# ---- block 1 ----
### Register map, names as in the netlist, block 1

Bar = 20 um.
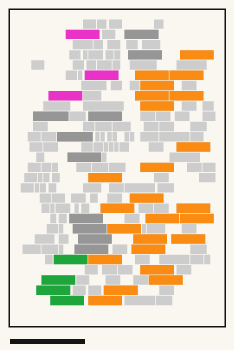

### src/rtl/bus_reader_pkg.sv
// Shared types and helpers for the bus_reader slice: FSM state encoding,
// default sizes and a constant-foldable clog2.
package bus_reader_pkg;

    typedef enum logic [1:0] {
        ST_IDLE    = 2'd0,
        ST_GRANT   = 2'd1,
        ST_CAPTURE = 2'd2,
        ST_TURN    = 2'd3
    } state_t;

    localparam int DEF_N_SRC = 4;
    localparam int DEF_WIDTH = 4;
    localparam int DEF_DEPTH = 4;

    // Bits needed to index 'value' items (clog2(1) == 0).
    function automatic int clog2(input int value);
        int bits;
        bits = 0;
        for (int i = 0; i < 31; i++) begin
            if ((1 << i) < value) begin
                bits = i + 1;
            end
        end
        return bits;
    endfunction

endpackage

### src/rtl/bus_reader_if.sv
// Signal bundle between bus_reader and its surroundings: requests and drive
// enables toward the bus drivers, the shared bus value, and the valid/ready
// drain side. master = bus_reader, slave = drivers/consumer.
interface bus_reader_if
    import bus_reader_pkg::*;
#(
    parameter int N_SRC = DEF_N_SRC,
    parameter int WIDTH = DEF_WIDTH,
    parameter int DEPTH = DEF_DEPTH
) ();
    localparam int SRC_W = clog2(N_SRC);
    localparam int LVL_W = clog2(DEPTH) + 1;

    logic [N_SRC-1:0] req;
    logic [N_SRC-1:0] en;
    logic [WIDTH-1:0] bus_in;
    logic [WIDTH-1:0] out_data;
    logic [SRC_W-1:0] out_src;
    logic             out_valid;
    logic             out_ready;
    logic [LVL_W-1:0] level;

    modport master (
        input  req, bus_in, out_ready,
        output en, out_data, out_src, out_valid, level
    );

    modport slave (
        output req, bus_in, out_ready,
        input  en, out_data, out_src, out_valid, level
    );

endinterface

### src/rtl/bus_reader_fifo.sv
// Synchronous FIFO holding captured {src,data} entries. Head is shown
// combinationally; push into a full FIFO and pop from an empty one are ignored.
module bus_reader_fifo
    import bus_reader_pkg::*;
#(
    parameter int ENTRY_W = 6,
    parameter int DEPTH   = DEF_DEPTH,
    parameter int LVL_W   = clog2(DEPTH) + 1
) (
    input  logic               clk,
    input  logic               rst_n,
    input  logic               push,
    input  logic [ENTRY_W-1:0] push_data,
    input  logic               pop,
    output logic [ENTRY_W-1:0] head,
    output logic               valid,
    output logic [LVL_W-1:0]   level
);
    localparam int PTR_W = clog2(DEPTH);

    logic [ENTRY_W-1:0] mem [DEPTH];
    logic [PTR_W-1:0]   wr_ptr;
    logic [PTR_W-1:0]   rd_ptr;
    logic [LVL_W-1:0]   count;
    logic               do_push;
    logic               do_pop;

    assign do_push = push && (count != LVL_W'(DEPTH));
    assign do_pop  = pop && (count != '0);

    // Storage, pointers and occupancy; pointers wrap naturally at DEPTH.
    // NOTE: sequential state uses <= so every register sees pre-edge values.
    always_ff @(posedge clk or negedge rst_n) begin
        if (!rst_n) begin
            // NOTE: storage is cleared too because the head word is visible
            // on out_data and must read 0 straight out of reset.
            for (int i = 0; i < DEPTH; i++) begin
                mem[i] <= '0;
            end
            wr_ptr <= '0;
            rd_ptr <= '0;
            count  <= '0;
        end else begin
            if (do_push) begin
                mem[wr_ptr] <= push_data;
                wr_ptr      <= wr_ptr + 1'b1;
            end
            if (do_pop) begin
                rd_ptr <= rd_ptr + 1'b1;
            end
            if (do_push && !do_pop) begin
                count <= count + 1'b1;
            end else if (do_pop && !do_push) begin
                count <= count - 1'b1;
            end
        end
    end

    assign head  = mem[rd_ptr];
    assign valid = (count != '0);
    assign level = count;

endmodule

### src/rtl/bus_reader.sv
// bus_reader: arbitrates among N_SRC tri-state bus drivers, enables exactly
// one at a time for two cycles, captures the settled bus into a FIFO and
// hands words out over valid/ready tagged with the source index.
// Optional feature: define BUS_READER_TURNAROUND_EN to add one released
// (TURN) cycle after each capture, giving two idle bus cycles per handover.
module bus_reader
    import bus_reader_pkg::*;
#(
    parameter int N_SRC = DEF_N_SRC,
    parameter int WIDTH = DEF_WIDTH,
    parameter int DEPTH = DEF_DEPTH
) (
    input  logic          clk,
    input  logic          rst_n,
    bus_reader_if.master  bus
);
    localparam int SRC_W   = clog2(N_SRC);
    localparam int LVL_W   = clog2(DEPTH) + 1;
    localparam int ENTRY_W = SRC_W + WIDTH;

    state_t             state;
    state_t             next_state;
    logic [SRC_W-1:0]   grant_idx;
    logic [SRC_W-1:0]   next_grant;
    logic [SRC_W-1:0]   rr_ptr;
    logic [SRC_W-1:0]   pick_idx;
    logic [SRC_W-1:0]   cand;
    logic               pick_valid;
    logic [N_SRC-1:0]   en_q;
    logic [N_SRC-1:0]   next_en;
    logic               push;
    logic               pop;
    logic [ENTRY_W-1:0] head;
    logic               fifo_valid;
    logic [LVL_W-1:0]   fifo_level;

    // Round-robin pick: first requester after rr_ptr, wrapping mod N_SRC.
    // NOTE: every signal gets a default first so no latch can be inferred.
    always_comb begin
        pick_valid = 1'b0;
        pick_idx   = '0;
        cand       = '0;
        // Scan farthest-to-nearest so the nearest requester is written last.
        for (int i = N_SRC; i >= 1; i--) begin
            cand = SRC_W'((int'(rr_ptr) + i) % N_SRC);
            if (bus.req[cand]) begin
                pick_valid = 1'b1;
                pick_idx   = cand;
            end
        end
    end

    // Next-state logic, capture strobe and the decoded enable for next cycle.
    always_comb begin
        next_state = state;
        next_grant = grant_idx;
        push       = 1'b0;
        case (state)
            ST_IDLE: begin
                if (pick_valid && (fifo_level < LVL_W'(DEPTH))) begin
                    next_state = ST_GRANT;
                    next_grant = pick_idx;
                end
            end
            ST_GRANT: begin
                next_state = ST_CAPTURE;
            end
            ST_CAPTURE: begin
                push = 1'b1;
`ifdef BUS_READER_TURNAROUND_EN
                next_state = ST_TURN;
`else
                next_state = ST_IDLE;
`endif
            end
            ST_TURN: begin
                next_state = ST_IDLE;
            end
            default: begin
                next_state = ST_IDLE;
            end
        endcase

        next_en = '0;
        if ((next_state == ST_GRANT) || (next_state == ST_CAPTURE)) begin
            next_en = {{(N_SRC-1){1'b0}}, 1'b1} << next_grant;
        end
    end

    // State, grant, arbitration pointer and registered enable; reset releases
    // the bus immediately and abandons any in-flight word.
    always_ff @(posedge clk or negedge rst_n) begin
        if (!rst_n) begin
            state     <= ST_IDLE;
            grant_idx <= '0;
            rr_ptr    <= SRC_W'(N_SRC - 1);
            en_q      <= '0;
        end else begin
            state     <= next_state;
            grant_idx <= next_grant;
            en_q      <= next_en;
            if (state == ST_CAPTURE) begin
                rr_ptr <= grant_idx;
            end
        end
    end

    assign pop = fifo_valid && bus.out_ready;

    bus_reader_fifo #(
        .ENTRY_W (ENTRY_W),
        .DEPTH   (DEPTH),
        .LVL_W   (LVL_W)
    ) u_fifo (
        .clk       (clk),
        .rst_n     (rst_n),
        .push      (push),
        .push_data ({grant_idx, bus.bus_in}),
        .pop       (pop),
        .head      (head),
        .valid     (fifo_valid),
        .level     (fifo_level)
    );

    assign bus.en        = en_q;
    assign bus.out_data  = head[WIDTH-1:0];
    assign bus.out_src   = head[ENTRY_W-1:WIDTH];
    assign bus.out_valid = fifo_valid;
    assign bus.level     = fifo_level;

endmodule

### src/flat_wrapper.sv
// flat-port wrapper written by rule: the top's interface ports become plain ports
module bus_reader_flat import bus_reader_pkg::*;
#(
    parameter int N_SRC = DEF_N_SRC,
    parameter int WIDTH = DEF_WIDTH,
    parameter int DEPTH = DEF_DEPTH
)
  (clk, rst_n, bus_req, bus_bus_in, bus_out_ready, bus_en, bus_out_data, bus_out_src, bus_out_valid, bus_level);
  bus_reader_if #(.N_SRC(N_SRC), .WIDTH(WIDTH), .DEPTH(DEPTH)) bus_i ();
  input  logic clk;
  input  logic rst_n;
  input wire logic [$bits(bus_i.req)-1:0] bus_req;
  input wire logic [$bits(bus_i.bus_in)-1:0] bus_bus_in;
  input wire logic [$bits(bus_i.out_ready)-1:0] bus_out_ready;
  output wire logic [$bits(bus_i.en)-1:0] bus_en;
  output wire logic [$bits(bus_i.out_data)-1:0] bus_out_data;
  output wire logic [$bits(bus_i.out_src)-1:0] bus_out_src;
  output wire logic [$bits(bus_i.out_valid)-1:0] bus_out_valid;
  output wire logic [$bits(bus_i.level)-1:0] bus_level;
  assign bus_i.req = bus_req;
  assign bus_i.bus_in = bus_bus_in;
  assign bus_i.out_ready = bus_out_ready;
  assign bus_en = bus_i.en;
  assign bus_out_data = bus_i.out_data;
  assign bus_out_src = bus_i.out_src;
  assign bus_out_valid = bus_i.out_valid;
  assign bus_level = bus_i.level;
  bus_reader #(.N_SRC(N_SRC), .WIDTH(WIDTH), .DEPTH(DEPTH)) u_core (.clk(clk), .rst_n(rst_n), .bus(bus_i));
endmodule
### config.mk
export PLATFORM = sky130hd
export DESIGN_NAME = bus_reader_flat
export DESIGN_NICKNAME = d
export VERILOG_FILES = /design/src/rtl/bus_reader_pkg.sv /design/src/rtl/bus_reader_if.sv /design/src/rtl/bus_reader_fifo.sv /design/src/rtl/bus_reader.sv /design/src/flat_wrapper.sv
export SDC_FILE = /design/constraint.sdc
export NUM_CORES = 1
export LEC_CHECK = 0
export CORE_AREA = 2 2 55 82
export CTS_CLUSTER_DIAMETER = 50
export DETAILED_ROUTE_END_ITERATION = 10
export DIE_AREA = 0 0 57 84
export PLACE_DENSITY = 0.73
export SYNTH_ARGS = -nofsm -noshare
export SYNTH_HDL_FRONTEND = slang
export SYNTH_HIERARCHICAL = 1
export SYNTH_SLANG_ARGS = --single-unit
### constraint.sdc
create_clock -name clk -period 2.3 [get_ports clk]
set_input_delay 0.46 -clock clk [delete_from_list [all_inputs] [get_ports clk]]
set_output_delay 0.46 -clock clk [all_outputs]
set_load 0.01 [all_outputs]
# ---- block 2 ----
$ cat config.mk
export PLATFORM = sky130hd
export DESIGN_NAME = cam_pattern_tx_flat
export DESIGN_NICKNAME = d
export VERILOG_FILES = /design/src/rtl/cam_pattern_tx_if.sv /design/src/rtl/cam_pattern_tx.sv /design/src/flat_wrapper.sv
export SDC_FILE = /design/constraint.sdc
export NUM_CORES = 1
export LEC_CHECK = 0
export ABC_AREA = 1
export CAP_MARGIN = 30
export CORE_UTILIZATION = 53
export DETAILED_ROUTE_END_ITERATION = 10
export PLACE_DENSITY = 0.77
export RECOVER_POWER = 50
export SLEW_MARGIN = 20
export SYNTH_ARGS = -nofsm -noshare
export SYNTH_HDL_FRONTEND = slang
export SYNTH_SLANG_ARGS = --single-unit
$ cat constraint.sdc
create_clock -name clk -period 3.33 [get_ports clk]
set_clock_uncertainty 0.1 [all_clocks]
set_input_delay 0.999 -clock clk [delete_from_list [all_inputs] [get_ports clk]]
set_output_delay 0.999 -clock clk [all_outputs]
set_load 0.05 [all_outputs]
$ cat src/rtl/cam_pattern_tx_if.sv
`default_nettype none
// ==========================================================================
// cam_pattern_tx_if : control inputs and DVP-style camera bus of the
//                     test-pattern transmitter.
// Revision: 1.0
// ==========================================================================
interface cam_pattern_tx_if;
  logic        enable;
  logic [1:0]  mode;
  logic [15:0] color;
  logic        PCLK;
  logic        VSYNC;
  logic        HREF;
  logic [7:0]  D;
  logic        frame_done;

  // master = the transmitter driving the camera bus
  modport master (
    input  enable, mode, color,
    output PCLK, VSYNC, HREF, D, frame_done
  );

  modport slave (
    output enable, mode, color,
    input  PCLK, VSYNC, HREF, D, frame_done
  );
endinterface
`default_nettype wire

$ cat src/rtl/cam_pattern_tx.sv
`default_nettype none
// ==========================================================================
// cam_pattern_tx : emits framed RGB565 test patterns on a DVP-style bus.
// Revision: 1.0
// ==========================================================================
module cam_pattern_tx #(
  parameter int H_ACT    = 320,
  parameter int V_ACT    = 240,
  parameter int H_BLANK  = 144,
  parameter int VS_LINES = 3,
  parameter int V_BACK   = 17,
  parameter int V_FRONT  = 10
) (
  input  wire logic        clk,
  input  wire logic        rst,
  cam_pattern_tx_if.master cam
);

  localparam int c_LINE  = 2 * H_ACT + H_BLANK;
  localparam int c_HW    = (c_LINE > 1) ? $clog2(c_LINE) : 1;
  localparam int c_VSUM  = VS_LINES + V_BACK + V_ACT + V_FRONT;
  localparam int c_VW    = $clog2(c_VSUM + 1);
  localparam int c_BAR_W = (H_ACT >= 8) ? (H_ACT / 8) : 1;

  typedef enum logic [2:0] {
    ST_IDLE   = 3'd0,
    ST_VS     = 3'd1,
    ST_VBACK  = 3'd2,
    ST_ACTIVE = 3'd3,
    ST_VFRONT = 3'd4
  } state_t;

  state_t            r_state;
  logic              r_pclk;
  logic [c_HW-1:0]   r_hcnt;
  logic [c_VW-1:0]   r_lcnt;
  logic [1:0]        r_mode;
  logic [15:0]       r_color;
  logic              r_vsync;
  logic              r_href;
  logic [7:0]        r_d;
  logic              r_fd;

  state_t            w_nstate;
  logic [c_HW-1:0]   w_nh;
  logic [c_VW-1:0]   w_nl;
  logic              w_tick;
  logic              w_line_end;
  logic              w_lcnt_last;
  logic              w_frame_end;
  logic              w_latch;
  logic [15:0]       w_x;
  logic [15:0]       w_y;
  logic [15:0]       w_bar;
  logic [15:0]       w_pix;
  logic              w_href_n;
  logic [7:0]        w_d_n;

  // Everything but PCLK advances on the clk edge where PCLK falls.
  assign w_tick     = r_pclk;
  assign w_line_end = (r_hcnt == c_HW'(c_LINE - 1));

  always_comb begin
    w_lcnt_last = 1'b0;
    case (r_state)
      ST_VS:     w_lcnt_last = (r_lcnt == c_VW'(VS_LINES - 1));
      ST_VBACK:  w_lcnt_last = (r_lcnt == c_VW'(V_BACK - 1));
      ST_ACTIVE: w_lcnt_last = (r_lcnt == c_VW'(V_ACT - 1));
      ST_VFRONT: w_lcnt_last = (r_lcnt == c_VW'(V_FRONT - 1));
      default:   w_lcnt_last = 1'b0;
    endcase
  end

  always_comb begin
    w_nstate    = r_state;
    w_nh        = r_hcnt;
    w_nl        = r_lcnt;
    w_frame_end = 1'b0;
    w_latch     = 1'b0;
    if (r_state == ST_IDLE) begin
      if (cam.enable) begin
        w_nstate = ST_VS;
        w_latch  = 1'b1;
      end
    end else if (!w_line_end) begin
      w_nh = r_hcnt + c_HW'(1);
    end else begin
      w_nh = '0;
      if (!w_lcnt_last) begin
        w_nl = r_lcnt + c_VW'(1);
      end else begin
        w_nl = '0;
        case (r_state)
          ST_VS:     w_nstate = ST_VBACK;
          ST_VBACK:  w_nstate = ST_ACTIVE;
          ST_ACTIVE: w_nstate = ST_VFRONT;
          ST_VFRONT: begin
            // Back-to-back frames skip IDLE so VS follows immediately.
            w_frame_end = 1'b1;
            if (cam.enable) begin
              w_nstate = ST_VS;
              w_latch  = 1'b1;
            end else begin
              w_nstate = ST_IDLE;
            end
          end
          default:   w_nstate = ST_IDLE;
        endcase
      end
    end
  end

  // Outputs are computed for the PCLK period that starts at this tick.
  assign w_x      = 16'(w_nh >> 1);
  assign w_y      = 16'(w_nl);
  assign w_bar    = w_x / 16'(c_BAR_W);
  assign w_href_n = (w_nstate == ST_ACTIVE) && (w_nh < c_HW'(2 * H_ACT));

  always_comb begin
    w_pix = 16'h0000;
    case (r_mode)
      2'b00: begin
        case (w_bar)
          16'd0:   w_pix = 16'hFFFF;
          16'd1:   w_pix = 16'hFFE0;
          16'd2:   w_pix = 16'h07FF;
          16'd3:   w_pix = 16'h07E0;
          16'd4:   w_pix = 16'hF81F;
          16'd5:   w_pix = 16'hF800;
          16'd6:   w_pix = 16'h001F;
          default: w_pix = 16'h0000;
        endcase
      end
      2'b01:   w_pix = r_color;
      2'b10:   w_pix = w_x + w_y;
      default: w_pix = (w_x[3] ^ w_y[3]) ? 16'hFFFF : 16'h0000;
    endcase
  end

  always_comb begin
    w_d_n = 8'h00;
    if (w_href_n) begin
      w_d_n = w_nh[0] ? w_pix[7:0] : w_pix[15:8];
    end
  end

  always_ff @(posedge clk) begin
    if (rst) begin
      r_pclk  <= 1'b0;
      r_state <= ST_IDLE;
      r_hcnt  <= '0;
      r_lcnt  <= '0;
      r_mode  <= 2'b00;
      r_color <= 16'h0000;
      r_vsync <= 1'b0;
      r_href  <= 1'b0;
      r_d     <= 8'h00;
      r_fd    <= 1'b0;
    end else begin
      r_pclk <= ~r_pclk;
      r_fd   <= 1'b0;
      if (w_tick) begin
        r_state <= w_nstate;
        r_hcnt  <= w_nh;
        r_lcnt  <= w_nl;
        r_vsync <= (w_nstate == ST_VS);
        r_href  <= w_href_n;
        r_d     <= w_d_n;
        r_fd    <= w_frame_end;
        if (w_latch) begin
          r_mode  <= cam.mode;
          r_color <= cam.color;
        end
      end
    end
  end

  assign cam.PCLK       = r_pclk;
  assign cam.VSYNC      = r_vsync;
  assign cam.HREF       = r_href;
  assign cam.D          = r_d;
  assign cam.frame_done = r_fd;

endmodule
`default_nettype wire

$ cat src/flat_wrapper.sv
// flat-port wrapper written by rule: the top's interface ports become plain ports
module cam_pattern_tx_flat 
#(
  parameter int H_ACT    = 320,
  parameter int V_ACT    = 240,
  parameter int H_BLANK  = 144,
  parameter int VS_LINES = 3,
  parameter int V_BACK   = 17,
  parameter int V_FRONT  = 10
)
  (clk, rst, cam_enable, cam_mode, cam_color, cam_PCLK, cam_VSYNC, cam_HREF, cam_D, cam_frame_done);
  cam_pattern_tx_if cam_i ();
  input  wire logic clk;
  input  wire logic rst;
  input wire logic [$bits(cam_i.enable)-1:0] cam_enable;
  input wire logic [$bits(cam_i.mode)-1:0] cam_mode;
  input wire logic [$bits(cam_i.color)-1:0] cam_color;
  output wire logic [$bits(cam_i.PCLK)-1:0] cam_PCLK;
  output wire logic [$bits(cam_i.VSYNC)-1:0] cam_VSYNC;
  output wire logic [$bits(cam_i.HREF)-1:0] cam_HREF;
  output wire logic [$bits(cam_i.D)-1:0] cam_D;
  output wire logic [$bits(cam_i.frame_done)-1:0] cam_frame_done;
  assign cam_i.enable = cam_enable;
  assign cam_i.mode = cam_mode;
  assign cam_i.color = cam_color;
  assign cam_PCLK = cam_i.PCLK;
  assign cam_VSYNC = cam_i.VSYNC;
  assign cam_HREF = cam_i.HREF;
  assign cam_D = cam_i.D;
  assign cam_frame_done = cam_i.frame_done;
  cam_pattern_tx #(.H_ACT(H_ACT), .V_ACT(V_ACT), .H_BLANK(H_BLANK), .VS_LINES(VS_LINES), .V_BACK(V_BACK), .V_FRONT(V_FRONT)) u_core (.clk(clk), .rst(rst), .cam(cam_i));
endmodule
### Cell classes on the final placement, block 2

Bar = 20 um.
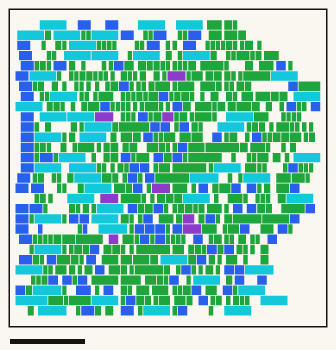
- clock drivers and dummy loads: purple (cells 8)
- flops: cyan (cells 52)
- combinational and other logic: green (cells 470)
- other buffers and delay cells: blue (cells 108)

### Gate-type map, block 2

Bar = 20 um.
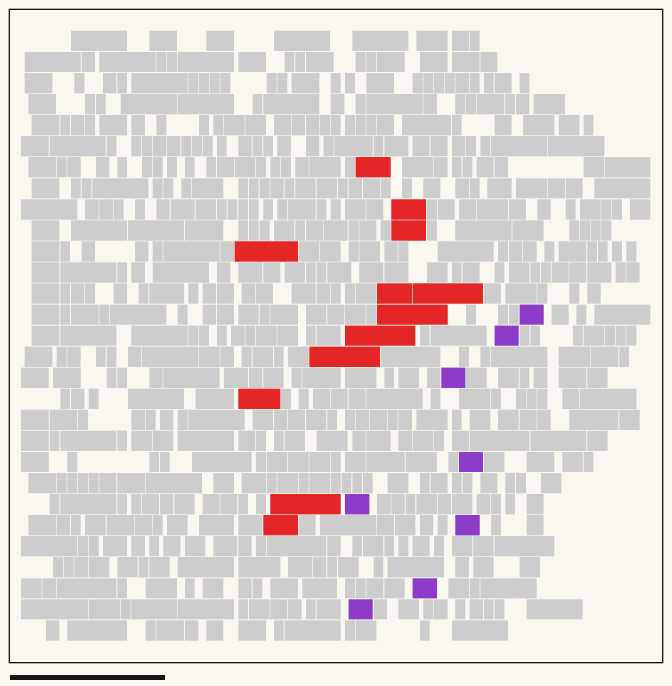
- adder and majority cells: red (cells 12)
- XOR/XNOR gates: purple (cells 8; most used xor2_1)

==> results.txt, block 2 <==
flow finished, numbers: status=finished, violations left, failing checks=negative setup slack, P_int=0.000863 W, Top cell excl fill/tap=nand2_1, Final Power=0.00124 W, RSZ-0062 raised after global routing=true, core area=0.00642 mm2, Comb group=0.000190 W, Worst Path Buf+Inv=5, cell count along the critical path=27, DR iter-0 viols=308, Final setup viols=6, DP HPWL=7150 um, largest net degree at the start of global routing=22, Synth Area in Adders=0.0440, Die ar.=around 0.0071 mm2, Synth logic family=simple AND/OR/NAND/NOR gates, PnR worst setup slack=-0.246 ns, post-layout period usage of the worst path=1.07, Logic area=0.00239 mm2, Top Ports=33, first-pass GRT wire length=roughly 17000 um, M1 GR Usage=0.381, async set or reset register ratio after synthesis=0, Port Buffer Count=32
block 2: synth_stat cells, types with 7 or more instances:
| library cell | instances | area share |
|---|---|---|
| a21oi_1 | 26 | 0.036 |
| clkbuf_1 | 9 | 0.0094 |
| dfxtp_1 | 52 | 0.29 |
| ha_1 | 11 | 0.038 |
| inv_1 | 77 | 0.081 |
| nand2_1 | 159 | 0.17 |
| nand2_2 | 8 | 0.014 |
| nand3_1 | 32 | 0.045 |
| nand3_2 | 7 | 0.020 |
| nand4_1 | 9 | 0.016 |
| nor2_1 | 26 | 0.027 |
| o21ai_0 | 26 | 0.036 |
| o22ai_1 | 17 | 0.030 |
| xor2_1 | 8 | 0.020 |
block 2: cell type report:
cell class              count  share of cell area
multi-input cells         385               0.494
flip-flops and latches     52               0.217
repair buffers            108               0.183
inverters                  85              0.0661
well taps                  77              0.0199
clock buffers               5              0.0142
clock inverters             3             0.00517
block 2: sequential cells by signal, indices dropped and copies added (netlist names):
name	cells
u_core.cam.D	8
u_core.cam.HREF	1
u_core.cam.PCLK	1
u_core.cam.VSYNC	1
u_core.cam.frame_done	1
u_core.r_color	16
u_core.r_hcnt	10
u_core.r_lcnt	9
u_core.r_mode	2
u_core.r_state	3
### Cell classes on the final placement, block 1

Bar = 20 um.
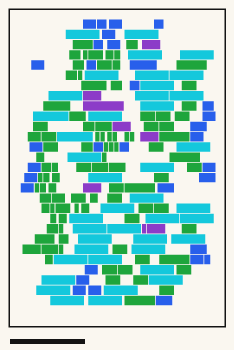
- clock drivers and dummy loads: purple (cells 8)
- other buffers and delay cells: blue (cells 32)
- combinational and other logic: green (cells 94)
- flops: cyan (cells 41)

## Picture notes: 'Register map, names as in the netlist' of block 1
- u_core/bus.en: green (flops 4; where lower left)
- u_core/u_fifo/mem: orange (flops 24)
- u_core/u_fifo/level: magenta (flops 3)
- not colored: 10
post-layout util: 0.588
sequential share of cell area: 0.423

==> results.txt, block 1 <==
flow finished, numbers: Rel. slew slack=0.403, reg-to-reg slack, setup=0.12 ns, top cells by count=dfrtp_1 (39), mux2_2 (29), inv_1 (7), nand2_1 (7), tool warnings=29, largest net degree at the start of global routing=about 42, Synth Cell Area=0.00193 mm2, DP HPWL=between 2000 and 3000 um, wire length on met3=141 um, sequential share of power=0.374, root buffer cell=clkbuf_8, Fill cells=352, Post-synth seq share=0.532, total track usage=0.172, vias in the first global route=1330, GRT Residual Overflow=0, post-synthesis average cell area=around 14 um2, WS Path Type=register to register, WL/cell=roughly 16 um, switching share of power=0.318, Final ANT Viol Nets=0, Clock Tree Buf Depth=2, # placed instances=211, vias=1179, Comb group=between 0.0015 and 0.002 W, Power per Cell Area=1490 mW/mm2, first-pass GRT wire length=6240 um, status=complete, no violations, Syn. warnings=6, Gate power share=0.464, clock share of power=0.162, Worst Setup SP=u_core/u_fifo/level[0]$_DFFE_PN0P_, # rows=29, Final setup viols=0, Core Util at FP=0.468, # diodes=0, Top FF cell, synth=dfrtp_1, Synth Area in Adders=0.0427, GR Layer Usage met3=0.0341, final std cell area, no fill=0.00243 mm2, busiest grt layer=met2, Slowest cell on crit path=or3_4, DRC=0, RSZ-0062 raised after global routing=false, Leak=1.10 nW, Reg2Reg Depth=9
-- block 1: placed cells by master, fill, tap and decap left out, types with 5 or more instances in the layout --
cell type,count
nor2b_1,5
mux2_2,29
dfrtp_1,39
clkbuf_8,6
nand2_1,6
buf_4,7
dlymetal6s2s_1,5
mux4_2,6
nor2_1,5
inv_1,7
clkdlybuf4s50_1,17
-- block 1: state kept, by name, summed over array words and instances, names as in the netlist --
register	count
u_core/bus.en	4
u_core/u_fifo/level	3
u_core/state	2
u_core/rr_ptr	2
u_core/grant_idx	2
u_core/u_fifo/wr_ptr	2
u_core/u_fifo/mem	24
u_core/u_fifo/rd_ptr	2
-- block 1: area by class of cell --
class | count | area [um2] | share of cell area
multi-input cells | 87 | 883 | 0.363
inverters | 7 | 26.3 | 0.0108
flip-flops and latches | 41 | 1030 | 0.423
well taps | 46 | 57.6 | 0.0237
repair buffers | 32 | 319 | 0.131
clock inverters | 1 | 30.0 | 0.0124
clock buffers | 7 | 86.3 | 0.0355
-- block 1: worst max-delay path: cells and delay by family, from the launching register on --
kind,cells,cell delay (ns)
AND/OR/NAND/NOR,4,0.78
adder cells (fa/ha/maj),2,0.57
flip-flops,1,0.38
XOR/XNOR,2,0.32
buffers and inverters,1,0.06

==> gallery <==
Cell sizes after repair.
Bar = 20 um.
image #1
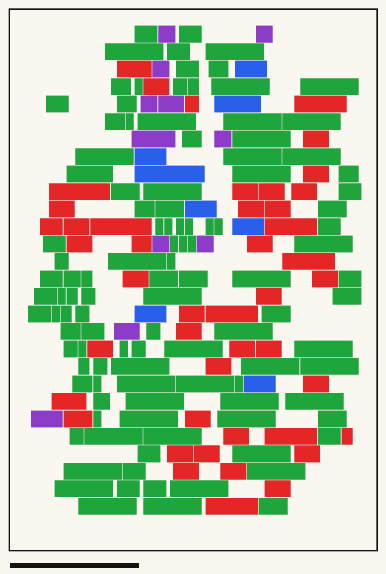
image #2
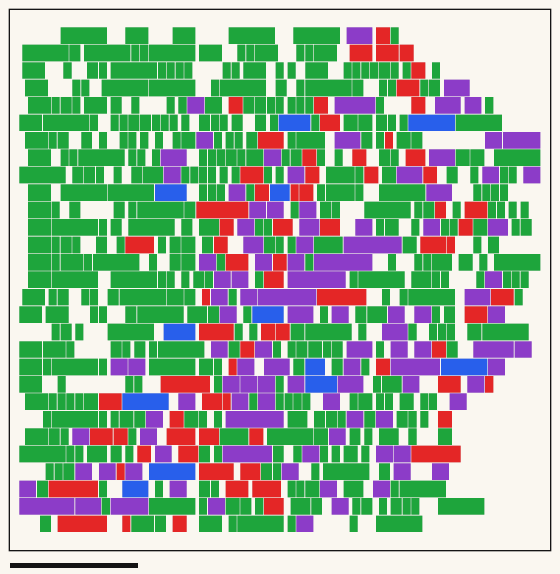
Of these, largest die: image #2
- block 2 = image #2
- block 1 = image #1


# ---- block 3 ----
### Congestion heat map, block 3

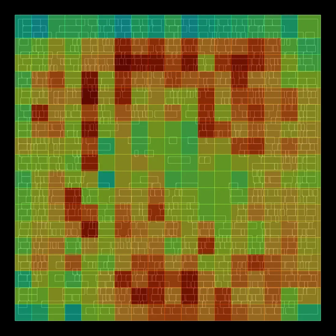

**src/rtl/nand_unit_arbiter_if.sv**
```systemverilog
// rtl/nand_unit_arbiter_if.sv - request/result bundle between requesters and the shared NAND logic unit
interface nand_unit_arbiter_if #(
  parameter int WIDTH = 32
);
  logic [3:0]         req;
  logic [4*WIDTH-1:0] a_bus;
  logic [4*WIDTH-1:0] b_bus;
  logic [7:0]         op_bus;
  logic [3:0]         gnt;
  logic [WIDTH-1:0]   y;
  logic               y_valid;
  logic [1:0]         y_id;
  logic               busy;

  modport master (
    output req, a_bus, b_bus, op_bus,
    input  gnt, y, y_valid, y_id, busy
  );

  modport slave (
    input  req, a_bus, b_bus, op_bus,
    output gnt, y, y_valid, y_id, busy
  );
endinterface

```
**src/rtl/nand_unit_arbiter.sv**
```systemverilog
// rtl/nand_unit_arbiter.sv - round-robin arbiter sharing one registered NAND-built logic unit among four requesters
// One operation per three cycles: grant/capture, compute, drain.
module nand_unit_arbiter #(
  parameter int WIDTH = 32
) (
  input  logic                clk,
  input  logic                rst,
  nand_unit_arbiter_if.slave  bus
);
  typedef enum logic [1:0] {IDLE, EXEC, DONE} state_t;

  state_t           state;
  logic [1:0]       last;
  logic [WIDTH-1:0] a_q;
  logic [WIDTH-1:0] b_q;
  logic [1:0]       op_q;
  logic [3:0]       gnt_q;
  logic [WIDTH-1:0] y_q;
  logic             y_valid_q;
  logic [1:0]       y_id_q;
  logic             busy_q;

  logic [1:0]       winner;
  logic             found;
  logic [1:0]       idx;
  logic [WIDTH-1:0] a_sel;
  logic [WIDTH-1:0] b_sel;
  logic [1:0]       op_sel;
  logic [WIDTH-1:0] result;

  function automatic logic [WIDTH-1:0] nand2(input logic [WIDTH-1:0] x, input logic [WIDTH-1:0] z);
    return ~(x & z);
  endfunction

  // Scan from last+1 upward; the fourth step lands back on last itself.
  always_comb begin
    winner = last;
    found  = 1'b0;
    idx    = last;
    for (int i = 1; i <= 4; i++) begin
      idx = last + 2'(i);
      if (!found && bus.req[idx]) begin
        winner = idx;
        found  = 1'b1;
      end
    end
  end

  always_comb begin
    a_sel  = '0;
    b_sel  = '0;
    op_sel = 2'b00;
    case (winner)
      2'd0: begin a_sel = bus.a_bus[0*WIDTH +: WIDTH]; b_sel = bus.b_bus[0*WIDTH +: WIDTH]; op_sel = bus.op_bus[1:0]; end
      2'd1: begin a_sel = bus.a_bus[1*WIDTH +: WIDTH]; b_sel = bus.b_bus[1*WIDTH +: WIDTH]; op_sel = bus.op_bus[3:2]; end
      2'd2: begin a_sel = bus.a_bus[2*WIDTH +: WIDTH]; b_sel = bus.b_bus[2*WIDTH +: WIDTH]; op_sel = bus.op_bus[5:4]; end
      default: begin a_sel = bus.a_bus[3*WIDTH +: WIDTH]; b_sel = bus.b_bus[3*WIDTH +: WIDTH]; op_sel = bus.op_bus[7:6]; end
    endcase
  end

  // Every opcode is expressed purely in terms of the NAND primitive.
  always_comb begin
    result = nand2(a_q, b_q);
    case (op_q)
      2'b00:   result = nand2(a_q, b_q);
      2'b01:   result = nand2(nand2(a_q, b_q), nand2(a_q, b_q));
      2'b10:   result = nand2(nand2(a_q, a_q), nand2(b_q, b_q));
      default: result = nand2(a_q, a_q);
    endcase
  end

  always_ff @(posedge clk or posedge rst) begin
    if (rst) begin
      state     <= IDLE;
      last      <= 2'd3;
      a_q       <= '0;
      b_q       <= '0;
      op_q      <= 2'b00;
      gnt_q     <= 4'b0000;
      y_q       <= '0;
      y_valid_q <= 1'b0;
      y_id_q    <= 2'd0;
      busy_q    <= 1'b0;
    end else begin
      case (state)
        IDLE: begin
          if (found) begin
            a_q    <= a_sel;
            b_q    <= b_sel;
            op_q   <= op_sel;
            gnt_q  <= 4'b0001 << winner;
            last   <= winner;
            y_id_q <= winner;
            busy_q <= 1'b1;
            state  <= EXEC;
          end
        end
        EXEC: begin
          gnt_q     <= 4'b0000;
          y_q       <= result;
          y_valid_q <= 1'b1;
          state     <= DONE;
        end
        DONE: begin
          y_valid_q <= 1'b0;
          busy_q    <= 1'b0;
          state     <= IDLE;
        end
        default: begin
          gnt_q     <= 4'b0000;
          y_valid_q <= 1'b0;
          busy_q    <= 1'b0;
          state     <= IDLE;
        end
      endcase
    end
  end

  assign bus.gnt     = gnt_q;
  assign bus.y       = y_q;
  assign bus.y_valid = y_valid_q;
  assign bus.y_id    = y_id_q;
  assign bus.busy    = busy_q;
endmodule

```
**src/flat_wrapper.sv**
```systemverilog
// flat-port wrapper written by rule: the top's interface ports become plain ports
module nand_unit_arbiter_flat 
#(
  parameter int WIDTH = 32
)
  (clk, rst, bus_req, bus_a_bus, bus_b_bus, bus_op_bus, bus_gnt, bus_y, bus_y_valid, bus_y_id, bus_busy);
  nand_unit_arbiter_if #(.WIDTH(WIDTH)) bus_i ();
  input  logic clk;
  input  logic rst;
  input wire logic [$bits(bus_i.req)-1:0] bus_req;
  input wire logic [$bits(bus_i.a_bus)-1:0] bus_a_bus;
  input wire logic [$bits(bus_i.b_bus)-1:0] bus_b_bus;
  input wire logic [$bits(bus_i.op_bus)-1:0] bus_op_bus;
  output wire logic [$bits(bus_i.gnt)-1:0] bus_gnt;
  output wire logic [$bits(bus_i.y)-1:0] bus_y;
  output wire logic [$bits(bus_i.y_valid)-1:0] bus_y_valid;
  output wire logic [$bits(bus_i.y_id)-1:0] bus_y_id;
  output wire logic [$bits(bus_i.busy)-1:0] bus_busy;
  assign bus_i.req = bus_req;
  assign bus_i.a_bus = bus_a_bus;
  assign bus_i.b_bus = bus_b_bus;
  assign bus_i.op_bus = bus_op_bus;
  assign bus_gnt = bus_i.gnt;
  assign bus_y = bus_i.y;
  assign bus_y_valid = bus_i.y_valid;
  assign bus_y_id = bus_i.y_id;
  assign bus_busy = bus_i.busy;
  nand_unit_arbiter #(.WIDTH(WIDTH)) u_core (.clk(clk), .rst(rst), .bus(bus_i));
endmodule
```
**config.mk**
```make
export PLATFORM = sky130hd
export DESIGN_NAME = nand_unit_arbiter_flat
export DESIGN_NICKNAME = d
export VERILOG_FILES = /design/src/rtl/nand_unit_arbiter_if.sv /design/src/rtl/nand_unit_arbiter.sv /design/src/flat_wrapper.sv
export SDC_FILE = /design/constraint.sdc
export NUM_CORES = 1
export LEC_CHECK = 0
export CAP_MARGIN = 20
export CORE_UTILIZATION = 42
export DETAILED_ROUTE_END_ITERATION = 10
export HOLD_SLACK_MARGIN = 0.05
export PLACE_DENSITY = 0.82
export SETUP_SLACK_MARGIN = 0.15
export SLEW_MARGIN = 0
export SYNTH_ARGS = -nofsm -noshare
export SYNTH_HDL_FRONTEND = slang
export SYNTH_SLANG_ARGS = --single-unit
```
**constraint.sdc**
```tcl
create_clock -name clk -period 4.18 [get_ports clk]
set_input_delay 0.836 -clock clk [delete_from_list [all_inputs] [get_ports clk]]
set_output_delay 0.836 -clock clk [all_outputs]
set_load 0.05 [all_outputs]
```
# ---- block 4 ----
### src/rtl/trace_stream_packer.sv
// Buffers trace records in a FIFO and serialises them LSW-first onto a 32-bit valid/ready stream.
// Optional TRACE_PACKER_HDR_EN prefixes each record with a header word {8'hA5, WORDS, drop count}.
module trace_stream_packer #(
  parameter int TRACE_WIDTH    = 128,
  parameter int FIFO_DEPTH     = 8,
  parameter int DROP_CNT_WIDTH = 16
) (
  input  logic                        clk,
  input  logic                        rst_n,
  input  logic                        trace_valid_i,
  input  logic [TRACE_WIDTH-1:0]      trace_data_i,
  input  logic                        capture_en_i,
  input  logic                        lock_i,
  output logic                        m_valid_o,
  output logic [31:0]                 m_data_o,
  output logic                        m_last_o,
  input  logic                        m_ready_i,
  output logic [$clog2(FIFO_DEPTH):0] fifo_level_o,
  output logic [DROP_CNT_WIDTH-1:0]   drop_count_o,
  output logic                        done_o
);
  localparam int WORDS = TRACE_WIDTH / 32;
  localparam int AW    = $clog2(FIFO_DEPTH);
  localparam int IW    = (WORDS > 1) ? $clog2(WORDS) : 1;
  localparam logic [IW-1:0]             LAST_IDX = IW'(WORDS - 1);
  localparam logic [IW-1:0]             IDX_ONE  = IW'(1);
  localparam logic [AW:0]               PTR_ONE  = (AW+1)'(1);
  localparam logic [AW:0]               DEPTH    = (AW+1)'(FIFO_DEPTH);
  localparam logic [DROP_CNT_WIDTH-1:0] DROP_ONE = DROP_CNT_WIDTH'(1);

  typedef enum logic [1:0] {
    ST_IDLE,
    ST_SEND,
    ST_DONE
`ifdef TRACE_PACKER_HDR_EN
    , ST_HDR
`endif
  } state_t;

  state_t                    state_q, state_d;
  logic [TRACE_WIDTH-1:0]    fifo_mem [FIFO_DEPTH];
  logic [AW:0]               wr_ptr_q, wr_ptr_d, rd_ptr_q, rd_ptr_d, level;
  logic                      locked_q, locked_d;
  logic [DROP_CNT_WIDTH-1:0] drop_cnt_q, drop_cnt_d;
  logic [TRACE_WIDTH-1:0]    rec_q, rec_d;
  logic [IW-1:0]             idx_q, idx_d;
  logic                      full, empty, offer, push, pop;
`ifdef TRACE_PACKER_HDR_EN
  logic [31:0]               hdr_q, hdr_d;
`endif

  // Pointers carry a wrap bit, so the difference is the occupancy directly.
  assign level = wr_ptr_q - rd_ptr_q;
  assign full  = (level == DEPTH);
  assign empty = (level == '0);
  assign offer = trace_valid_i && capture_en_i && !locked_q;
  assign push  = offer && !full;

  assign fifo_level_o = rst_n ? level : '0;
  assign drop_count_o = rst_n ? drop_cnt_q : '0;

  always_comb begin
    locked_d   = locked_q | lock_i;
    drop_cnt_d = drop_cnt_q;
    if (offer && full && (drop_cnt_q != '1))
      drop_cnt_d = drop_cnt_q + DROP_ONE;
    wr_ptr_d = push ? wr_ptr_q + PTR_ONE : wr_ptr_q;
    rd_ptr_d = pop  ? rd_ptr_q + PTR_ONE : rd_ptr_q;
  end

  always_comb begin
    state_d   = state_q;
    idx_d     = idx_q;
    rec_d     = rec_q;
    pop       = 1'b0;
`ifdef TRACE_PACKER_HDR_EN
    hdr_d     = hdr_q;
`endif
    m_valid_o = 1'b0;
    m_data_o  = '0;
    m_last_o  = 1'b0;
    done_o    = 1'b0;
    case (state_q)
      ST_IDLE: begin
        if (!empty)        pop     = 1'b1;
        else if (locked_q) state_d = ST_DONE;
      end
      ST_SEND: begin
        m_valid_o = 1'b1;
        m_data_o  = rec_q[31:0];
        m_last_o  = (idx_q == LAST_IDX);
        if (m_ready_i) begin
          if (!m_last_o) begin
            idx_d = idx_q + IDX_ONE;
            rec_d = rec_q >> 32;
          end
          else if (!empty)   pop     = 1'b1;
          else if (locked_q) state_d = ST_DONE;
          else               state_d = ST_IDLE;
        end
      end
`ifdef TRACE_PACKER_HDR_EN
      ST_HDR: begin
        m_valid_o = 1'b1;
        m_data_o  = hdr_q;
        if (m_ready_i) state_d = ST_SEND;
      end
`endif
      ST_DONE: done_o = 1'b1;
      default: state_d = ST_IDLE;
    endcase
    // A pop from IDLE or from the last SEND word both land here, so back-to-back records have no bubble.
    if (pop) begin
      rec_d = fifo_mem[rd_ptr_q[AW-1:0]];
      idx_d = '0;
`ifdef TRACE_PACKER_HDR_EN
      hdr_d   = {8'hA5, 8'(WORDS), 16'(drop_cnt_q)};
      state_d = ST_HDR;
`else
      state_d = ST_SEND;
`endif
    end
    if (!rst_n) begin
      m_valid_o = 1'b0;
      m_data_o  = '0;
      m_last_o  = 1'b0;
      done_o    = 1'b0;
    end
  end

  always_ff @(posedge clk) begin
    if (!rst_n) begin
      state_q    <= ST_IDLE;
      wr_ptr_q   <= '0;
      rd_ptr_q   <= '0;
      locked_q   <= 1'b0;
      drop_cnt_q <= '0;
      rec_q      <= '0;
      idx_q      <= '0;
`ifdef TRACE_PACKER_HDR_EN
      hdr_q      <= '0;
`endif
    end else begin
      state_q    <= state_d;
      wr_ptr_q   <= wr_ptr_d;
      rd_ptr_q   <= rd_ptr_d;
      locked_q   <= locked_d;
      drop_cnt_q <= drop_cnt_d;
      rec_q      <= rec_d;
      idx_q      <= idx_d;
`ifdef TRACE_PACKER_HDR_EN
      hdr_q      <= hdr_d;
`endif
    end
  end

  always_ff @(posedge clk) begin
    if (push) fifo_mem[wr_ptr_q[AW-1:0]] <= trace_data_i;
  end

endmodule

### config.mk
export PLATFORM = sky130hd
export DESIGN_NAME = trace_stream_packer
export DESIGN_NICKNAME = d
export VERILOG_FILES = /design/src/rtl/trace_stream_packer.sv
export SDC_FILE = /design/constraint.sdc
export NUM_CORES = 1
export LEC_CHECK = 0
export CORE_MARGIN = 3
export CORE_UTILIZATION = 55
export CTS_BUF_LIST = sky130_fd_sc_hd__clkbuf_4 sky130_fd_sc_hd__clkbuf_8
export DETAILED_ROUTE_END_ITERATION = 10
export GPL_ROUTABILITY_DRIVEN = 1
export PLACE_DENSITY = 0.85
export SLEW_MARGIN = 20
export SYNTH_ARGS = -nofsm -noshare
export SYNTH_HDL_FRONTEND = slang
export SYNTH_SLANG_ARGS = --single-unit
export TNS_END_PERCENT = 10
### constraint.sdc
create_clock -name clk -period 22.7 [get_ports clk]
set_input_delay 4.54 -clock clk [delete_from_list [all_inputs] [get_ports clk]]
set_output_delay 4.54 -clock clk [all_outputs]
set_load 0.05 [all_outputs]
# ---- block 5 ----
==> src/rtl/uart_pkg.sv <==
// Shared types for the UART transmit scheduler: FSM states, byte source tags and data width.
package uart_pkg;

  localparam int unsigned BYTE_W = 8;

  typedef enum logic {
    S_IDLE,
    S_OFFER
  } uart_tx_sched_state_e;

  typedef enum logic {
    SRC_FIFO,
    SRC_XCHAR
  } uart_tx_src_e;

endpackage

==> src/rtl/uart_tx_sched_if.sv <==
// Scheduler <-> uart_tx byte handshake plus the out-of-band flow-control character request.
// Handshake: uart_tx_data is stable while uart_tx_data_rdy=1 and rdy never drops until the
// cycle uart_tx_data_ack=1; the byte is transferred in that cycle. xchar_req is a level held
// by the requester until xchar_ack pulses, which happens in the same cycle as the data ack.
interface uart_tx_sched_if;
  logic [7:0] uart_tx_data;
  logic       uart_tx_data_rdy;
  logic       uart_tx_data_ack;
  logic       uart_tx_idle;
  logic [7:0] xchar;
  logic       xchar_req;
  logic       xchar_ack;

  modport master (
    output uart_tx_data, uart_tx_data_rdy, xchar_ack,
    input  uart_tx_data_ack, uart_tx_idle, xchar, xchar_req
  );

  modport slave (
    input  uart_tx_data, uart_tx_data_rdy, xchar_ack,
    output uart_tx_data_ack, uart_tx_idle, xchar, xchar_req
  );
endinterface

==> src/rtl/uart_fifo.sv <==
// Synchronous FIFO with flush; single_i restricts it to one entry (slot 0) for non-FIFO mode.
module uart_fifo #(
  parameter int unsigned DEPTH = 16,
  parameter int unsigned WIDTH = 8
) (
  input  logic                     clk_i,
  input  logic                     rst_i,
  input  logic                     single_i,
  input  logic                     clr_i,
  input  logic                     push_i,
  input  logic [WIDTH-1:0]         wdata_i,
  input  logic                     pop_i,
  output logic [WIDTH-1:0]         rdata_o,
  output logic [$clog2(DEPTH):0]   cnt_o,
  output logic                     full_o,
  output logic                     empty_o
);
  localparam int unsigned AW = $clog2(DEPTH);
  localparam int unsigned CW = AW + 1;

  logic [WIDTH-1:0] mem [DEPTH];
  logic [AW-1:0]    wr_ptr_q, rd_ptr_q;
  logic [AW-1:0]    waddr, raddr;
  logic [CW-1:0]    cnt_q;
  logic             do_push, do_pop;

  assign full_o  = single_i ? (cnt_q != '0) : (cnt_q == CW'(DEPTH));
  assign empty_o = (cnt_q == '0);
  assign cnt_o   = cnt_q;

  // A flush in the same cycle as a write discards the write.
  assign do_push = push_i && !full_o && !clr_i;
  assign do_pop  = pop_i && !empty_o;

  assign waddr   = single_i ? '0 : wr_ptr_q;
  assign raddr   = single_i ? '0 : rd_ptr_q;
  assign rdata_o = mem[raddr];

  always_ff @(posedge clk_i) begin
    if (do_push) mem[waddr] <= wdata_i;
  end

  always_ff @(posedge clk_i) begin
    if (rst_i || clr_i) begin
      wr_ptr_q <= '0;
      rd_ptr_q <= '0;
      cnt_q    <= '0;
    end else begin
      if (do_push) wr_ptr_q <= wr_ptr_q + AW'(1);
      if (do_pop)  rd_ptr_q <= rd_ptr_q + AW'(1);
      case ({do_push, do_pop})
        2'b10:   cnt_q <= cnt_q + CW'(1);
        2'b01:   cnt_q <= cnt_q - CW'(1);
        default: cnt_q <= cnt_q;
      endcase
    end
  end
endmodule

==> src/rtl/uart_tx_sched.sv <==
// Transmit scheduler: TX FIFO plus XON/XOFF injection with strict priority, CTS auto flow
// control on FIFO data only, and a registered rdy/ack offer towards uart_tx.
module uart_tx_sched
  import uart_pkg::*;
#(
  parameter int unsigned DEPTH = 16
) (
  input  logic                   clk_i,
  input  logic                   rst_i,
  input  logic                   uart_tx_en_i,
  input  logic                   fifo_en_i,
  input  logic                   fifo_clr_i,
  input  logic                   afc_en_i,
  input  logic                   cts_i,
  input  logic [7:0]             wr_data_i,
  input  logic                   wr_en_i,
  uart_tx_sched_if.master        tx,
  output logic [$clog2(DEPTH):0] fifo_cnt_o,
  output logic                   fifo_full_o,
  output logic                   overrun_o,
  output logic                   temt_o,
  output uart_tx_sched_state_e   state_o
);
  uart_tx_sched_state_e state_q, state_d;
  uart_tx_src_e         src_q, src_d;
  logic [BYTE_W-1:0]    hold_q, hold_d;
  logic [BYTE_W-1:0]    fifo_rdata;
  logic                 fifo_empty, fifo_pop;

  uart_fifo #(
    .DEPTH (DEPTH),
    .WIDTH (BYTE_W)
  ) u_fifo (
    .clk_i    (clk_i),
    .rst_i    (rst_i),
    .single_i (!fifo_en_i),
    .clr_i    (fifo_clr_i),
    .push_i   (wr_en_i),
    .wdata_i  (wr_data_i),
    .pop_i    (fifo_pop),
    .rdata_o  (fifo_rdata),
    .cnt_o    (fifo_cnt_o),
    .full_o   (fifo_full_o),
    .empty_o  (fifo_empty)
  );

  always_ff @(posedge clk_i) begin
    if (rst_i) begin
      state_q <= S_IDLE;
      src_q   <= SRC_FIFO;
      hold_q  <= '0;
    end else begin
      state_q <= state_d;
      src_q   <= src_d;
      hold_q  <= hold_d;
    end
  end

  // Once an offer is made it stays up until acked, whatever happens to enable or CTS.
  always_comb begin
    state_d  = state_q;
    src_d    = src_q;
    hold_d   = hold_q;
    fifo_pop = 1'b0;
    case (state_q)
      S_IDLE: begin
        if (uart_tx_en_i) begin
          if (tx.xchar_req) begin
            hold_d  = tx.xchar;
            src_d   = SRC_XCHAR;
            state_d = S_OFFER;
          end else if (!fifo_empty && (!afc_en_i || cts_i)) begin
            hold_d   = fifo_rdata;
            src_d    = SRC_FIFO;
            fifo_pop = 1'b1;
            state_d  = S_OFFER;
          end
        end
      end
      S_OFFER: begin
        if (tx.uart_tx_data_ack) state_d = S_IDLE;
      end
      default: state_d = S_IDLE;
    endcase
  end

  assign tx.uart_tx_data     = hold_q;
  assign tx.uart_tx_data_rdy = (state_q == S_OFFER);
  assign tx.xchar_ack        = (state_q == S_OFFER) && tx.uart_tx_data_ack && (src_q == SRC_XCHAR);

  assign overrun_o = wr_en_i && fifo_full_o && !fifo_clr_i;
  assign temt_o    = (state_q == S_IDLE) && fifo_empty && !tx.xchar_req && tx.uart_tx_idle;
  assign state_o   = state_q;
endmodule

==> src/flat_wrapper.sv <==
// flat-port wrapper written by rule: the top's interface ports become plain ports
module uart_tx_sched_flat import uart_pkg::*;
#(
  parameter int unsigned DEPTH = 16
)
  (clk_i, rst_i, uart_tx_en_i, fifo_en_i, fifo_clr_i, afc_en_i, cts_i, wr_data_i, wr_en_i, fifo_cnt_o, fifo_full_o, overrun_o, temt_o, state_o, tx_uart_tx_data, tx_uart_tx_data_rdy, tx_xchar_ack, tx_uart_tx_data_ack, tx_uart_tx_idle, tx_xchar, tx_xchar_req);
  uart_tx_sched_if tx_i ();
  input  logic clk_i;
  input  logic rst_i;
  input  logic uart_tx_en_i;
  input  logic fifo_en_i;
  input  logic fifo_clr_i;
  input  logic afc_en_i;
  input  logic cts_i;
  input  logic [7:0] wr_data_i;
  input  logic wr_en_i;
  output logic [$clog2(DEPTH):0] fifo_cnt_o;
  output logic fifo_full_o;
  output logic overrun_o;
  output logic temt_o;
  output uart_tx_sched_state_e state_o;
  output wire logic [$bits(tx_i.uart_tx_data)-1:0] tx_uart_tx_data;
  output wire logic [$bits(tx_i.uart_tx_data_rdy)-1:0] tx_uart_tx_data_rdy;
  output wire logic [$bits(tx_i.xchar_ack)-1:0] tx_xchar_ack;
  input wire logic [$bits(tx_i.uart_tx_data_ack)-1:0] tx_uart_tx_data_ack;
  input wire logic [$bits(tx_i.uart_tx_idle)-1:0] tx_uart_tx_idle;
  input wire logic [$bits(tx_i.xchar)-1:0] tx_xchar;
  input wire logic [$bits(tx_i.xchar_req)-1:0] tx_xchar_req;
  assign tx_uart_tx_data = tx_i.uart_tx_data;
  assign tx_uart_tx_data_rdy = tx_i.uart_tx_data_rdy;
  assign tx_xchar_ack = tx_i.xchar_ack;
  assign tx_i.uart_tx_data_ack = tx_uart_tx_data_ack;
  assign tx_i.uart_tx_idle = tx_uart_tx_idle;
  assign tx_i.xchar = tx_xchar;
  assign tx_i.xchar_req = tx_xchar_req;
  uart_tx_sched #(.DEPTH(DEPTH)) u_core (.clk_i(clk_i), .rst_i(rst_i), .uart_tx_en_i(uart_tx_en_i), .fifo_en_i(fifo_en_i), .fifo_clr_i(fifo_clr_i), .afc_en_i(afc_en_i), .cts_i(cts_i), .wr_data_i(wr_data_i), .wr_en_i(wr_en_i), .tx(tx_i), .fifo_cnt_o(fifo_cnt_o), .fifo_full_o(fifo_full_o), .overrun_o(overrun_o), .temt_o(temt_o), .state_o(state_o));
endmodule
==> config.mk <==
export PLATFORM = sky130hd
export DESIGN_NAME = uart_tx_sched_flat
export DESIGN_NICKNAME = d
export VERILOG_FILES = /design/src/rtl/uart_pkg.sv /design/src/rtl/uart_tx_sched_if.sv /design/src/rtl/uart_fifo.sv /design/src/rtl/uart_tx_sched.sv /design/src/flat_wrapper.sv
export SDC_FILE = /design/constraint.sdc
export NUM_CORES = 1
export LEC_CHECK = 0
export ABC_AREA = 1
export CAP_MARGIN = 25
export CORE_MARGIN = 1
export CORE_UTILIZATION = 32
export DETAILED_ROUTE_END_ITERATION = 10
export PLACE_DENSITY = 0.45
export SLEW_MARGIN = 40
export SYNTH_ARGS = -nofsm -noshare
export SYNTH_HDL_FRONTEND = slang
export SYNTH_SLANG_ARGS = --single-unit
==> constraint.sdc <==
create_clock -name clk_i -period 3.86 [get_ports clk_i]
set_input_delay 0.579 -clock clk_i [delete_from_list [all_inputs] [get_ports clk_i]]
set_output_delay 0.579 -clock clk_i [all_outputs]
set_load 0.1 [all_outputs]
# ---- block 6 ----
<file path="src/rtl/ga_pkg.sv">
// ga_pkg: shared types and constants for the GA evaluation blocks.
// Widths come from CHROM_WIDTH / FITNESS_WIDTH; defaults are supplied when the
// common defines have not been pulled in ahead of this file.
`ifndef CHROM_WIDTH
`define CHROM_WIDTH 16
`endif
`ifndef FITNESS_WIDTH
`define FITNESS_WIDTH 16
`endif

package ga_pkg;
    localparam int CHROM_W = `CHROM_WIDTH;
    localparam int FIT_W   = `FITNESS_WIDTH;

    typedef logic signed [CHROM_W-1:0] chrom_t;
    typedef logic signed [FIT_W-1:0]   fitness_t;

    typedef enum logic [1:0] {
        IDLE  = 2'd0,
        ISSUE = 2'd1,
        DRAIN = 2'd2,
        DONE  = 2'd3
    } collector_state_t;

    // Most-negative fitness: any real result beats it.
    localparam fitness_t FITNESS_MIN = {1'b1, {(FIT_W-1){1'b0}}};
endpackage

</file>
<file path="src/rtl/fitness_collector_pair_compare.sv">
// pair_compare: picks the winner of one fitness pair and decides whether it
// displaces the running best. Lane 1 wins ties inside the pair (lower index);
// the running best is only replaced on a strictly greater fitness so the
// earliest index keeps ties across pairs.
module pair_compare
    import ga_pkg::*;
#(
    parameter int IDX_W = 4
) (
    input  logic signed [FIT_W-1:0]   fit1,
    input  logic signed [FIT_W-1:0]   fit2,
    input  logic signed [CHROM_W-1:0] chrom1,
    input  logic signed [CHROM_W-1:0] chrom2,
    input  logic [IDX_W-1:0]          idx1,
    input  logic [IDX_W-1:0]          idx2,
    input  logic signed [FIT_W-1:0]   best_fit,
    input  logic signed [CHROM_W-1:0] best_chrom,
    input  logic [IDX_W-1:0]          best_idx,
    output logic signed [FIT_W-1:0]   nxt_fit,
    output logic signed [CHROM_W-1:0] nxt_chrom,
    output logic [IDX_W-1:0]          nxt_idx,
    output logic                      update
);
    fitness_t          win_fit_s;
    chrom_t            win_chrom_s;
    logic [IDX_W-1:0]  win_idx_s;

    // Pair winner, then compare against the running best
    always_comb begin
        win_fit_s   = fit1;
        win_chrom_s = chrom1;
        win_idx_s   = idx1;
        if (fit1 >= fit2) begin
            win_fit_s   = fit1;
            win_chrom_s = chrom1;
            win_idx_s   = idx1;
        end else begin
            win_fit_s   = fit2;
            win_chrom_s = chrom2;
            win_idx_s   = idx2;
        end

        update    = 1'b0;
        nxt_fit   = best_fit;
        nxt_chrom = best_chrom;
        nxt_idx   = best_idx;
        if (win_fit_s > best_fit) begin
            update    = 1'b1;
            nxt_fit   = win_fit_s;
            nxt_chrom = win_chrom_s;
            nxt_idx   = win_idx_s;
        end else begin
            update    = 1'b0;
            nxt_fit   = best_fit;
            nxt_chrom = best_chrom;
            nxt_idx   = best_idx;
        end
    end
endmodule

</file>
<file path="src/rtl/fitness_collector.sv">
// fitness_collector: runs one population evaluation through the dual-lane
// fitness function, fills the fitness register file and tracks the best
// chromosome. Optional macro FITNESS_SUM_EN adds the fitness_sum output.
module fitness_collector
    import ga_pkg::*;
#(
    parameter int POP_SIZE   = 16,
    parameter int FF_LATENCY = 1
) (
    input  logic                              clk,
    input  logic                              rst,
    input  logic                              start,
    output logic                              busy,
    output logic                              done,
    output logic [$clog2(POP_SIZE/2)-1:0]     pair_idx,
    input  logic signed [CHROM_W-1:0]         pop_chrom1,
    input  logic signed [CHROM_W-1:0]         pop_chrom2,
    output logic signed [CHROM_W-1:0]         ff_chrom1,
    output logic signed [CHROM_W-1:0]         ff_chrom2,
    output logic                              ff_enable,
    input  logic signed [FIT_W-1:0]           ff_fitness1,
    input  logic signed [FIT_W-1:0]           ff_fitness2,
    input  logic [$clog2(POP_SIZE)-1:0]       fit_rd_addr,
    output logic signed [FIT_W-1:0]           fit_rd_data,
    output logic signed [CHROM_W-1:0]         best_chrom,
    output logic signed [FIT_W-1:0]           best_fitness,
    output logic [$clog2(POP_SIZE)-1:0]       best_idx
`ifdef FITNESS_SUM_EN
    ,
    output logic signed [FIT_W+$clog2(POP_SIZE)-1:0] fitness_sum
`endif
);
    localparam int IDX_W  = $clog2(POP_SIZE);
    localparam int PAIR_W = IDX_W - 1;
    localparam int PAIRS  = POP_SIZE / 2;

    collector_state_t  state_r, state_s;
    logic [PAIR_W-1:0] pair_idx_r;
    logic              accept_s, issue_s, last_s;

    chrom_t            ff_chrom1_r, ff_chrom2_r;
    logic              ff_enable_r;
    logic [PAIR_W-1:0] ff_idx_r;

    // Delay line runs parallel to the fitness pipeline; the operand registers
    // are recycled each cycle, so the chromosomes travel with the index.
    logic              dl_vld_r [FF_LATENCY];
    logic [PAIR_W-1:0] dl_idx_r [FF_LATENCY];
    chrom_t            dl_c1_r  [FF_LATENCY];
    chrom_t            dl_c2_r  [FF_LATENCY];

    logic              cap_s, pending_s;
    logic [PAIR_W-1:0] cap_idx_s;

    fitness_t          file_r [POP_SIZE];

    chrom_t            best_chrom_r, nxt_chrom_s;
    fitness_t          best_fit_r, nxt_fit_s;
    logic [IDX_W-1:0]  best_idx_r, nxt_idx_s;
    logic              upd_s;

    assign accept_s  = (state_r == IDLE) && start;
    assign issue_s   = (state_r == ISSUE);
    assign last_s    = (pair_idx_r == PAIR_W'(PAIRS - 1));
    assign cap_s     = dl_vld_r[FF_LATENCY-1];
    assign cap_idx_s = dl_idx_r[FF_LATENCY-1];

    // State register
    always_ff @(posedge clk) begin
        if (rst) begin
            state_r <= IDLE;
        end else begin
            state_r <= state_s;
        end
    end

    // A capture is still outstanding if any earlier stage holds a valid pair
    always_comb begin
        pending_s = ff_enable_r;
        for (int i = 0; i < FF_LATENCY - 1; i++) begin
            pending_s = pending_s | dl_vld_r[i];
        end
    end

    // Next-state logic
    always_comb begin
        state_s = state_r;
        case (state_r)
            IDLE: begin
                if (start) state_s = ISSUE;
                else       state_s = IDLE;
            end
            ISSUE: begin
                if (last_s) state_s = DRAIN;
                else        state_s = ISSUE;
            end
            DRAIN: begin
                if (cap_s && !pending_s) state_s = DONE;
                else                     state_s = DRAIN;
            end
            DONE:    state_s = IDLE;
            default: state_s = IDLE;
        endcase
    end

    // Status outputs decoded from the state register
    always_comb begin
        busy = 1'b0;
        done = 1'b0;
        case (state_r)
            ISSUE:   busy = 1'b1;
            DRAIN:   busy = 1'b1;
            DONE:    done = 1'b1;
            default: begin
                busy = 1'b0;
                done = 1'b0;
            end
        endcase
    end

    // Population pair address: restarts on acceptance, wraps after the last pair
    always_ff @(posedge clk) begin
        if (rst || accept_s) begin
            pair_idx_r <= {PAIR_W{1'b0}};
        end else if (issue_s) begin
            pair_idx_r <= pair_idx_r + PAIR_W'(1);
        end
    end

    // Operand registers toward the fitness lanes; chromosomes hold when idle
    always_ff @(posedge clk) begin
        if (rst) begin
            ff_chrom1_r <= {CHROM_W{1'b0}};
            ff_chrom2_r <= {CHROM_W{1'b0}};
            ff_enable_r <= 1'b0;
            ff_idx_r    <= {PAIR_W{1'b0}};
        end else begin
            ff_enable_r <= issue_s;
            if (issue_s) begin
                ff_chrom1_r <= pop_chrom1;
                ff_chrom2_r <= pop_chrom2;
                ff_idx_r    <= pair_idx_r;
            end
        end
    end

    // Delay line shifting valid, pair index and chromosomes toward capture
    always_ff @(posedge clk) begin
        if (rst) begin
            for (int i = 0; i < FF_LATENCY; i++) begin
                dl_vld_r[i] <= 1'b0;
                dl_idx_r[i] <= {PAIR_W{1'b0}};
                dl_c1_r[i]  <= {CHROM_W{1'b0}};
                dl_c2_r[i]  <= {CHROM_W{1'b0}};
            end
        end else begin
            dl_vld_r[0] <= ff_enable_r;
            dl_idx_r[0] <= ff_idx_r;
            dl_c1_r[0]  <= ff_chrom1_r;
            dl_c2_r[0]  <= ff_chrom2_r;
            for (int i = 1; i < FF_LATENCY; i++) begin
                dl_vld_r[i] <= dl_vld_r[i-1];
                dl_idx_r[i] <= dl_idx_r[i-1];
                dl_c1_r[i]  <= dl_c1_r[i-1];
                dl_c2_r[i]  <= dl_c2_r[i-1];
            end
        end
    end

    // Fitness file: both lanes of a captured pair land in adjacent slots
    always_ff @(posedge clk) begin
        if (cap_s && !rst) begin
            file_r[{cap_idx_s, 1'b0}] <= ff_fitness1;
            file_r[{cap_idx_s, 1'b1}] <= ff_fitness2;
        end
    end

    assign fit_rd_data = file_r[fit_rd_addr];

    pair_compare #(.IDX_W(IDX_W)) u_cmp (
        .fit1       (ff_fitness1),
        .fit2       (ff_fitness2),
        .chrom1     (dl_c1_r[FF_LATENCY-1]),
        .chrom2     (dl_c2_r[FF_LATENCY-1]),
        .idx1       ({cap_idx_s, 1'b0}),
        .idx2       ({cap_idx_s, 1'b1}),
        .best_fit   (best_fit_r),
        .best_chrom (best_chrom_r),
        .best_idx   (best_idx_r),
        .nxt_fit    (nxt_fit_s),
        .nxt_chrom  (nxt_chrom_s),
        .nxt_idx    (nxt_idx_s),
        .update     (upd_s)
    );

    // Running best: cleared per run, updated on a capture that beats it
    always_ff @(posedge clk) begin
        if (rst || accept_s) begin
            best_fit_r   <= FITNESS_MIN;
            best_chrom_r <= {CHROM_W{1'b0}};
            best_idx_r   <= {IDX_W{1'b0}};
        end else if (cap_s && upd_s) begin
            best_fit_r   <= nxt_fit_s;
            best_chrom_r <= nxt_chrom_s;
            best_idx_r   <= nxt_idx_s;
        end
    end

`ifdef FITNESS_SUM_EN
    localparam int SUM_W = FIT_W + IDX_W;
    logic signed [SUM_W-1:0] sum_r;

    // Running total of every captured fitness, restarted with each run
    always_ff @(posedge clk) begin
        if (rst || accept_s) begin
            sum_r <= {SUM_W{1'b0}};
        end else if (cap_s) begin
            sum_r <= sum_r + SUM_W'(ff_fitness1) + SUM_W'(ff_fitness2);
        end
    end

    assign fitness_sum = sum_r;
`endif

    assign pair_idx     = pair_idx_r;
    assign ff_chrom1    = ff_chrom1_r;
    assign ff_chrom2    = ff_chrom2_r;
    assign ff_enable    = ff_enable_r;
    assign best_chrom   = best_chrom_r;
    assign best_fitness = best_fit_r;
    assign best_idx     = best_idx_r;
endmodule
</file>
<file path="config.mk">
export PLATFORM = sky130hd
export DESIGN_NAME = fitness_collector
export DESIGN_NICKNAME = d
export VERILOG_FILES = /design/src/rtl/ga_pkg.sv /design/src/rtl/fitness_collector_pair_compare.sv /design/src/rtl/fitness_collector.sv
export SDC_FILE = /design/constraint.sdc
export NUM_CORES = 1
export LEC_CHECK = 0
export CAP_MARGIN = 0
export CORE_ASPECT_RATIO = 1.25
export CORE_MARGIN = 10
export CORE_UTILIZATION = 61
export DETAILED_ROUTE_END_ITERATION = 7
export PLACE_DENSITY_LB_ADDON = 0.05
export SLEW_MARGIN = 25
export SYNTH_ARGS = -nofsm -noshare
export SYNTH_HDL_FRONTEND = slang
export SYNTH_SLANG_ARGS = --single-unit
</file>
<file path="constraint.sdc">
create_clock -name clk -period 6.1 [get_ports clk]
set_clock_uncertainty 0.05 [all_clocks]
set_input_delay 0.915 -clock clk [delete_from_list [all_inputs] [get_ports clk]]
set_output_delay 0.915 -clock clk [all_outputs]
set_load 0.01 [all_outputs]
</file>
### Register map, names as in the netlist, block 5

Bar = 50 um.
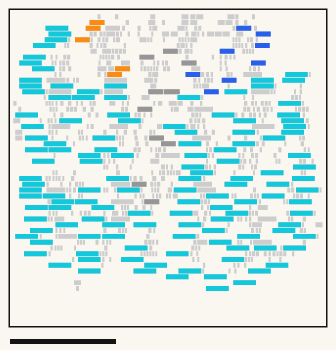
- u_core.tx.uart_tx_data: blue (flops 8)
- u_core.u_fifo.mem: cyan (flops 128)
- u_core.u_fifo.cnt_o: orange (flops 5; where upper left)
post-layout util: 0.385
sequential share of cell area: 0.531
seq pwr: 0.00180 W
Register Area: 0.00431 mm2

==> results.txt, block 5 <==
flow finished, numbers: status=complete, no violations, Simple-Gate Fraction of Synth Area=0.236, # rows=approximately 53, Area leader share=0.559, yosys stat area=roughly 0.007 mm2, R2R Path End=u_core.u_fifo.cnt_o[4]$_SDFFE_PP0P_, Signal buf overhead=0.0482, vias in the first global route=4793, # Post-CTS Setup Buffers=0, Complex Gates by Area=0.0258, switching pwr=0.000938 W, Syn. warnings=0, WL/cell=around 16 um, mux share=0, clk sinks=151, Gate power share=0.083, Logic area=0.00195 mm2, switching share of power=0.237, reg-to-reg slack, setup=about 1.1 ns, Comb group=0.000329 W, Hold EP=u_core.tx.uart_tx_data[4]$_SDFFE_PP0P_
## block 5: through the flow
stage | setup WS, ns | std cells | area [um2] | hold slack (ns) | total power (W)
finish | 1.08 | 1059 | 8100 | 0.463 | 0.00396
global route | 0.941 | 1059 | 8100 | 0.496 | 0.00408
global placement | 0.786 | 1027 | 7540 | 0.456 | 0.00217
floorplan | 0.576 | 731 | 6890 | 0.471 | 0.00206
detailed placement | 0.658 | 1027 | 7460 | 0.456 | 0.00217
CTS | 1.11 | 1059 | 8110 | 0.465 | 0.00399
## block 5: layer usage
layer | vias to the layer above | track usage | share of wire
met1 | 2314 | 0.215 | 0.46
met5 | - | 0 | 0
met3 | 17 | 0.0316 | 0.031
met4 | 0 | 0.0588 | 0.0098
li1 | 2455 | - | -
met2 | 58 | 0.285 | 0.50
## block 5: sequential cells by signal (all words and copies together) (netlist names)
signal	count
u_core.u_fifo.mem	128
u_core.state_o	1
u_core.u_fifo.rd_ptr_q	4
u_core.u_fifo.cnt_o	5
u_core.src_q	1
u_core.tx.uart_tx_data	8
u_core.u_fifo.wr_ptr_q	4
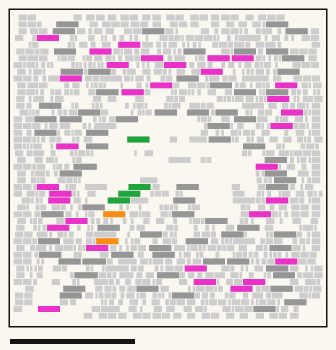
*Register map, names as in the netlist, block 3*
Bar = 50 um.
- u_core.bus.gnt: green (flops 4; where center)
- u_core.state: orange (flops 2)
- u_core.b_q: magenta (flops 32; where all over the die)
sequential share of cell area: 0.276
Register Area: 0.00276 mm2
seq pwr: 0.00223 W
post-layout util: 0.657

### Cell sizes after repair, block 3

Bar = 50 um.
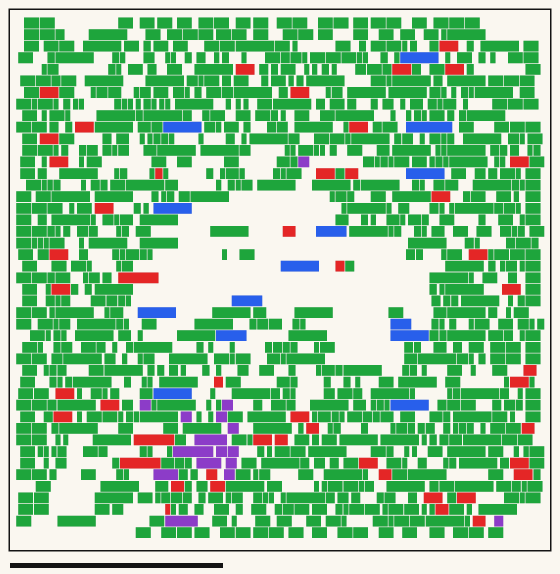
- _0 and _1 cells: green (cells 975)
- _2 cells: red (cells 48)
- _6 and larger: blue (cells 14)
- _3 and _4 cells: purple (cells 16)
final std cell area, no fill: 0.00999 mm2
PnR worst setup slack: 1.21 ns
Buffers, non-clock: 322
Area Growth Syn to Fin: 52.7%

About 'Congestion heat map' of block 3:
GR Layer Usage met3: 0.0607
total track usage: 0.286
M1 GR Usage: 0.317
WL/cell: 18.5 um
busiest grt layer: met2

==> results.txt, block 3 <==
flow finished, numbers: xor+xnor area frac=0.0174, Floorplan Nets=1053, Flops=110, clk sinks=110, Hold Buf Count CTS=0, Syn. warnings=0, Finished Layout Cells=1241, Layout clock area frac=0.0289, GRT Residual Overflow=0, clock share of power=0.111, status=complete, no violations, # rows=about 45, Worst setup EP type=register, Power per Cell Area=780 mW/mm2, RD Place Congestion=between 0.8 and 0.9, Complex Gates by Area=0.344, endpoints failing hold=0
block 3: power by group through the flow:
stage	clock network [W]	registers, W	logic [W]
global placement	0	0.00221	0.00455
CTS	0.000879	0.00223	0.00467
detailed placement	0	0.00224	0.00465
finish	0.000865	0.00223	0.00469
floorplan	0	0.00265	0.00283
global route	0.000919	0.00232	0.00510
block 3: Yosys cell counts:
library cell	number
o21a_1	4
o221ai_1	19
and2_1	1
nor3_4	1
nand2b_1	4
nor4_4	1
o32ai_1	1
buf_2	30
a21o_1	21
a211oi_1	37
nand3_1	1
xnor2_1	13
nor4b_1	1
inv_1	4
buf_6	5
clkbuf_1	23
dfrtp_1	108
nor2b_2	1
and3_1	2
o21ai_0	46
o211ai_2	1
nor2_1	104
o311ai_4	1
clkbuf_2	1
a21oi_2	7
buf_4	3
nand3b_1	1
o21ai_2	1
inv_2	1
buf_1	6
nand2_1	125
a32oi_1	2
a211oi_2	29
o22ai_1	66
or2_1	1
o21ai_1	5
a21oi_1	91
nor2b_1	13
dfstp_2	2
block 3: worst max-delay path, cell delays in order:
cell	delay [ns]
clkdlybuf4s50_1	0.59
nor2b_1	0.21
o32ai_1	0.13
o21ai_4	0.74
buf_4	0.39
nor2_1	0.06
a211oi_1	0.24
### Cell classes on the final placement, block 6

Bar = 50 um.
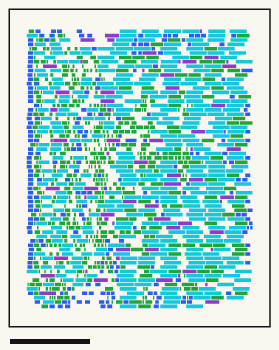
- combinational and other logic: green (cells 545)
- clock drivers and dummy loads: purple (cells 64)
- other buffers and delay cells: blue (cells 213)
- flops: cyan (cells 369)

### Register map, names as in the netlist, block 6

Bar = 50 um.
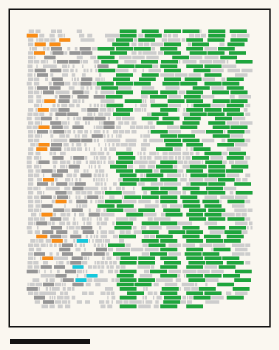
- ff_chrom2: orange (flops 16)
- file_r: green (flops 256)
- best_idx: cyan (flops 4; where lower left)

==> results.txt, block 6 <==
flow finished, numbers: wire length on met3=3340 um, M1 GR Usage=0.251, Initial DRT Pass Iterations=5, worst-path fanout max=13, Worst Hold Launch=ff_idx_r[2]$_SDFFE_PP0P_, Crit path required time=around 6.5 ns, yosys stat area=0.0153 mm2, Worst Path Buf+Inv=3, vias in the first global route=between 9000 and 10000, Max IR drop VDD=0.208 mV, largest net degree at the start of global routing=78, Synth top cell by count=edfxtp_1, combinational share of cell area=0.265, top sig layer=met5, yosys stat cell total=971, Top Layout Cells=edfxtp_1 (256), clkdlybuf4s50_1 (156), dfxtp_1 (113), sequential share of cell area=0.534, top cells by count=edfxtp_1 (256), dfxtp_1 (113), mux2i_1 (94), mux4_2 (80), nor2_1 (55), vias=between 8000 and 9000, nets=1275, Buffers, non-clock=213, initial antenna violation count=1, clk sinks=approximately 370, CTS resizes=0, ys flops=roughly 370, Hold Buf Count CTS=0, Top cell excl fill/tap=edfxtp_1, Avg Vias per Cell=5.83, PnR worst setup slack=0.683 ns, DR iter-0 viols=537, Hold EP=dl_idx_r[0][2]$_SDFF_PP0_, Worst setup EP type=register, Top Ports=roughly 160, status=complete, no violations, Worst Setup SP=ff_fitness1[8], total track usage=0.213, nature of the critical path startpoint=primary input, Clock Tree Buf Depth=3, RSZ-0062 raised after global routing=false, DRC=0, GR Util met2=0.361, Complex Gates by Area=0.0305
-- block 6: flip-flops by register name (all words and copies together) (netlist names), named ones only --
| signal | count |
|---|---|
| file_r | 256 |
| best_chrom | 16 |
| best_fitness | 16 |
| dl_c1_r | 16 |
| dl_c2_r | 16 |
| ff_chrom1 | 16 |
| ff_chrom2 | 16 |
| best_idx | 4 |
| dl_idx_r | 3 |
| ff_idx_r | 3 |
| pair_idx | 3 |
| dl_vld_r | 1 |
| ff_enable | 1 |
| state_r | 1 |
-- block 6: where the power goes --
| group | internal [W] | total, W | switching, W |
|---|---|---|---|
| clock | 0.00132 | 0.00222 | 0.000901 |
| sequential | 0.00270 | 0.00271 | 0.0000152 |
| combinational | 0.000253 | 0.000512 | 0.000259 |
| total | 0.00427 | 0.00544 | 0.00118 |
-- block 6: per-stage QoR --
stage | hold WS, ns | cells | util | total power, W
2_1_floorplan | 0.387 | 971 | - | 0.00305
3_3_place_gp | 0.403 | 1457 | 0.711 | 0.00327
3_5_place_dp | 0.399 | 1457 | 0.711 | 0.00328
4_1_cts | 0.407 | 1521 | 0.759 | 0.00547
5_1_grt | 0.420 | 1521 | 0.759 | 0.00560
6_report | 0.406 | 1521 | 0.759 | 0.00544
### Cell sizes after repair, block 4

Bar = 100 um.
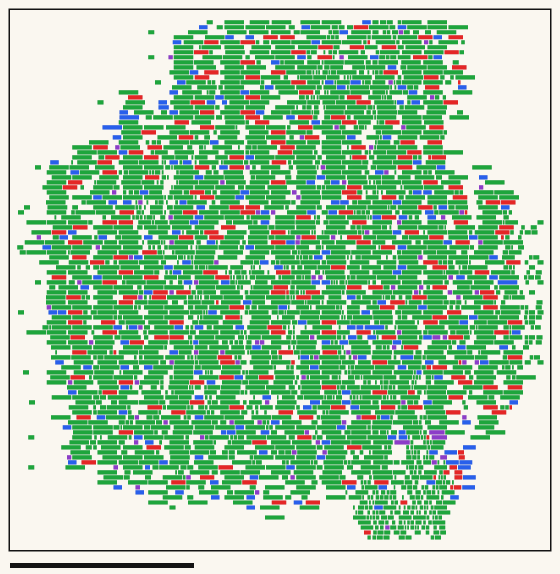
- _0 and _1 cells: green (cells 2306)
- _6 and larger: blue (cells 225)
- _3 and _4 cells: purple (cells 100)
- _2 cells: red (cells 249)

==> results.txt, block 4 <==
flow finished, numbers: vias in the first global route=around 26000, mux share=0.126, Power per Cell Area=between 100 and 150 mW/mm2, fmax=87.2 MHz, yosys stat cell total=2505, # rows=roughly 100, wire length on met3=10200 um, Signal buf overhead=0.0423, Gate power share=0.243, status=complete, no violations, ys flops=1184, initial antenna violation count=22, wire length on met2=between 50000 and 60000 um, GRT Residual Overflow=0, clock buffers=270, combinational share of cell area=0.207, setup_tns=0 ns, Worst setup EP type=primary output, Port Buffer Count=188, Hold Buf Count CTS=0, nature of the critical path startpoint=primary input, largest net degree at the start of global routing=141, Pwr top=sequential cells, Leak=between 15 and 20 nW, Initial DRT Pass Iterations=6, synth unique cells=around 50, Top Layout Cells=edfxtp_1 (1024), mux4_2 (224), nand2_1 (206), Crit path required time=between 15 and 20 ns, P_int=0.00406 W, Register Area=between 0.03 and 0.04 mm2, GR Util met2=0.410
block 4: how the worst max path moves through the flow:
stage                       startpoint                  endpoint
after floorplan           capture_en_i  fifo_mem[4][0]$_DFFE_PP_
after global placement           rst_n              m_data_o[30]
after detailed placement         rst_n               m_data_o[2]
after CTS                        rst_n               m_data_o[2]
after global routing             rst_n               m_data_o[2]
final                            rst_n               m_data_o[6]
block 4: tightest hold or removal path, cell delays in order (launching register included):
cell and delay, ns:
dfxtp_1 0.31, nand3_1 0.06, a21oi_1 0.06
block 4: metrics by stage:
stage	power, W	area [um2]	util	hold slack [ns]	std cells
after floorplan	0.00367	45500	-	0.438	2505
after global placement	0.00400	48400	0.595	0.442	3612
after detailed placement	0.00406	48400	0.595	0.465	3612
after CTS	0.00584	52100	0.641	0.473	3940
after global routing	0.00605	52100	0.642	0.497	3947
final	0.00583	52100	0.642	0.473	3956
block 4: flip-flops by register name, indices dropped and copies added, names as in the netlist, named ones only:
| name | flops |
|---|---|
| rec_q | 128 |
| fifo_mem | 1024 |
| idx_q | 2 |
| rd_ptr_q | 4 |
| drop_cnt_q | 16 |
| state_q | 2 |
| wr_ptr_q | 4 |
| locked_q | 1 |

# ---- block 7 ----
===== src/rtl/connect4_board_pkg.sv =====
// Shared definitions for the Connect-4 board controller: board geometry,
// cell codes, FSM encoding and the (col,row) -> grid bit mapping.
package connect4_board_pkg;

  localparam int ROWS        = 6;
  localparam int COLS        = 7;
  localparam int GRID_W      = 2 * ROWS * COLS;
  localparam int NUM_WINDOWS = 69;

  typedef enum logic [1:0] {
    EMPTY = 2'b00,
    HUMAN = 2'b01,
    AI    = 2'b10
  } cell_e;

  typedef enum logic [1:0] {
    WAIT_HUMAN = 2'd0,
    WAIT_AI    = 2'd1,
    SCAN       = 2'd2,
    OVER       = 2'd3
  } state_e;

  // Column 0 sits in the most significant pair of each row, row 0 in the lowest bits.
  function automatic int cellMsb(input int c, input int r);
    return (2 * COLS - 1) - 2 * c + 2 * COLS * r;
  endfunction

endpackage


===== src/rtl/connect4_board_if.sv =====
// Move requests in, board state and game status out, for the Connect-4 board controller.
interface connect4_board_if;
  import connect4_board_pkg::*;

  logic                sw;
  logic                new_game;
  logic                human_valid;
  logic [2:0]          human_col;
  logic                move;
  logic [6:0]          opt;
  logic [GRID_W-1:0]   grid;
  logic [3*COLS-1:0]   column_counts;
  logic                player;
  logic                busy;
  logic                game_over;
  logic [1:0]          winner;
  logic                illegal;

  modport master (
    output sw, new_game, human_valid, human_col, move, opt,
    input  grid, column_counts, player, busy, game_over, winner, illegal
  );

  modport slave (
    input  sw, new_game, human_valid, human_col, move, opt,
    output grid, column_counts, player, busy, game_over, winner, illegal
  );

endinterface


===== src/rtl/connect4_board_win_scan.sv =====
// Sequential four-in-a-row detector: walks the 69 board windows one per cycle
// while start is held high, flagging a window whose four cells all match colour.
module win_scan
  import connect4_board_pkg::*;
(
  input  logic              clk,
  input  logic              rst_n,
  input  logic [GRID_W-1:0] grid,
  input  logic [1:0]        colour,
  input  logic              start,
  output logic              hit,
  output logic              done
);

  logic [6:0] idx_q, idx_d;
  logic [1:0] cells [COLS][ROWS];
  logic [6:0] k;
  logic [2:0] col0, row0;
  logic [1:0] dir;
  logic [2:0] cc [4];
  logic [2:0] rr [4];
  logic       match;

  for (genvar c = 0; c < COLS; c++) begin : g_col
    for (genvar r = 0; r < ROWS; r++) begin : g_row
      assign cells[c][r] = grid[cellMsb(c, r) -: 2];
    end
  end

  // Window order: horizontal, vertical, rising diagonal, falling diagonal (falling starts high and steps down).
  always_comb begin
    k    = '0;
    col0 = '0;
    row0 = '0;
    dir  = 2'd0;
    if (idx_q < 7'd24) begin
      k    = idx_q;
      col0 = {1'b0, k[1:0]};
      row0 = k[4:2];
      dir  = 2'd0;
    end else if (idx_q < 7'd45) begin
      k    = idx_q - 7'd24;
      col0 = 3'(k / 7'd3);
      row0 = 3'(k % 7'd3);
      dir  = 2'd1;
    end else if (idx_q < 7'd57) begin
      k    = idx_q - 7'd45;
      col0 = {1'b0, k[1:0]};
      row0 = {1'b0, k[3:2]};
      dir  = 2'd2;
    end else begin
      k    = idx_q - 7'd57;
      col0 = {1'b0, k[1:0]};
      row0 = 3'd3 + {1'b0, k[3:2]};
      dir  = 2'd3;
    end

    match = 1'b1;
    for (int i = 0; i < 4; i++) begin
      cc[i] = col0;
      rr[i] = row0;
      unique case (dir)
        2'd0: cc[i] = col0 + 3'(i);
        2'd1: rr[i] = row0 + 3'(i);
        2'd2: begin cc[i] = col0 + 3'(i); rr[i] = row0 + 3'(i); end
        default: begin cc[i] = col0 + 3'(i); rr[i] = row0 - 3'(i); end
      endcase
      if (cells[cc[i]][rr[i]] != colour) match = 1'b0;
    end
  end

  always_comb begin
    hit   = start && match;
    done  = start && (idx_q == 7'(NUM_WINDOWS - 1));
    idx_d = (start && !hit && !done) ? idx_q + 7'd1 : 7'd0;
  end

  always_ff @(posedge clk or negedge rst_n) begin
    if (!rst_n) idx_q <= '0;
    else        idx_q <= idx_d;
  end

endmodule


===== src/rtl/connect4_board.sv =====
// Connect-4 board controller: validates human / minimax drops, maintains the
// grid and column fill counts, and runs a win scan after every placed piece.
module connect4_board #(
  parameter int ROWS = 6,
  parameter int COLS = 7
) (
  input  logic             clk,
  input  logic             rst_n,
  connect4_board_if.slave  bus
);
  import connect4_board_pkg::*;

  logic [1:0]        cells_q [COLS][ROWS];
  logic [1:0]        cells_d [COLS][ROWS];
  logic [2:0]        counts_q [COLS];
  logic [2:0]        counts_d [COLS];
  state_e            state_q, state_d;
  logic              player_q, player_d;
  logic              gameOver_q, gameOver_d;
  logic              illegal_q, illegal_d;
  logic [1:0]        winner_q, winner_d;

  logic              doPlace;
  logic [2:0]        placeCol;
  logic [1:0]        placeColour;
  logic [1:0]        moverColour;
  logic              humanOk, aiOk, allFull;
  logic              scanHit, scanDone;
  logic [2:0]        fallbackCol, aiCol;
  logic [6:0]        optMod, optRow;
  logic [GRID_W-1:0] gridPacked;

  // Decode the minimax bit index back to (col,row) and pick the fallback column.
  always_comb begin
    optMod      = bus.opt % 7'd14;
    optRow      = bus.opt / 7'd14;
    aiCol       = 3'((7'd13 - optMod) >> 1);
    aiOk        = optMod[0] && (aiCol < 3'(COLS)) &&
                  (optRow == 7'(counts_q[aiCol])) && (counts_q[aiCol] < 3'(ROWS));
    humanOk     = (bus.human_col < 3'(COLS)) && (counts_q[bus.human_col] < 3'(ROWS));
    moverColour = player_q ? AI : HUMAN;
    fallbackCol = '0;
    allFull     = 1'b1;
    for (int c = COLS - 1; c >= 0; c--) begin
      if (counts_q[c] < 3'(ROWS)) fallbackCol = 3'(c);
      if (counts_q[c] != 3'(ROWS)) allFull = 1'b0;
    end
  end

  always_comb begin
    state_d     = state_q;
    cells_d     = cells_q;
    counts_d    = counts_q;
    player_d    = player_q;
    gameOver_d  = gameOver_q;
    winner_d    = winner_q;
    illegal_d   = 1'b0;
    doPlace     = 1'b0;
    placeCol    = bus.human_col;
    placeColour = moverColour;

    if (bus.new_game) begin
      state_d    = WAIT_HUMAN;
      player_d   = 1'b0;
      gameOver_d = 1'b0;
      winner_d   = EMPTY;
      for (int c = 0; c < COLS; c++) begin
        counts_d[c] = '0;
        for (int r = 0; r < ROWS; r++) cells_d[c][r] = EMPTY;
      end
    end else begin
      unique case (state_q)
        WAIT_HUMAN: begin
          if (bus.human_valid) begin
            if (humanOk) begin doPlace = 1'b1; state_d = SCAN; end
            else illegal_d = 1'b1;
          end
        end
        WAIT_AI: begin
          if (bus.sw) begin
            if (bus.move) begin
              doPlace = 1'b1;
              state_d = SCAN;
              if (aiOk) placeCol = aiCol;
              else begin placeCol = fallbackCol; illegal_d = 1'b1; end
            end
          end else if (bus.human_valid) begin
            if (humanOk) begin doPlace = 1'b1; state_d = SCAN; end
            else illegal_d = 1'b1;
          end
        end
        SCAN: begin
          // player still names the mover here, so it flips only once the scan resolves.
          if (scanHit) begin
            winner_d   = moverColour;
            gameOver_d = 1'b1;
            state_d    = OVER;
            player_d   = ~player_q;
          end else if (scanDone) begin
            player_d = ~player_q;
            if (allFull) begin
              gameOver_d = 1'b1;
              winner_d   = EMPTY;
              state_d    = OVER;
            end else begin
              state_d = player_q ? WAIT_HUMAN : WAIT_AI;
            end
          end
        end
        default: ;
      endcase
    end

    if (doPlace) begin
      cells_d[placeCol][counts_q[placeCol]] = placeColour;
      counts_d[placeCol] = counts_q[placeCol] + 3'd1;
    end
  end

  always_ff @(posedge clk or negedge rst_n) begin
    if (!rst_n) begin
      state_q    <= WAIT_HUMAN;
      player_q   <= 1'b0;
      gameOver_q <= 1'b0;
      winner_q   <= EMPTY;
      illegal_q  <= 1'b0;
      for (int c = 0; c < COLS; c++) begin
        counts_q[c] <= '0;
        for (int r = 0; r < ROWS; r++) cells_q[c][r] <= EMPTY;
      end
    end else begin
      state_q    <= state_d;
      player_q   <= player_d;
      gameOver_q <= gameOver_d;
      winner_q   <= winner_d;
      illegal_q  <= illegal_d;
      cells_q    <= cells_d;
      counts_q   <= counts_d;
    end
  end

  win_scan u_win_scan (
    .clk    (clk),
    .rst_n  (rst_n),
    .grid   (gridPacked),
    .colour (moverColour),
    .start  (state_q == SCAN),
    .hit    (scanHit),
    .done   (scanDone)
  );

  for (genvar c = 0; c < COLS; c++) begin : g_pack_col
    assign bus.column_counts[3*c+2 -: 3] = counts_q[c];
    for (genvar r = 0; r < ROWS; r++) begin : g_pack_row
      assign gridPacked[cellMsb(c, r) -: 2] = cells_q[c][r];
    end
  end

  assign bus.grid      = gridPacked;
  assign bus.player    = player_q;
  assign bus.busy      = (state_q == SCAN);
  assign bus.game_over = gameOver_q;
  assign bus.winner    = winner_q;
  assign bus.illegal   = illegal_q;

endmodule


===== src/flat_wrapper.sv =====
// flat-port wrapper written by rule: the top's interface ports become plain ports
module connect4_board_flat import connect4_board_pkg::*;
#(
  parameter int ROWS = 6,
  parameter int COLS = 7
)
  (clk, rst_n, bus_sw, bus_new_game, bus_human_valid, bus_human_col, bus_move, bus_opt, bus_grid, bus_column_counts, bus_player, bus_busy, bus_game_over, bus_winner, bus_illegal);
  connect4_board_if bus_i ();
  input  logic clk;
  input  logic rst_n;
  input wire logic [$bits(bus_i.sw)-1:0] bus_sw;
  input wire logic [$bits(bus_i.new_game)-1:0] bus_new_game;
  input wire logic [$bits(bus_i.human_valid)-1:0] bus_human_valid;
  input wire logic [$bits(bus_i.human_col)-1:0] bus_human_col;
  input wire logic [$bits(bus_i.move)-1:0] bus_move;
  input wire logic [$bits(bus_i.opt)-1:0] bus_opt;
  output wire logic [$bits(bus_i.grid)-1:0] bus_grid;
  output wire logic [$bits(bus_i.column_counts)-1:0] bus_column_counts;
  output wire logic [$bits(bus_i.player)-1:0] bus_player;
  output wire logic [$bits(bus_i.busy)-1:0] bus_busy;
  output wire logic [$bits(bus_i.game_over)-1:0] bus_game_over;
  output wire logic [$bits(bus_i.winner)-1:0] bus_winner;
  output wire logic [$bits(bus_i.illegal)-1:0] bus_illegal;
  assign bus_i.sw = bus_sw;
  assign bus_i.new_game = bus_new_game;
  assign bus_i.human_valid = bus_human_valid;
  assign bus_i.human_col = bus_human_col;
  assign bus_i.move = bus_move;
  assign bus_i.opt = bus_opt;
  assign bus_grid = bus_i.grid;
  assign bus_column_counts = bus_i.column_counts;
  assign bus_player = bus_i.player;
  assign bus_busy = bus_i.busy;
  assign bus_game_over = bus_i.game_over;
  assign bus_winner = bus_i.winner;
  assign bus_illegal = bus_i.illegal;
  connect4_board #(.ROWS(ROWS), .COLS(COLS)) u_core (.clk(clk), .rst_n(rst_n), .bus(bus_i));
endmodule

===== config.mk =====
export PLATFORM = sky130hd
export DESIGN_NAME = connect4_board_flat
export DESIGN_NICKNAME = d
export VERILOG_FILES = /design/src/rtl/connect4_board_pkg.sv /design/src/rtl/connect4_board_if.sv /design/src/rtl/connect4_board_win_scan.sv /design/src/rtl/connect4_board.sv /design/src/flat_wrapper.sv
export SDC_FILE = /design/constraint.sdc
export NUM_CORES = 1
export LEC_CHECK = 0
export CAP_MARGIN = 20
export CORE_MARGIN = 2
export CORE_UTILIZATION = 33
export DETAILED_ROUTE_END_ITERATION = 8
export PLACE_DENSITY = 0.62
export SYNTH_ARGS = -nofsm -noshare
export SYNTH_HDL_FRONTEND = slang
export SYNTH_SLANG_ARGS = --single-unit

===== constraint.sdc =====
create_clock -name clk -period 8.1 [get_ports clk]
set_input_delay 1.215 -clock clk [delete_from_list [all_inputs] [get_ports clk]]
set_output_delay 1.215 -clock clk [all_outputs]
set_load 0.02 [all_outputs]

# ---- block 8 ----
[src/rtl/dt_pkg.sv]
// Shared definitions for the multi-block hitbox scanner: scan states,
// coordinate widths and the default hitbox geometry.
package dt_pkg;

    typedef enum logic [1:0] {
        IDLE = 2'd0,
        SCAN = 2'd1,
        DONE = 2'd2
    } scan_state_t;

    localparam int XW   = 10;
    localparam int YW   = 9;
    localparam int CMPW = 11;
    localparam int CNTW = 4;

    localparam int DEF_OFS_X = 23;
    localparam int DEF_LO_X  = 2;
    localparam int DEF_HI_X  = 26;
    localparam int DEF_OFS_Y = 41;
    localparam int DEF_TOL_Y = 10;

endpackage

[src/rtl/dt_hit_cmp.sv]
// Combinational hitbox test of one player probe point against one block,
// evaluated at CMPW bits so no sum can wrap.
module dt_hit_cmp
    import dt_pkg::*;
#(
    parameter int OFS_X = DEF_OFS_X,
    parameter int LO_X  = DEF_LO_X,
    parameter int HI_X  = DEF_HI_X,
    parameter int OFS_Y = DEF_OFS_Y,
    parameter int TOL_Y = DEF_TOL_Y
) (
    input  logic [XW-1:0] i_xp,
    input  logic [YW-1:0] i_yp,
    input  logic [XW-1:0] i_xb,
    input  logic [YW-1:0] i_yb,
    output logic          o_hit
);

    logic [CMPW-1:0] w_px;
    logic [CMPW-1:0] w_x_lo;
    logic [CMPW-1:0] w_x_hi;
    logic [CMPW-1:0] w_py;
    logic [CMPW-1:0] w_py_hi;
    logic [CMPW-1:0] w_yb;
    logic [CMPW-1:0] w_yb_hi;

    assign w_px    = CMPW'(i_xp) + CMPW'(OFS_X);
    assign w_x_lo  = CMPW'(i_xb) + CMPW'(LO_X);
    assign w_x_hi  = CMPW'(i_xb) + CMPW'(HI_X);
    assign w_py    = CMPW'(i_yp) + CMPW'(OFS_Y);
    assign w_py_hi = w_py + CMPW'(TOL_Y);
    assign w_yb    = CMPW'(i_yb);
    assign w_yb_hi = w_yb + CMPW'(TOL_Y);

    assign o_hit = (w_px > w_x_lo) && (w_px < w_x_hi) &&
                   (w_py_hi > w_yb) && (w_py < w_yb_hi);

endmodule

[src/rtl/dt_block_scan.sv]
// Scans N_BLK level blocks against the player hitbox, one block per clock,
// keeping debounced per-block touched flags and a new-touch event.
module dt_block_scan
    import dt_pkg::*;
#(
    parameter int N_BLK       = 4,
    parameter int IDXW        = 2,
    parameter int OFS_X       = DEF_OFS_X,
    parameter int LO_X        = DEF_LO_X,
    parameter int HI_X        = DEF_HI_X,
    parameter int OFS_Y       = DEF_OFS_Y,
    parameter int TOL_Y       = DEF_TOL_Y,
    parameter int HOLD_FRAMES = 1,
    parameter int STICKY      = 1
) (
    input  logic                  clk,
    input  logic                  reset,
    input  logic                  frame_tick,
    input  logic [XW-1:0]         x_player,
    input  logic [YW-1:0]         y_player,
    input  logic [XW*N_BLK-1:0]   x_blocks,
    input  logic [YW*N_BLK-1:0]   y_blocks,
    input  logic [N_BLK-1:0]      block_en,
    input  logic                  clear_all,
    output logic [N_BLK-1:0]      touched,
    output logic                  touched_any,
    output logic                  busy,
    output logic                  scan_done,
    output logic                  new_touch,
    output logic [IDXW-1:0]       new_idx
);

    scan_state_t       r_state;
    scan_state_t       w_state_nxt;
    logic [IDXW-1:0]   r_idx;
    logic [IDXW-1:0]   w_idx_nxt;
    logic [XW-1:0]     r_xp;
    logic [YW-1:0]     r_yp;

    logic [N_BLK-1:0]  r_touched;
    logic [CNTW-1:0]   r_cnt [N_BLK];
    logic              r_new_touch;
    logic [IDXW-1:0]   r_new_idx;

    logic [XW-1:0]     w_xb;
    logic [YW-1:0]     w_yb;
    logic              w_en;
    logic [CNTW-1:0]   w_cnt_cur;
    logic              w_tch_cur;
    logic              w_geo_hit;
    logic              w_hit;
    logic [CNTW-1:0]   w_cnt_hit;
    logic              w_set;
    logic              w_last;

    assign w_last = (r_idx == IDXW'(N_BLK - 1));

    always_ff @(posedge clk or posedge reset) begin
        if (reset) begin
            r_state <= IDLE;
            r_idx   <= '0;
        end else begin
            r_state <= w_state_nxt;
            r_idx   <= w_idx_nxt;
        end
    end

    always_comb begin
        w_state_nxt = r_state;
        w_idx_nxt   = r_idx;
        case (r_state)
            IDLE: begin
                if (frame_tick) begin
                    w_state_nxt = SCAN;
                    w_idx_nxt   = '0;
                end
            end
            SCAN: begin
                if (w_last) begin
                    w_state_nxt = DONE;
                    w_idx_nxt   = '0;
                end else begin
                    w_idx_nxt = r_idx + IDXW'(1);
                end
            end
            DONE:    w_state_nxt = IDLE;
            default: w_state_nxt = IDLE;
        endcase
    end

    // Player position is frozen for the whole scan so every block sees the same probe.
    always_ff @(posedge clk) begin
        if (r_state == IDLE && frame_tick) begin
            r_xp <= x_player;
            r_yp <= y_player;
        end
    end

    always_comb begin
        w_xb      = '0;
        w_yb      = '0;
        w_en      = 1'b0;
        w_cnt_cur = '0;
        w_tch_cur = 1'b0;
        for (int i = 0; i < N_BLK; i++) begin
            if (r_idx == IDXW'(i)) begin
                w_xb      = x_blocks[i*XW +: XW];
                w_yb      = y_blocks[i*YW +: YW];
                w_en      = block_en[i];
                w_cnt_cur = r_cnt[i];
                w_tch_cur = r_touched[i];
            end
        end
    end

    dt_hit_cmp #(
        .OFS_X (OFS_X),
        .LO_X  (LO_X),
        .HI_X  (HI_X),
        .OFS_Y (OFS_Y),
        .TOL_Y (TOL_Y)
    ) u_cmp (
        .i_xp  (r_xp),
        .i_yp  (r_yp),
        .i_xb  (w_xb),
        .i_yb  (w_yb),
        .o_hit (w_geo_hit)
    );

    assign w_hit     = w_geo_hit && w_en;
    assign w_cnt_hit = (w_cnt_cur >= CNTW'(HOLD_FRAMES)) ? CNTW'(HOLD_FRAMES)
                                                         : w_cnt_cur + CNTW'(1);
    assign w_set     = w_hit && (w_cnt_hit >= CNTW'(HOLD_FRAMES)) && !w_tch_cur;

    // clear_all has priority over the block being evaluated in the same cycle.
    always_ff @(posedge clk or posedge reset) begin
        if (reset) begin
            r_touched   <= '0;
            r_new_touch <= 1'b0;
            r_new_idx   <= '0;
            for (int i = 0; i < N_BLK; i++) begin
                r_cnt[i] <= '0;
            end
        end else begin
            r_new_touch <= 1'b0;
            if (clear_all) begin
                r_touched <= '0;
                for (int i = 0; i < N_BLK; i++) begin
                    r_cnt[i] <= '0;
                end
            end else if (r_state == SCAN) begin
                for (int i = 0; i < N_BLK; i++) begin
                    if (r_idx == IDXW'(i)) begin
                        if (w_hit) begin
                            r_cnt[i] <= w_cnt_hit;
                            if (w_set) begin
                                r_touched[i] <= 1'b1;
                                r_new_touch  <= 1'b1;
                                r_new_idx    <= r_idx;
                            end
                        end else begin
                            r_cnt[i] <= '0;
                            if (STICKY == 0) begin
                                r_touched[i] <= 1'b0;
                            end
                        end
                    end
                end
            end
        end
    end

    assign touched     = r_touched;
    assign touched_any = |r_touched;
    assign busy        = (r_state != IDLE);
    assign scan_done   = (r_state == DONE);
    assign new_touch   = r_new_touch;
    assign new_idx     = r_new_idx;

endmodule

[config.mk]
export PLATFORM = sky130hd
export DESIGN_NAME = dt_block_scan
export DESIGN_NICKNAME = d
export VERILOG_FILES = /design/src/rtl/dt_pkg.sv /design/src/rtl/dt_hit_cmp.sv /design/src/rtl/dt_block_scan.sv
export SDC_FILE = /design/constraint.sdc
export NUM_CORES = 1
export LEC_CHECK = 0
export CAP_MARGIN = 20
export CORE_MARGIN = 1.5
export CORE_UTILIZATION = 50
export DETAILED_ROUTE_END_ITERATION = 7
export DONT_BUFFER_PORTS = 1
export HOLD_SLACK_MARGIN = 0.05
export PLACE_DENSITY = 0.7
export SKIP_CTS_REPAIR_TIMING = 1
export SLEW_MARGIN = 20
export SYNTH_ARGS = -nofsm -noshare
export SYNTH_HDL_FRONTEND = slang
export SYNTH_HIERARCHICAL = 1
export SYNTH_SLANG_ARGS = --single-unit
[constraint.sdc]
create_clock -name clk -period 15 [get_ports clk]
set_input_delay 3 -clock clk [delete_from_list [all_inputs] [get_ports clk]]
set_output_delay 3 -clock clk [all_outputs]
set_load 0.02 [all_outputs]
# ---- block 9 ----
[src/rtl/mm_pkg.sv]
// Shared types and constants for the banked matrix memory.
// Default-size element/matrix typedefs serve testbenches and neighbouring bus modules.
package mm_pkg;

  localparam int unsigned MODSEL_MSB = 15;
  localparam int unsigned MODSEL_LSB = 12;
  localparam int unsigned IDX_W      = 12;

  localparam int unsigned DEF_ELEM_W = 16;
  localparam int unsigned DEF_DIM    = 4;

  typedef logic [DEF_ELEM_W-1:0]      elem_t;
  typedef elem_t [DEF_DIM*DEF_DIM-1:0] matrix_t;

  typedef logic [0:0] mm_state_e;
  localparam mm_state_e MM_CLEAR = 1'b0;
  localparam mm_state_e MM_READY = 1'b1;

  // One extra bit so DEPTH=4096 still compares correctly against a 12-bit index.
  function automatic logic idx_in_range(input logic [IDX_W-1:0] idx, input int unsigned depth);
    logic [IDX_W:0] lim;
    lim = (IDX_W+1)'(depth);
    return {1'b0, idx} < lim;
  endfunction

endpackage

[src/rtl/mm_rd_pipe.sv]
// Read return delay line: LAT register stages of valid+data, flushed by synchronous reset.
// Data stages only load when their input is valid, so the output holds between results.
module mm_rd_pipe #(
  parameter int unsigned WIDTH = 256,
  parameter int unsigned LAT   = 1
) (
  input  logic             Clk,
  input  logic             nReset,
  input  logic             in_valid,
  input  logic [WIDTH-1:0] in_data,
  output logic             out_valid,
  output logic [WIDTH-1:0] out_data
);

  logic [LAT-1:0]   valid_q;
  logic [WIDTH-1:0] data_q [LAT];

  always_ff @(posedge Clk) begin
    if (!nReset) begin
      valid_q <= '0;
      for (int i = 0; i < int'(LAT); i++) begin
        data_q[i] <= '0;
      end
    end else begin
      valid_q[0] <= in_valid;
      if (in_valid) begin
        data_q[0] <= in_data;
      end
      for (int i = 1; i < int'(LAT); i++) begin
        valid_q[i] <= valid_q[i-1];
        if (valid_q[i-1]) begin
          data_q[i] <= data_q[i-1];
        end
      end
    end
  end

  assign out_valid = valid_q[LAT-1];
  assign out_data  = data_q[LAT-1];

endmodule

[src/rtl/matrix_mem_banked.sv]
// Bus-decoded matrix memory: masked per-element writes, pipelined reads, and a clear sequencer
// that initialises every entry after reset or on request.
module matrix_mem_banked
  import mm_pkg::*;
#(
  parameter int unsigned ELEM_W = 16,
  parameter int unsigned DIM    = 4,
  parameter int unsigned DEPTH  = 16,
  parameter logic [3:0]  MOD_ID = 4'h0,
  parameter int unsigned RD_LAT = 1,
  localparam int unsigned MW    = DIM * DIM * ELEM_W,
  parameter logic [MW-1:0] INIT0 = '0,
  parameter logic [MW-1:0] INIT1 = '0
) (
  input  logic               Clk,
  input  logic               nReset,
  input  logic [15:0]        address,
  input  logic               nRead,
  input  logic               nWrite,
  input  logic               nClear,
  input  logic [MW-1:0]      DataIn,
  input  logic [DIM*DIM-1:0] ElemMask,
  output logic [MW-1:0]      DataOut,
  output logic               RdValid,
  output logic               Busy,
  output logic               Err
);

  localparam int          NE = int'(DIM * DIM);
  localparam int unsigned CW = $clog2(DEPTH);

  logic [MW-1:0] mem [DEPTH];

  mm_state_e     state_q;
  logic [CW-1:0] cnt_q;
  logic          err_q;

  logic          sel;
  logic          rd_req;
  logic          wr_req;
  logic          idx_ok;
  logic          busy;
  logic          clr_req;
  logic          rd_ok;
  logic          wr_ok;
  logic          err_d;
  logic [CW-1:0] idx;
  logic [MW-1:0] clr_data;
  logic [MW-1:0] rd_word;

  // Request decode and acceptance
  always_comb begin
    sel     = (address[MODSEL_MSB:MODSEL_LSB] == MOD_ID);
    rd_req  = sel && !nRead;
    wr_req  = sel && !nWrite;
    idx_ok  = idx_in_range(address[IDX_W-1:0], DEPTH);
    idx     = address[CW-1:0];
    busy    = (state_q == MM_CLEAR);
    // A clear request wins over same-cycle accesses, which vanish silently.
    clr_req = (state_q == MM_READY) && !nClear;
    rd_ok   = nReset && rd_req && !busy && !clr_req && idx_ok;
    wr_ok   = nReset && wr_req && !busy && !clr_req && idx_ok;
    err_d   = (rd_req || wr_req) && !clr_req && (busy || !idx_ok);
  end

  always_comb begin
    clr_data = '0;
    if (cnt_q == '0) begin
      clr_data = INIT0;
    end else if (cnt_q == CW'(1)) begin
      clr_data = INIT1;
    end
  end

  // Clear sequencer and error pulse
  always_ff @(posedge Clk) begin
    if (!nReset) begin
      state_q <= MM_CLEAR;
      cnt_q   <= '0;
      err_q   <= 1'b0;
    end else begin
      err_q <= err_d;
      case (state_q)
        MM_CLEAR: begin
          if (cnt_q == CW'(DEPTH - 1)) begin
            state_q <= MM_READY;
            cnt_q   <= '0;
          end else begin
            cnt_q <= cnt_q + CW'(1);
          end
        end
        MM_READY: begin
          if (!nClear) begin
            state_q <= MM_CLEAR;
            cnt_q   <= '0;
          end
        end
        default: begin
          state_q <= MM_CLEAR;
          cnt_q   <= '0;
        end
      endcase
    end
  end

  // Storage is never reset directly; the clear sequencer initialises it.
  always_ff @(posedge Clk) begin
    if (nReset && busy) begin
      mem[cnt_q] <= clr_data;
    end else if (wr_ok) begin
      for (int k = 0; k < NE; k++) begin
        if (ElemMask[k]) begin
          mem[idx][k*ELEM_W +: ELEM_W] <= DataIn[k*ELEM_W +: ELEM_W];
        end
      end
    end
  end

  // Captured at the request edge, so a same-edge write is not yet visible.
  assign rd_word = mem[idx];

  mm_rd_pipe #(
    .WIDTH (MW),
    .LAT   (RD_LAT)
  ) u_rd_pipe (
    .Clk       (Clk),
    .nReset    (nReset),
    .in_valid  (rd_ok),
    .in_data   (rd_word),
    .out_valid (RdValid),
    .out_data  (DataOut)
  );

  assign Busy = busy;
  assign Err  = err_q;

endmodule

[config.mk]
export PLATFORM = sky130hd
export DESIGN_NAME = matrix_mem_banked
export DESIGN_NICKNAME = d
export VERILOG_FILES = /design/src/rtl/mm_pkg.sv /design/src/rtl/mm_rd_pipe.sv /design/src/rtl/matrix_mem_banked.sv
export SDC_FILE = /design/constraint.sdc
export NUM_CORES = 2
export LEC_CHECK = 0
export CORE_ASPECT_RATIO = 1.75
export CORE_MARGIN = 4
export CORE_UTILIZATION = 60
export CTS_BUF_LIST = sky130_fd_sc_hd__clkbuf_2
export CTS_CLUSTER_SIZE = 40
export DETAILED_ROUTE_END_ITERATION = 10
export HOLD_SLACK_MARGIN = 0.15
export PLACE_DENSITY = 0.83
export SYNTH_ARGS = -nofsm -noshare
export SYNTH_HDL_FRONTEND = slang
export SYNTH_MEMORY_MAX_BITS = 65536
export SYNTH_SLANG_ARGS = --single-unit
[constraint.sdc]
create_clock -name Clk -period 14.4 [get_ports Clk]
set_input_delay 4.32 -clock Clk [delete_from_list [all_inputs] [get_ports Clk]]
set_output_delay 4.32 -clock Clk [all_outputs]
set_load 0.05 [all_outputs]
# ---- block 10 ----
===== config.mk =====
export PLATFORM = sky130hd
export DESIGN_NAME = chunked_serial_adder
export DESIGN_NICKNAME = d
export VERILOG_FILES = /design/src/rtl/chunked_serial_adder.sv
export SDC_FILE = /design/constraint.sdc
export NUM_CORES = 1
export LEC_CHECK = 0
export CAP_MARGIN = 25
export CORE_MARGIN = 4
export CORE_UTILIZATION = 30
export DETAILED_ROUTE_END_ITERATION = 16
export GPL_TIMING_DRIVEN = 0
export SLEW_MARGIN = 20
export SYNTH_ARGS = -nofsm -noshare
export SYNTH_HDL_FRONTEND = slang
export SYNTH_SLANG_ARGS = --single-unit

===== constraint.sdc =====
create_clock -name clk -period 6.75 [get_ports clk]
set_clock_uncertainty 0.05 [all_clocks]
set_input_delay 1.35 -clock clk [delete_from_list [all_inputs] [get_ports clk]]
set_output_delay 1.35 -clock clk [all_outputs]
set_load 0.005 [all_outputs]

===== src/rtl/chunked_serial_adder.sv =====
// chunked_serial_adder: WIDTH-bit adder time-shared over CHUNK-bit slices through a registered carry,
// with valid/ready handshakes and signed overflow reporting.
module chunked_serial_adder #(
   parameter int WIDTH = 16,
   parameter int CHUNK = 4
) (
   input  logic             clk,
   input  logic             rst_n,
   input  logic             in_valid,
   output logic             in_ready,
   input  logic [WIDTH-1:0] A,
   input  logic [WIDTH-1:0] B,
   input  logic             Cin,
   output logic             out_valid,
   input  logic             out_ready,
   output logic [WIDTH-1:0] Sum,
   output logic             Carry,
   output logic             Overflow
);
   localparam int NCHUNK = WIDTH / CHUNK;
   localparam int IW = NCHUNK > 1 ? $clog2(NCHUNK) : 1;
   localparam logic [WIDTH-1:0] MASK = WIDTH'({CHUNK{1'b1}});
   typedef enum logic [1:0] {IDLE, RUN, DONE} state_t;
   state_t state, state_nx;
   logic [WIDTH-1:0] a_reg, b_reg, sum_nx;
   logic carry_reg;
   logic [IW-1:0] idx;
   logic [31:0] base;
   logic [CHUNK:0] csum;
   logic last;
   // Slices are taken by shifting so the chunk index never needs a variable part-select.
   always_comb begin
      base = 32'(idx) * 32'(CHUNK);
      csum = {1'b0, CHUNK'(a_reg >> base)} + {1'b0, CHUNK'(b_reg >> base)} + {{CHUNK{1'b0}}, carry_reg};
      sum_nx = (Sum & ~(MASK << base)) | (WIDTH'(csum[CHUNK-1:0]) << base);
      last = idx == IW'(NCHUNK - 1);
      in_ready = state == IDLE;
      out_valid = state == DONE;
      state_nx = state == IDLE ? (in_valid ? RUN : IDLE) :
                 state == RUN  ? (last ? DONE : RUN) :
                                 (out_ready ? IDLE : DONE);
   end
   always_ff @(posedge clk or negedge rst_n) begin
      if (!rst_n) state <= IDLE;
      else state <= state_nx;
   end
   always_ff @(posedge clk or negedge rst_n) begin
      if (!rst_n) begin
         a_reg <= '0;
         b_reg <= '0;
         carry_reg <= 1'b0;
         idx <= '0;
         Sum <= '0;
         Carry <= 1'b0;
         Overflow <= 1'b0;
      end else if (in_valid && in_ready) begin
         a_reg <= A;
         b_reg <= B;
         carry_reg <= Cin;
         idx <= '0;
      end else if (state == RUN) begin
         Sum <= sum_nx;
         carry_reg <= csum[CHUNK];
         idx <= last ? '0 : idx + IW'(1);
         if (last) begin
            Carry <= csum[CHUNK];
            Overflow <= (a_reg[WIDTH-1] == b_reg[WIDTH-1]) && (csum[CHUNK-1] != a_reg[WIDTH-1]);
         end
      end
   end
endmodule


### Cell sizes after repair, block 7

Bar = 50 um.
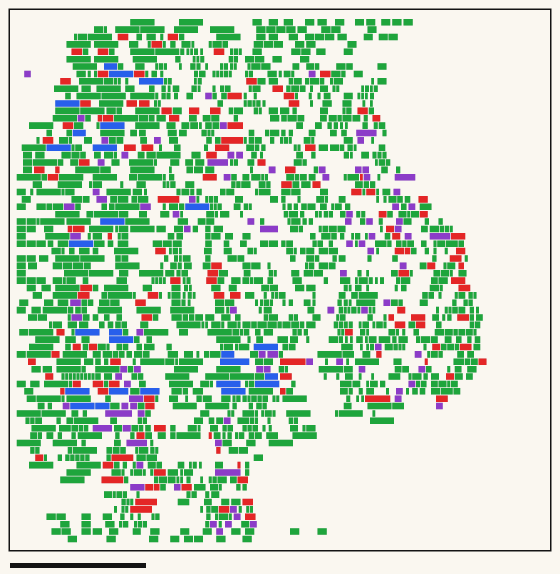
- _0 and _1 cells: green (cells 1395)
- _6 and larger: blue (cells 26)
- _3 and _4 cells: purple (cells 94)
- _2 cells: red (cells 129)
Buffers, non-clock: 201
final std cell area, no fill: 0.0151 mm2
Area Growth Syn to Fin: 20.6%
PnR worst setup slack: 0.385 ns

==> results.txt, block 7 <==
flow finished, numbers: status=complete, no violations, post-layout util=0.403, # diodes=0, Synth Area in Adders=0.0236, mux share=0.175, total track usage=0.261, Leak=5.89 nW, EDFF count, synth=0, DRC=0, Setup Skew=0.00825 ns, Gate power share=0.431, Area leader share=0.237, top sig layer=met4, Setup crit end=u_core.bus.grid[17]$_DFF_PN0_, Slew Viols, Final=0, Worst Hold Launch=u_core.bus.winner[1]$_DFFE_PN0P_, Slew @ Worst Pin=~1.1 ns, Hold EP=u_core.bus.winner[1]$_DFFE_PN0P_, # rows=71, Initial DRT Pass Iterations=6, nets=1667, sequential share of power=0.264, top cell type by total area after synthesis=dfrtp_1, Top cell excl fill/tap=nand2_1, Synth logic family=AND-OR/OR-AND gates, worst r2r src=u_core.u_win_scan.idx_q[3]$_DFF_PN0_, fmax=130 MHz, GRT Residual Overflow=0, Power per Cell Area=157 mW/mm2, Top Ports=127
## block 7: worst max-delay path, cell delays in order
cell and delay, ns:
clkdlybuf4s50_1 0.50, nor2_1 0.07, a21boi_0 0.15, o21ai_0 0.10, o2bb2ai_1 0.15, ha_1 0.26, a22o_1 0.20, a221o_1 0.32
a221oi_4 0.28, o21ai_0 0.18, mux2_2 0.30, ha_1 0.22, xor2_1 0.35, mux4_2 0.35, or2_2 0.30, and3_1 0.16
o211ai_2 0.17, a21oi_2 0.13, o311a_4 0.42, or2_4 0.30, a2111oi_1 0.65, a211oi_4 0.10, buf_12 0.21, or4_1 0.54
mux2_1 0.34
## block 7: per-stage QoR
step | hold slack (ns) | power, W
4_1_cts | 0.538 | 0.00235
6_report | 0.539 | 0.00238
3_5_place_dp | 0.530 | 0.00162
3_3_place_gp | 0.525 | 0.00161
2_1_floorplan | 0.574 | 0.00132
5_1_grt | 0.586 | 0.00248
## block 7: layout make-up
type                    count  area, um2
clock buffers              24        502
clock inverters             8       70.1
fillers                  3703      22400
inverters                  38        143
multi-input cells        1254       8950
flip-flops and latches    119       2980
well taps                 511        639
repair buffers            201       1850
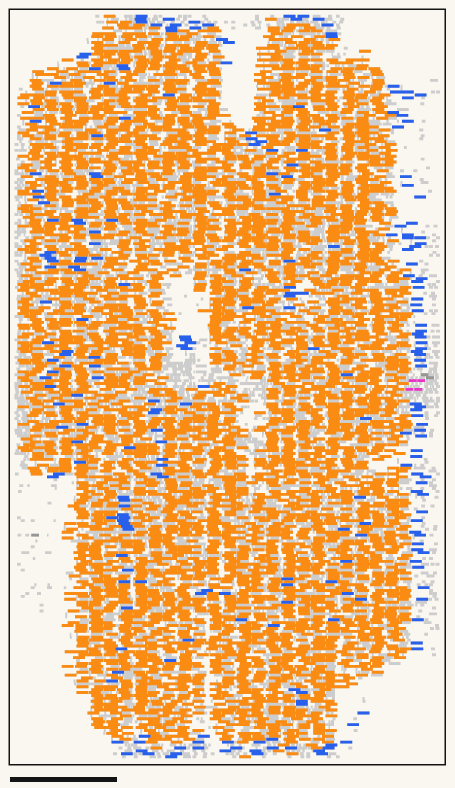
*Register map, names as in the netlist, block 9*
Bar = 100 um.
- u_rd_pipe.data_q: blue (flops 256; where all over the die)
- cnt_q: magenta (flops 4; where middle right)
- mem: orange (flops 4096; where all over the die)
- not colored: 3

### Cell classes on the final placement, block 9

Bar = 100 um.
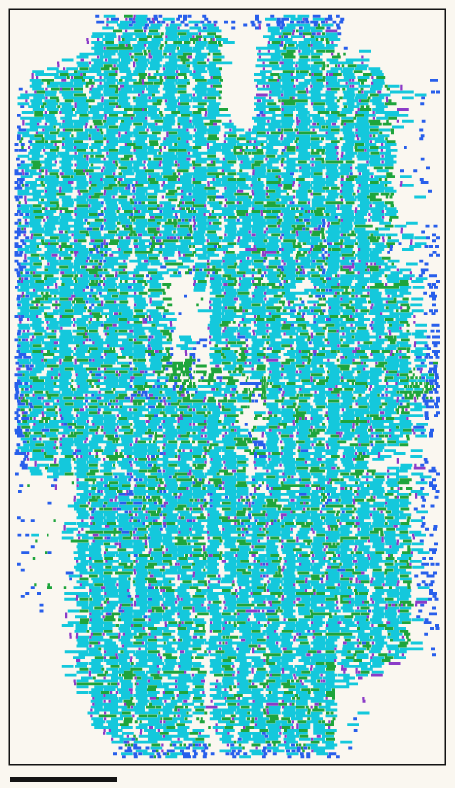
- clock drivers and dummy loads: purple (cells 1547)
- combinational and other logic: green (cells 2471)
- other buffers and delay cells: blue (cells 850)
- flops: cyan (cells 4359)

==> results.txt, block 9 <==
flow finished, numbers: Initial DRT Pass Iterations=8, Critical Path Max Stage Delay=0.74 ns, PnR worst setup slack=6.63 ns, status=finished, violations left, Port Buffer Count=551, R2R Path End=mem[3][52]$_DFFE_PP_, top cell type by total area after synthesis=edfxtp_1, worst r2r src=state_q$_SDFF_PN0_, Syn. warnings=0, combinational share of cell area=0.185, CTS resizes=0, WL/cell=34.2 um, # diodes=20, Logic area=~0.034 mm2, WL final=439000 um, Syn Inst Count=7324, Crit path required time=10.08 ns, Max Cap Viol=1, clk sinks=4359, Signal buf overhead=0.0430, largest net degree at the start of global routing=about 150, top sig layer=met5, clock buffers=1176, Top FF cell, synth=edfxtp_1, failing checks=max-capacitance violations, Hold Path Class=register to register
block 9: metal layers:
metal	track usage	up-vias
met5	0	-
met4	0.146	24
met3	0.0925	1166
met2	0.503	6686
met1	0.390	44099
li1	-	34418
block 9: where the power goes:
part           internal [W]  total, W  switching (W)
logic              0.000375   0.00102       0.000649
registers            0.0139    0.0139      0.0000515
clock network       0.00251   0.00706        0.00455
total                0.0168    0.0220        0.00525
block 9: worst max path at each step:
| stage | slack (ns) | startpoint | endpoint | cells after the start |
|---|---|---|---|---|
| after floorplan | 2.71 | address[13] | u_rd_pipe.data_q[0][0]$_SDFFCE_PN0P_ | 6 |
| after detailed placement | 5.02 | nReset | mem[3][55]$_DFFE_PP_ | 7 |
| after global routing | 6.45 | state_q$_SDFF_PN0_ | Busy | 2 |
| final | 6.63 | state_q$_SDFF_PN0_ | Busy | 2 |
| after CTS | 6.33 | state_q$_SDFF_PN0_ | Busy | 2 |
| after global placement | 5.01 | address[13] | mem[3][60]$_DFFE_PP_ | 7 |
block 9: worst min-delay path: stages, from the launching register on:
cell      delay, ns
edfxtp_1       0.33
mux4_2         0.22
a22oi_1        0.07
a21oi_2        0.13
### Cell classes on the final placement, block 8

Bar = 20 um.
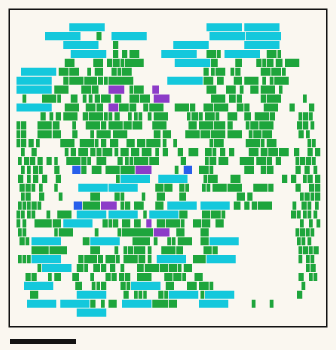
- flops: cyan (cells 46)
- combinational and other logic: green (cells 469)
- other buffers and delay cells: blue (cells 3)
- clock drivers and dummy loads: purple (cells 8)

==> results.txt, block 8 <==
flow finished, numbers: status=complete, no violations, Die Y=96.4 um, P_int=0.000465 W, Floorplan Nets=slightly below 700, die width=96.4 um, Setup Skew=between 0.01 and 0.015 ns, worst r2r src=r_idx[1]$_DFFE_PP0P_, post-layout util=0.539, EDFF count, synth=19, seq pwr=0.000175 W, Top Layout Cells=nand2_1 (74), a21oi_1 (62), nor2_1 (55), Simple-Gate Fraction of Synth Area=0.236, Max Cap Viol=0, worst-path fanout max=5, GR Layer Usage met3=0.0305, async set or reset register ratio after synthesis=0.587, Final setup viols=0, Crit path required time=15.20 ns, top sig layer=met4, GR Util met2=0.403, fmax=between 100 and 150 MHz, wire length on met3=570 um, ys flops=roughly 46, # rows=33, # diodes=0, Clock H-tree levels=2, clock buffer count from CTS=5, M1 GR Usage=0.243
block 8: state kept, by name (all words and copies together), names as in the netlist:
signal / cells
r_xp: 10
r_state: 2
r_idx: 2
r_cnt: 16
r_yp: 9
new_idx: 2
touched: 4
new_touch: 1
block 8: how the worst max path moves through the flow:
stage | to | cells after the start | from
2_1_floorplan | new_idx[0]$_DFFE_PP0P_ | 18 | x_blocks[1]
3_3_place_gp | new_idx[1]$_DFFE_PP0P_ | 18 | x_blocks[1]
3_5_place_dp | new_idx[1]$_DFFE_PP0P_ | 18 | x_blocks[1]
4_1_cts | new_idx[0]$_DFFE_PP0P_ | 18 | x_blocks[1]
5_1_grt | new_idx[1]$_DFFE_PP0P_ | 18 | x_blocks[1]
6_report | new_idx[0]$_DFFE_PP0P_ | 18 | x_blocks[1]
block 8: stage by stage:
step | total power, W | instance area [um2] | hold slack, ns | setup slack [ns]
after global routing | 0.00110 | 4490 | 0.548 | 7.58
after global placement | 0.000876 | 4400 | 0.497 | 7.61
after detailed placement | 0.000895 | 4400 | 0.499 | 7.47
after CTS | 0.000978 | 4490 | 0.524 | 7.77
after floorplan | 0.000755 | 4360 | 0.481 | 8.33
final | 0.000972 | 4490 | 0.520 | 7.81
### Cell sizes after repair, block 10

Bar = 20 um.
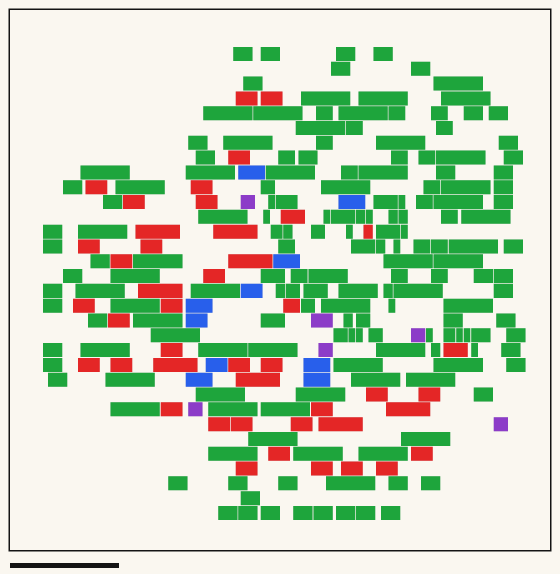
- _0 and _1 cells: green (cells 172)
- _6 and larger: blue (cells 10)
- _3 and _4 cells: purple (cells 6)
- _2 cells: red (cells 44)

==> results.txt, block 10 <==
flow finished, numbers: Worst Path Buf+Inv=1, inverters=3, minimum clock period=roughly 3 ns, CP most frequent cell=fa_1, Syn. warnings=0, CP delay by family, top=adder cells, Core Util at FP=0.316, RSZ-0062 raised after global routing=false, CP arrival=3.20 ns, status=complete, no violations, clock buffer count from CTS=5, Complex Gates by Area=0.0988, Die Y=99.2 um, # Post-CTS Setup Buffers=0, Synth Area in Adders=0.0512, post-layout util=0.416, Max Cap Viol=0, Final ANT Viol Nets=0
==> block 10: power breakdown <==
group	internal [W]	switching, W	total, W
Sequential	0.000497	0.000102	0.000599
Clock	0.0000935	0.000104	0.000198
Combinational	0.000520	0.000462	0.000982
==> block 10: layer usage <==
| layer | wire [um] | global-route usage | vias to the layer above |
|---|---|---|---|
| met5 | 0 | 0 | - |
| met4 | 63 | 0.0315 | 0 |
| met3 | 339 | 0.0316 | 6 |
| met2 | 2490 | 0.183 | 41 |
| met1 | 2430 | 0.154 | 800 |
| li1 | - | - | 751 |
==> block 10: path summary, 6_finish.rpt <==
check	startpoint	endpoint	slack, ns	cells after the start
max	idx[0]$_DFFE_PN0P_	Sum[10]$_DFFE_PN0P_	3.74	6
min	Overflow$_DFFE_PN0P_	Overflow$_DFFE_PN0P_	0.44	1
max reg2reg	idx[0]$_DFFE_PN0P_	Sum[10]$_DFFE_PN0P_	3.74	6
min reg2reg	Overflow$_DFFE_PN0P_	Overflow$_DFFE_PN0P_	0.44	1
max in group asynchronous	rst_n	b_reg[6]$_DFFE_PN0P_	5.15	1
min in group asynchronous	rst_n	a_reg[4]$_DFFE_PN0P_	1.02	1

## Gallery

Congestion heat map.
(a)
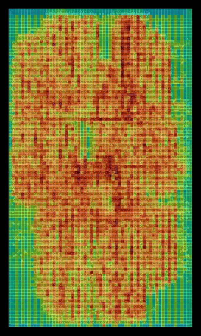
(b)
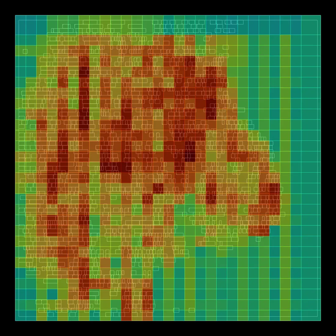
(c)
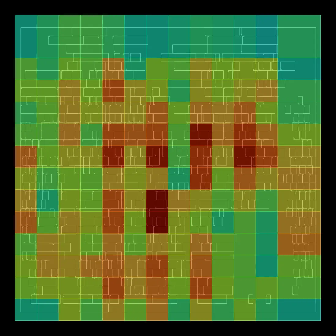
(d)
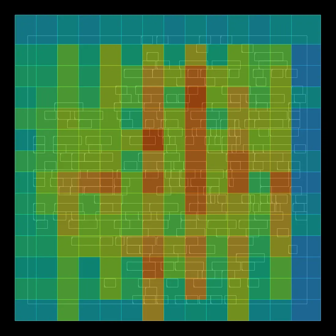
(d) comes from block 10.
(a) comes from block 9.
(c) comes from block 8.
(b) comes from block 7.
- lowest track usage: (d)
- highest utilization: (a)



==> notes/layouts.md <==
Pictures saved along the way, in no particular order.

Cell classes on the final placement.
picture 1
Bar = 50 um.
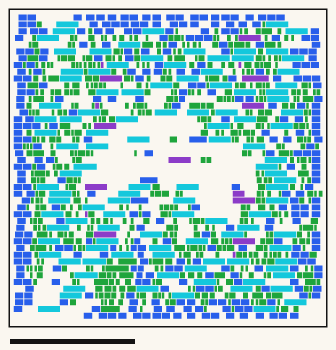
picture 2
Bar = 50 um.
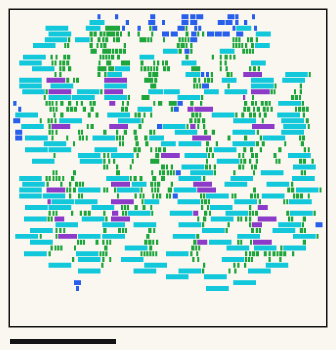
picture 3
Bar = 20 um.
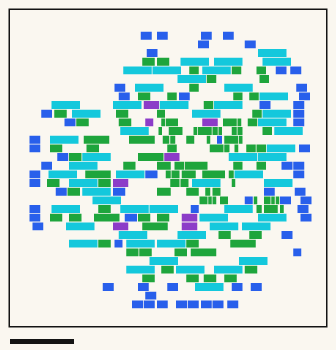
picture 4
Bar = 50 um.
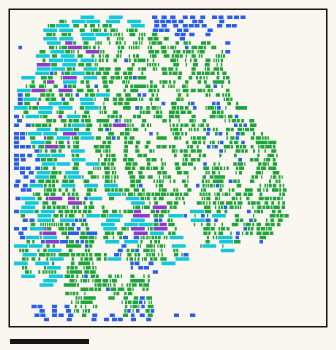
picture 5
Bar = 100 um.
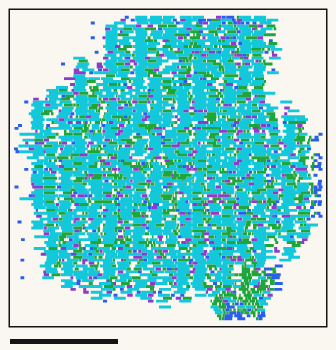
| picture | from |
|---|---|
| picture 2 | block 5 |
| picture 5 | block 4 |
| picture 4 | block 7 |
| picture 3 | block 10 |
| picture 1 | block 3 |
Of these, fewest cells: picture 3


==> gallery <==
Register map, names as in the netlist.
Plate I
Bar = 50 um.
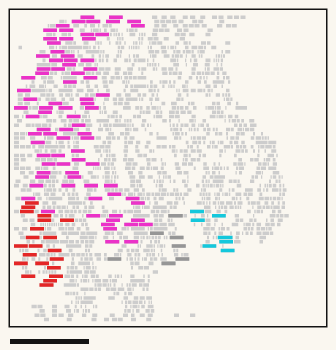
Plate II
Bar = 100 um.
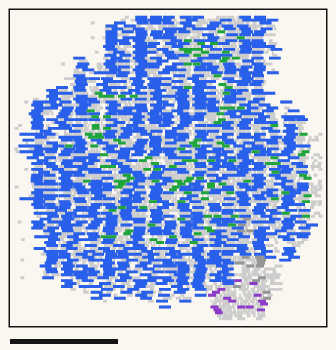
Plate III
Bar = 20 um.
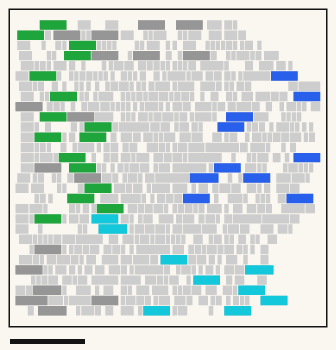
Plate IV
Bar = 20 um.
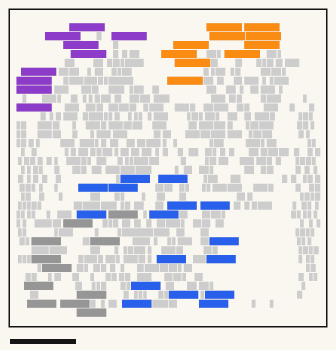
Plate V
Bar = 20 um.
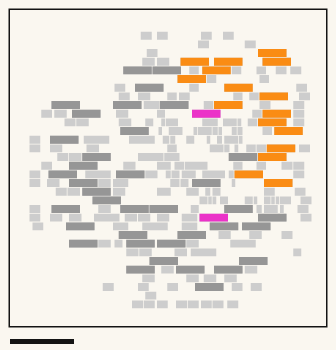
The one with the most cells is Plate II.
The one with the most sequential cells is Plate II.
- Plate I = block 7
- Plate II = block 4
- Plate V = block 10
- Plate III = block 2
- Plate IV = block 8

Power figures rest on the tool's default switching activity, not on a simulated workload.
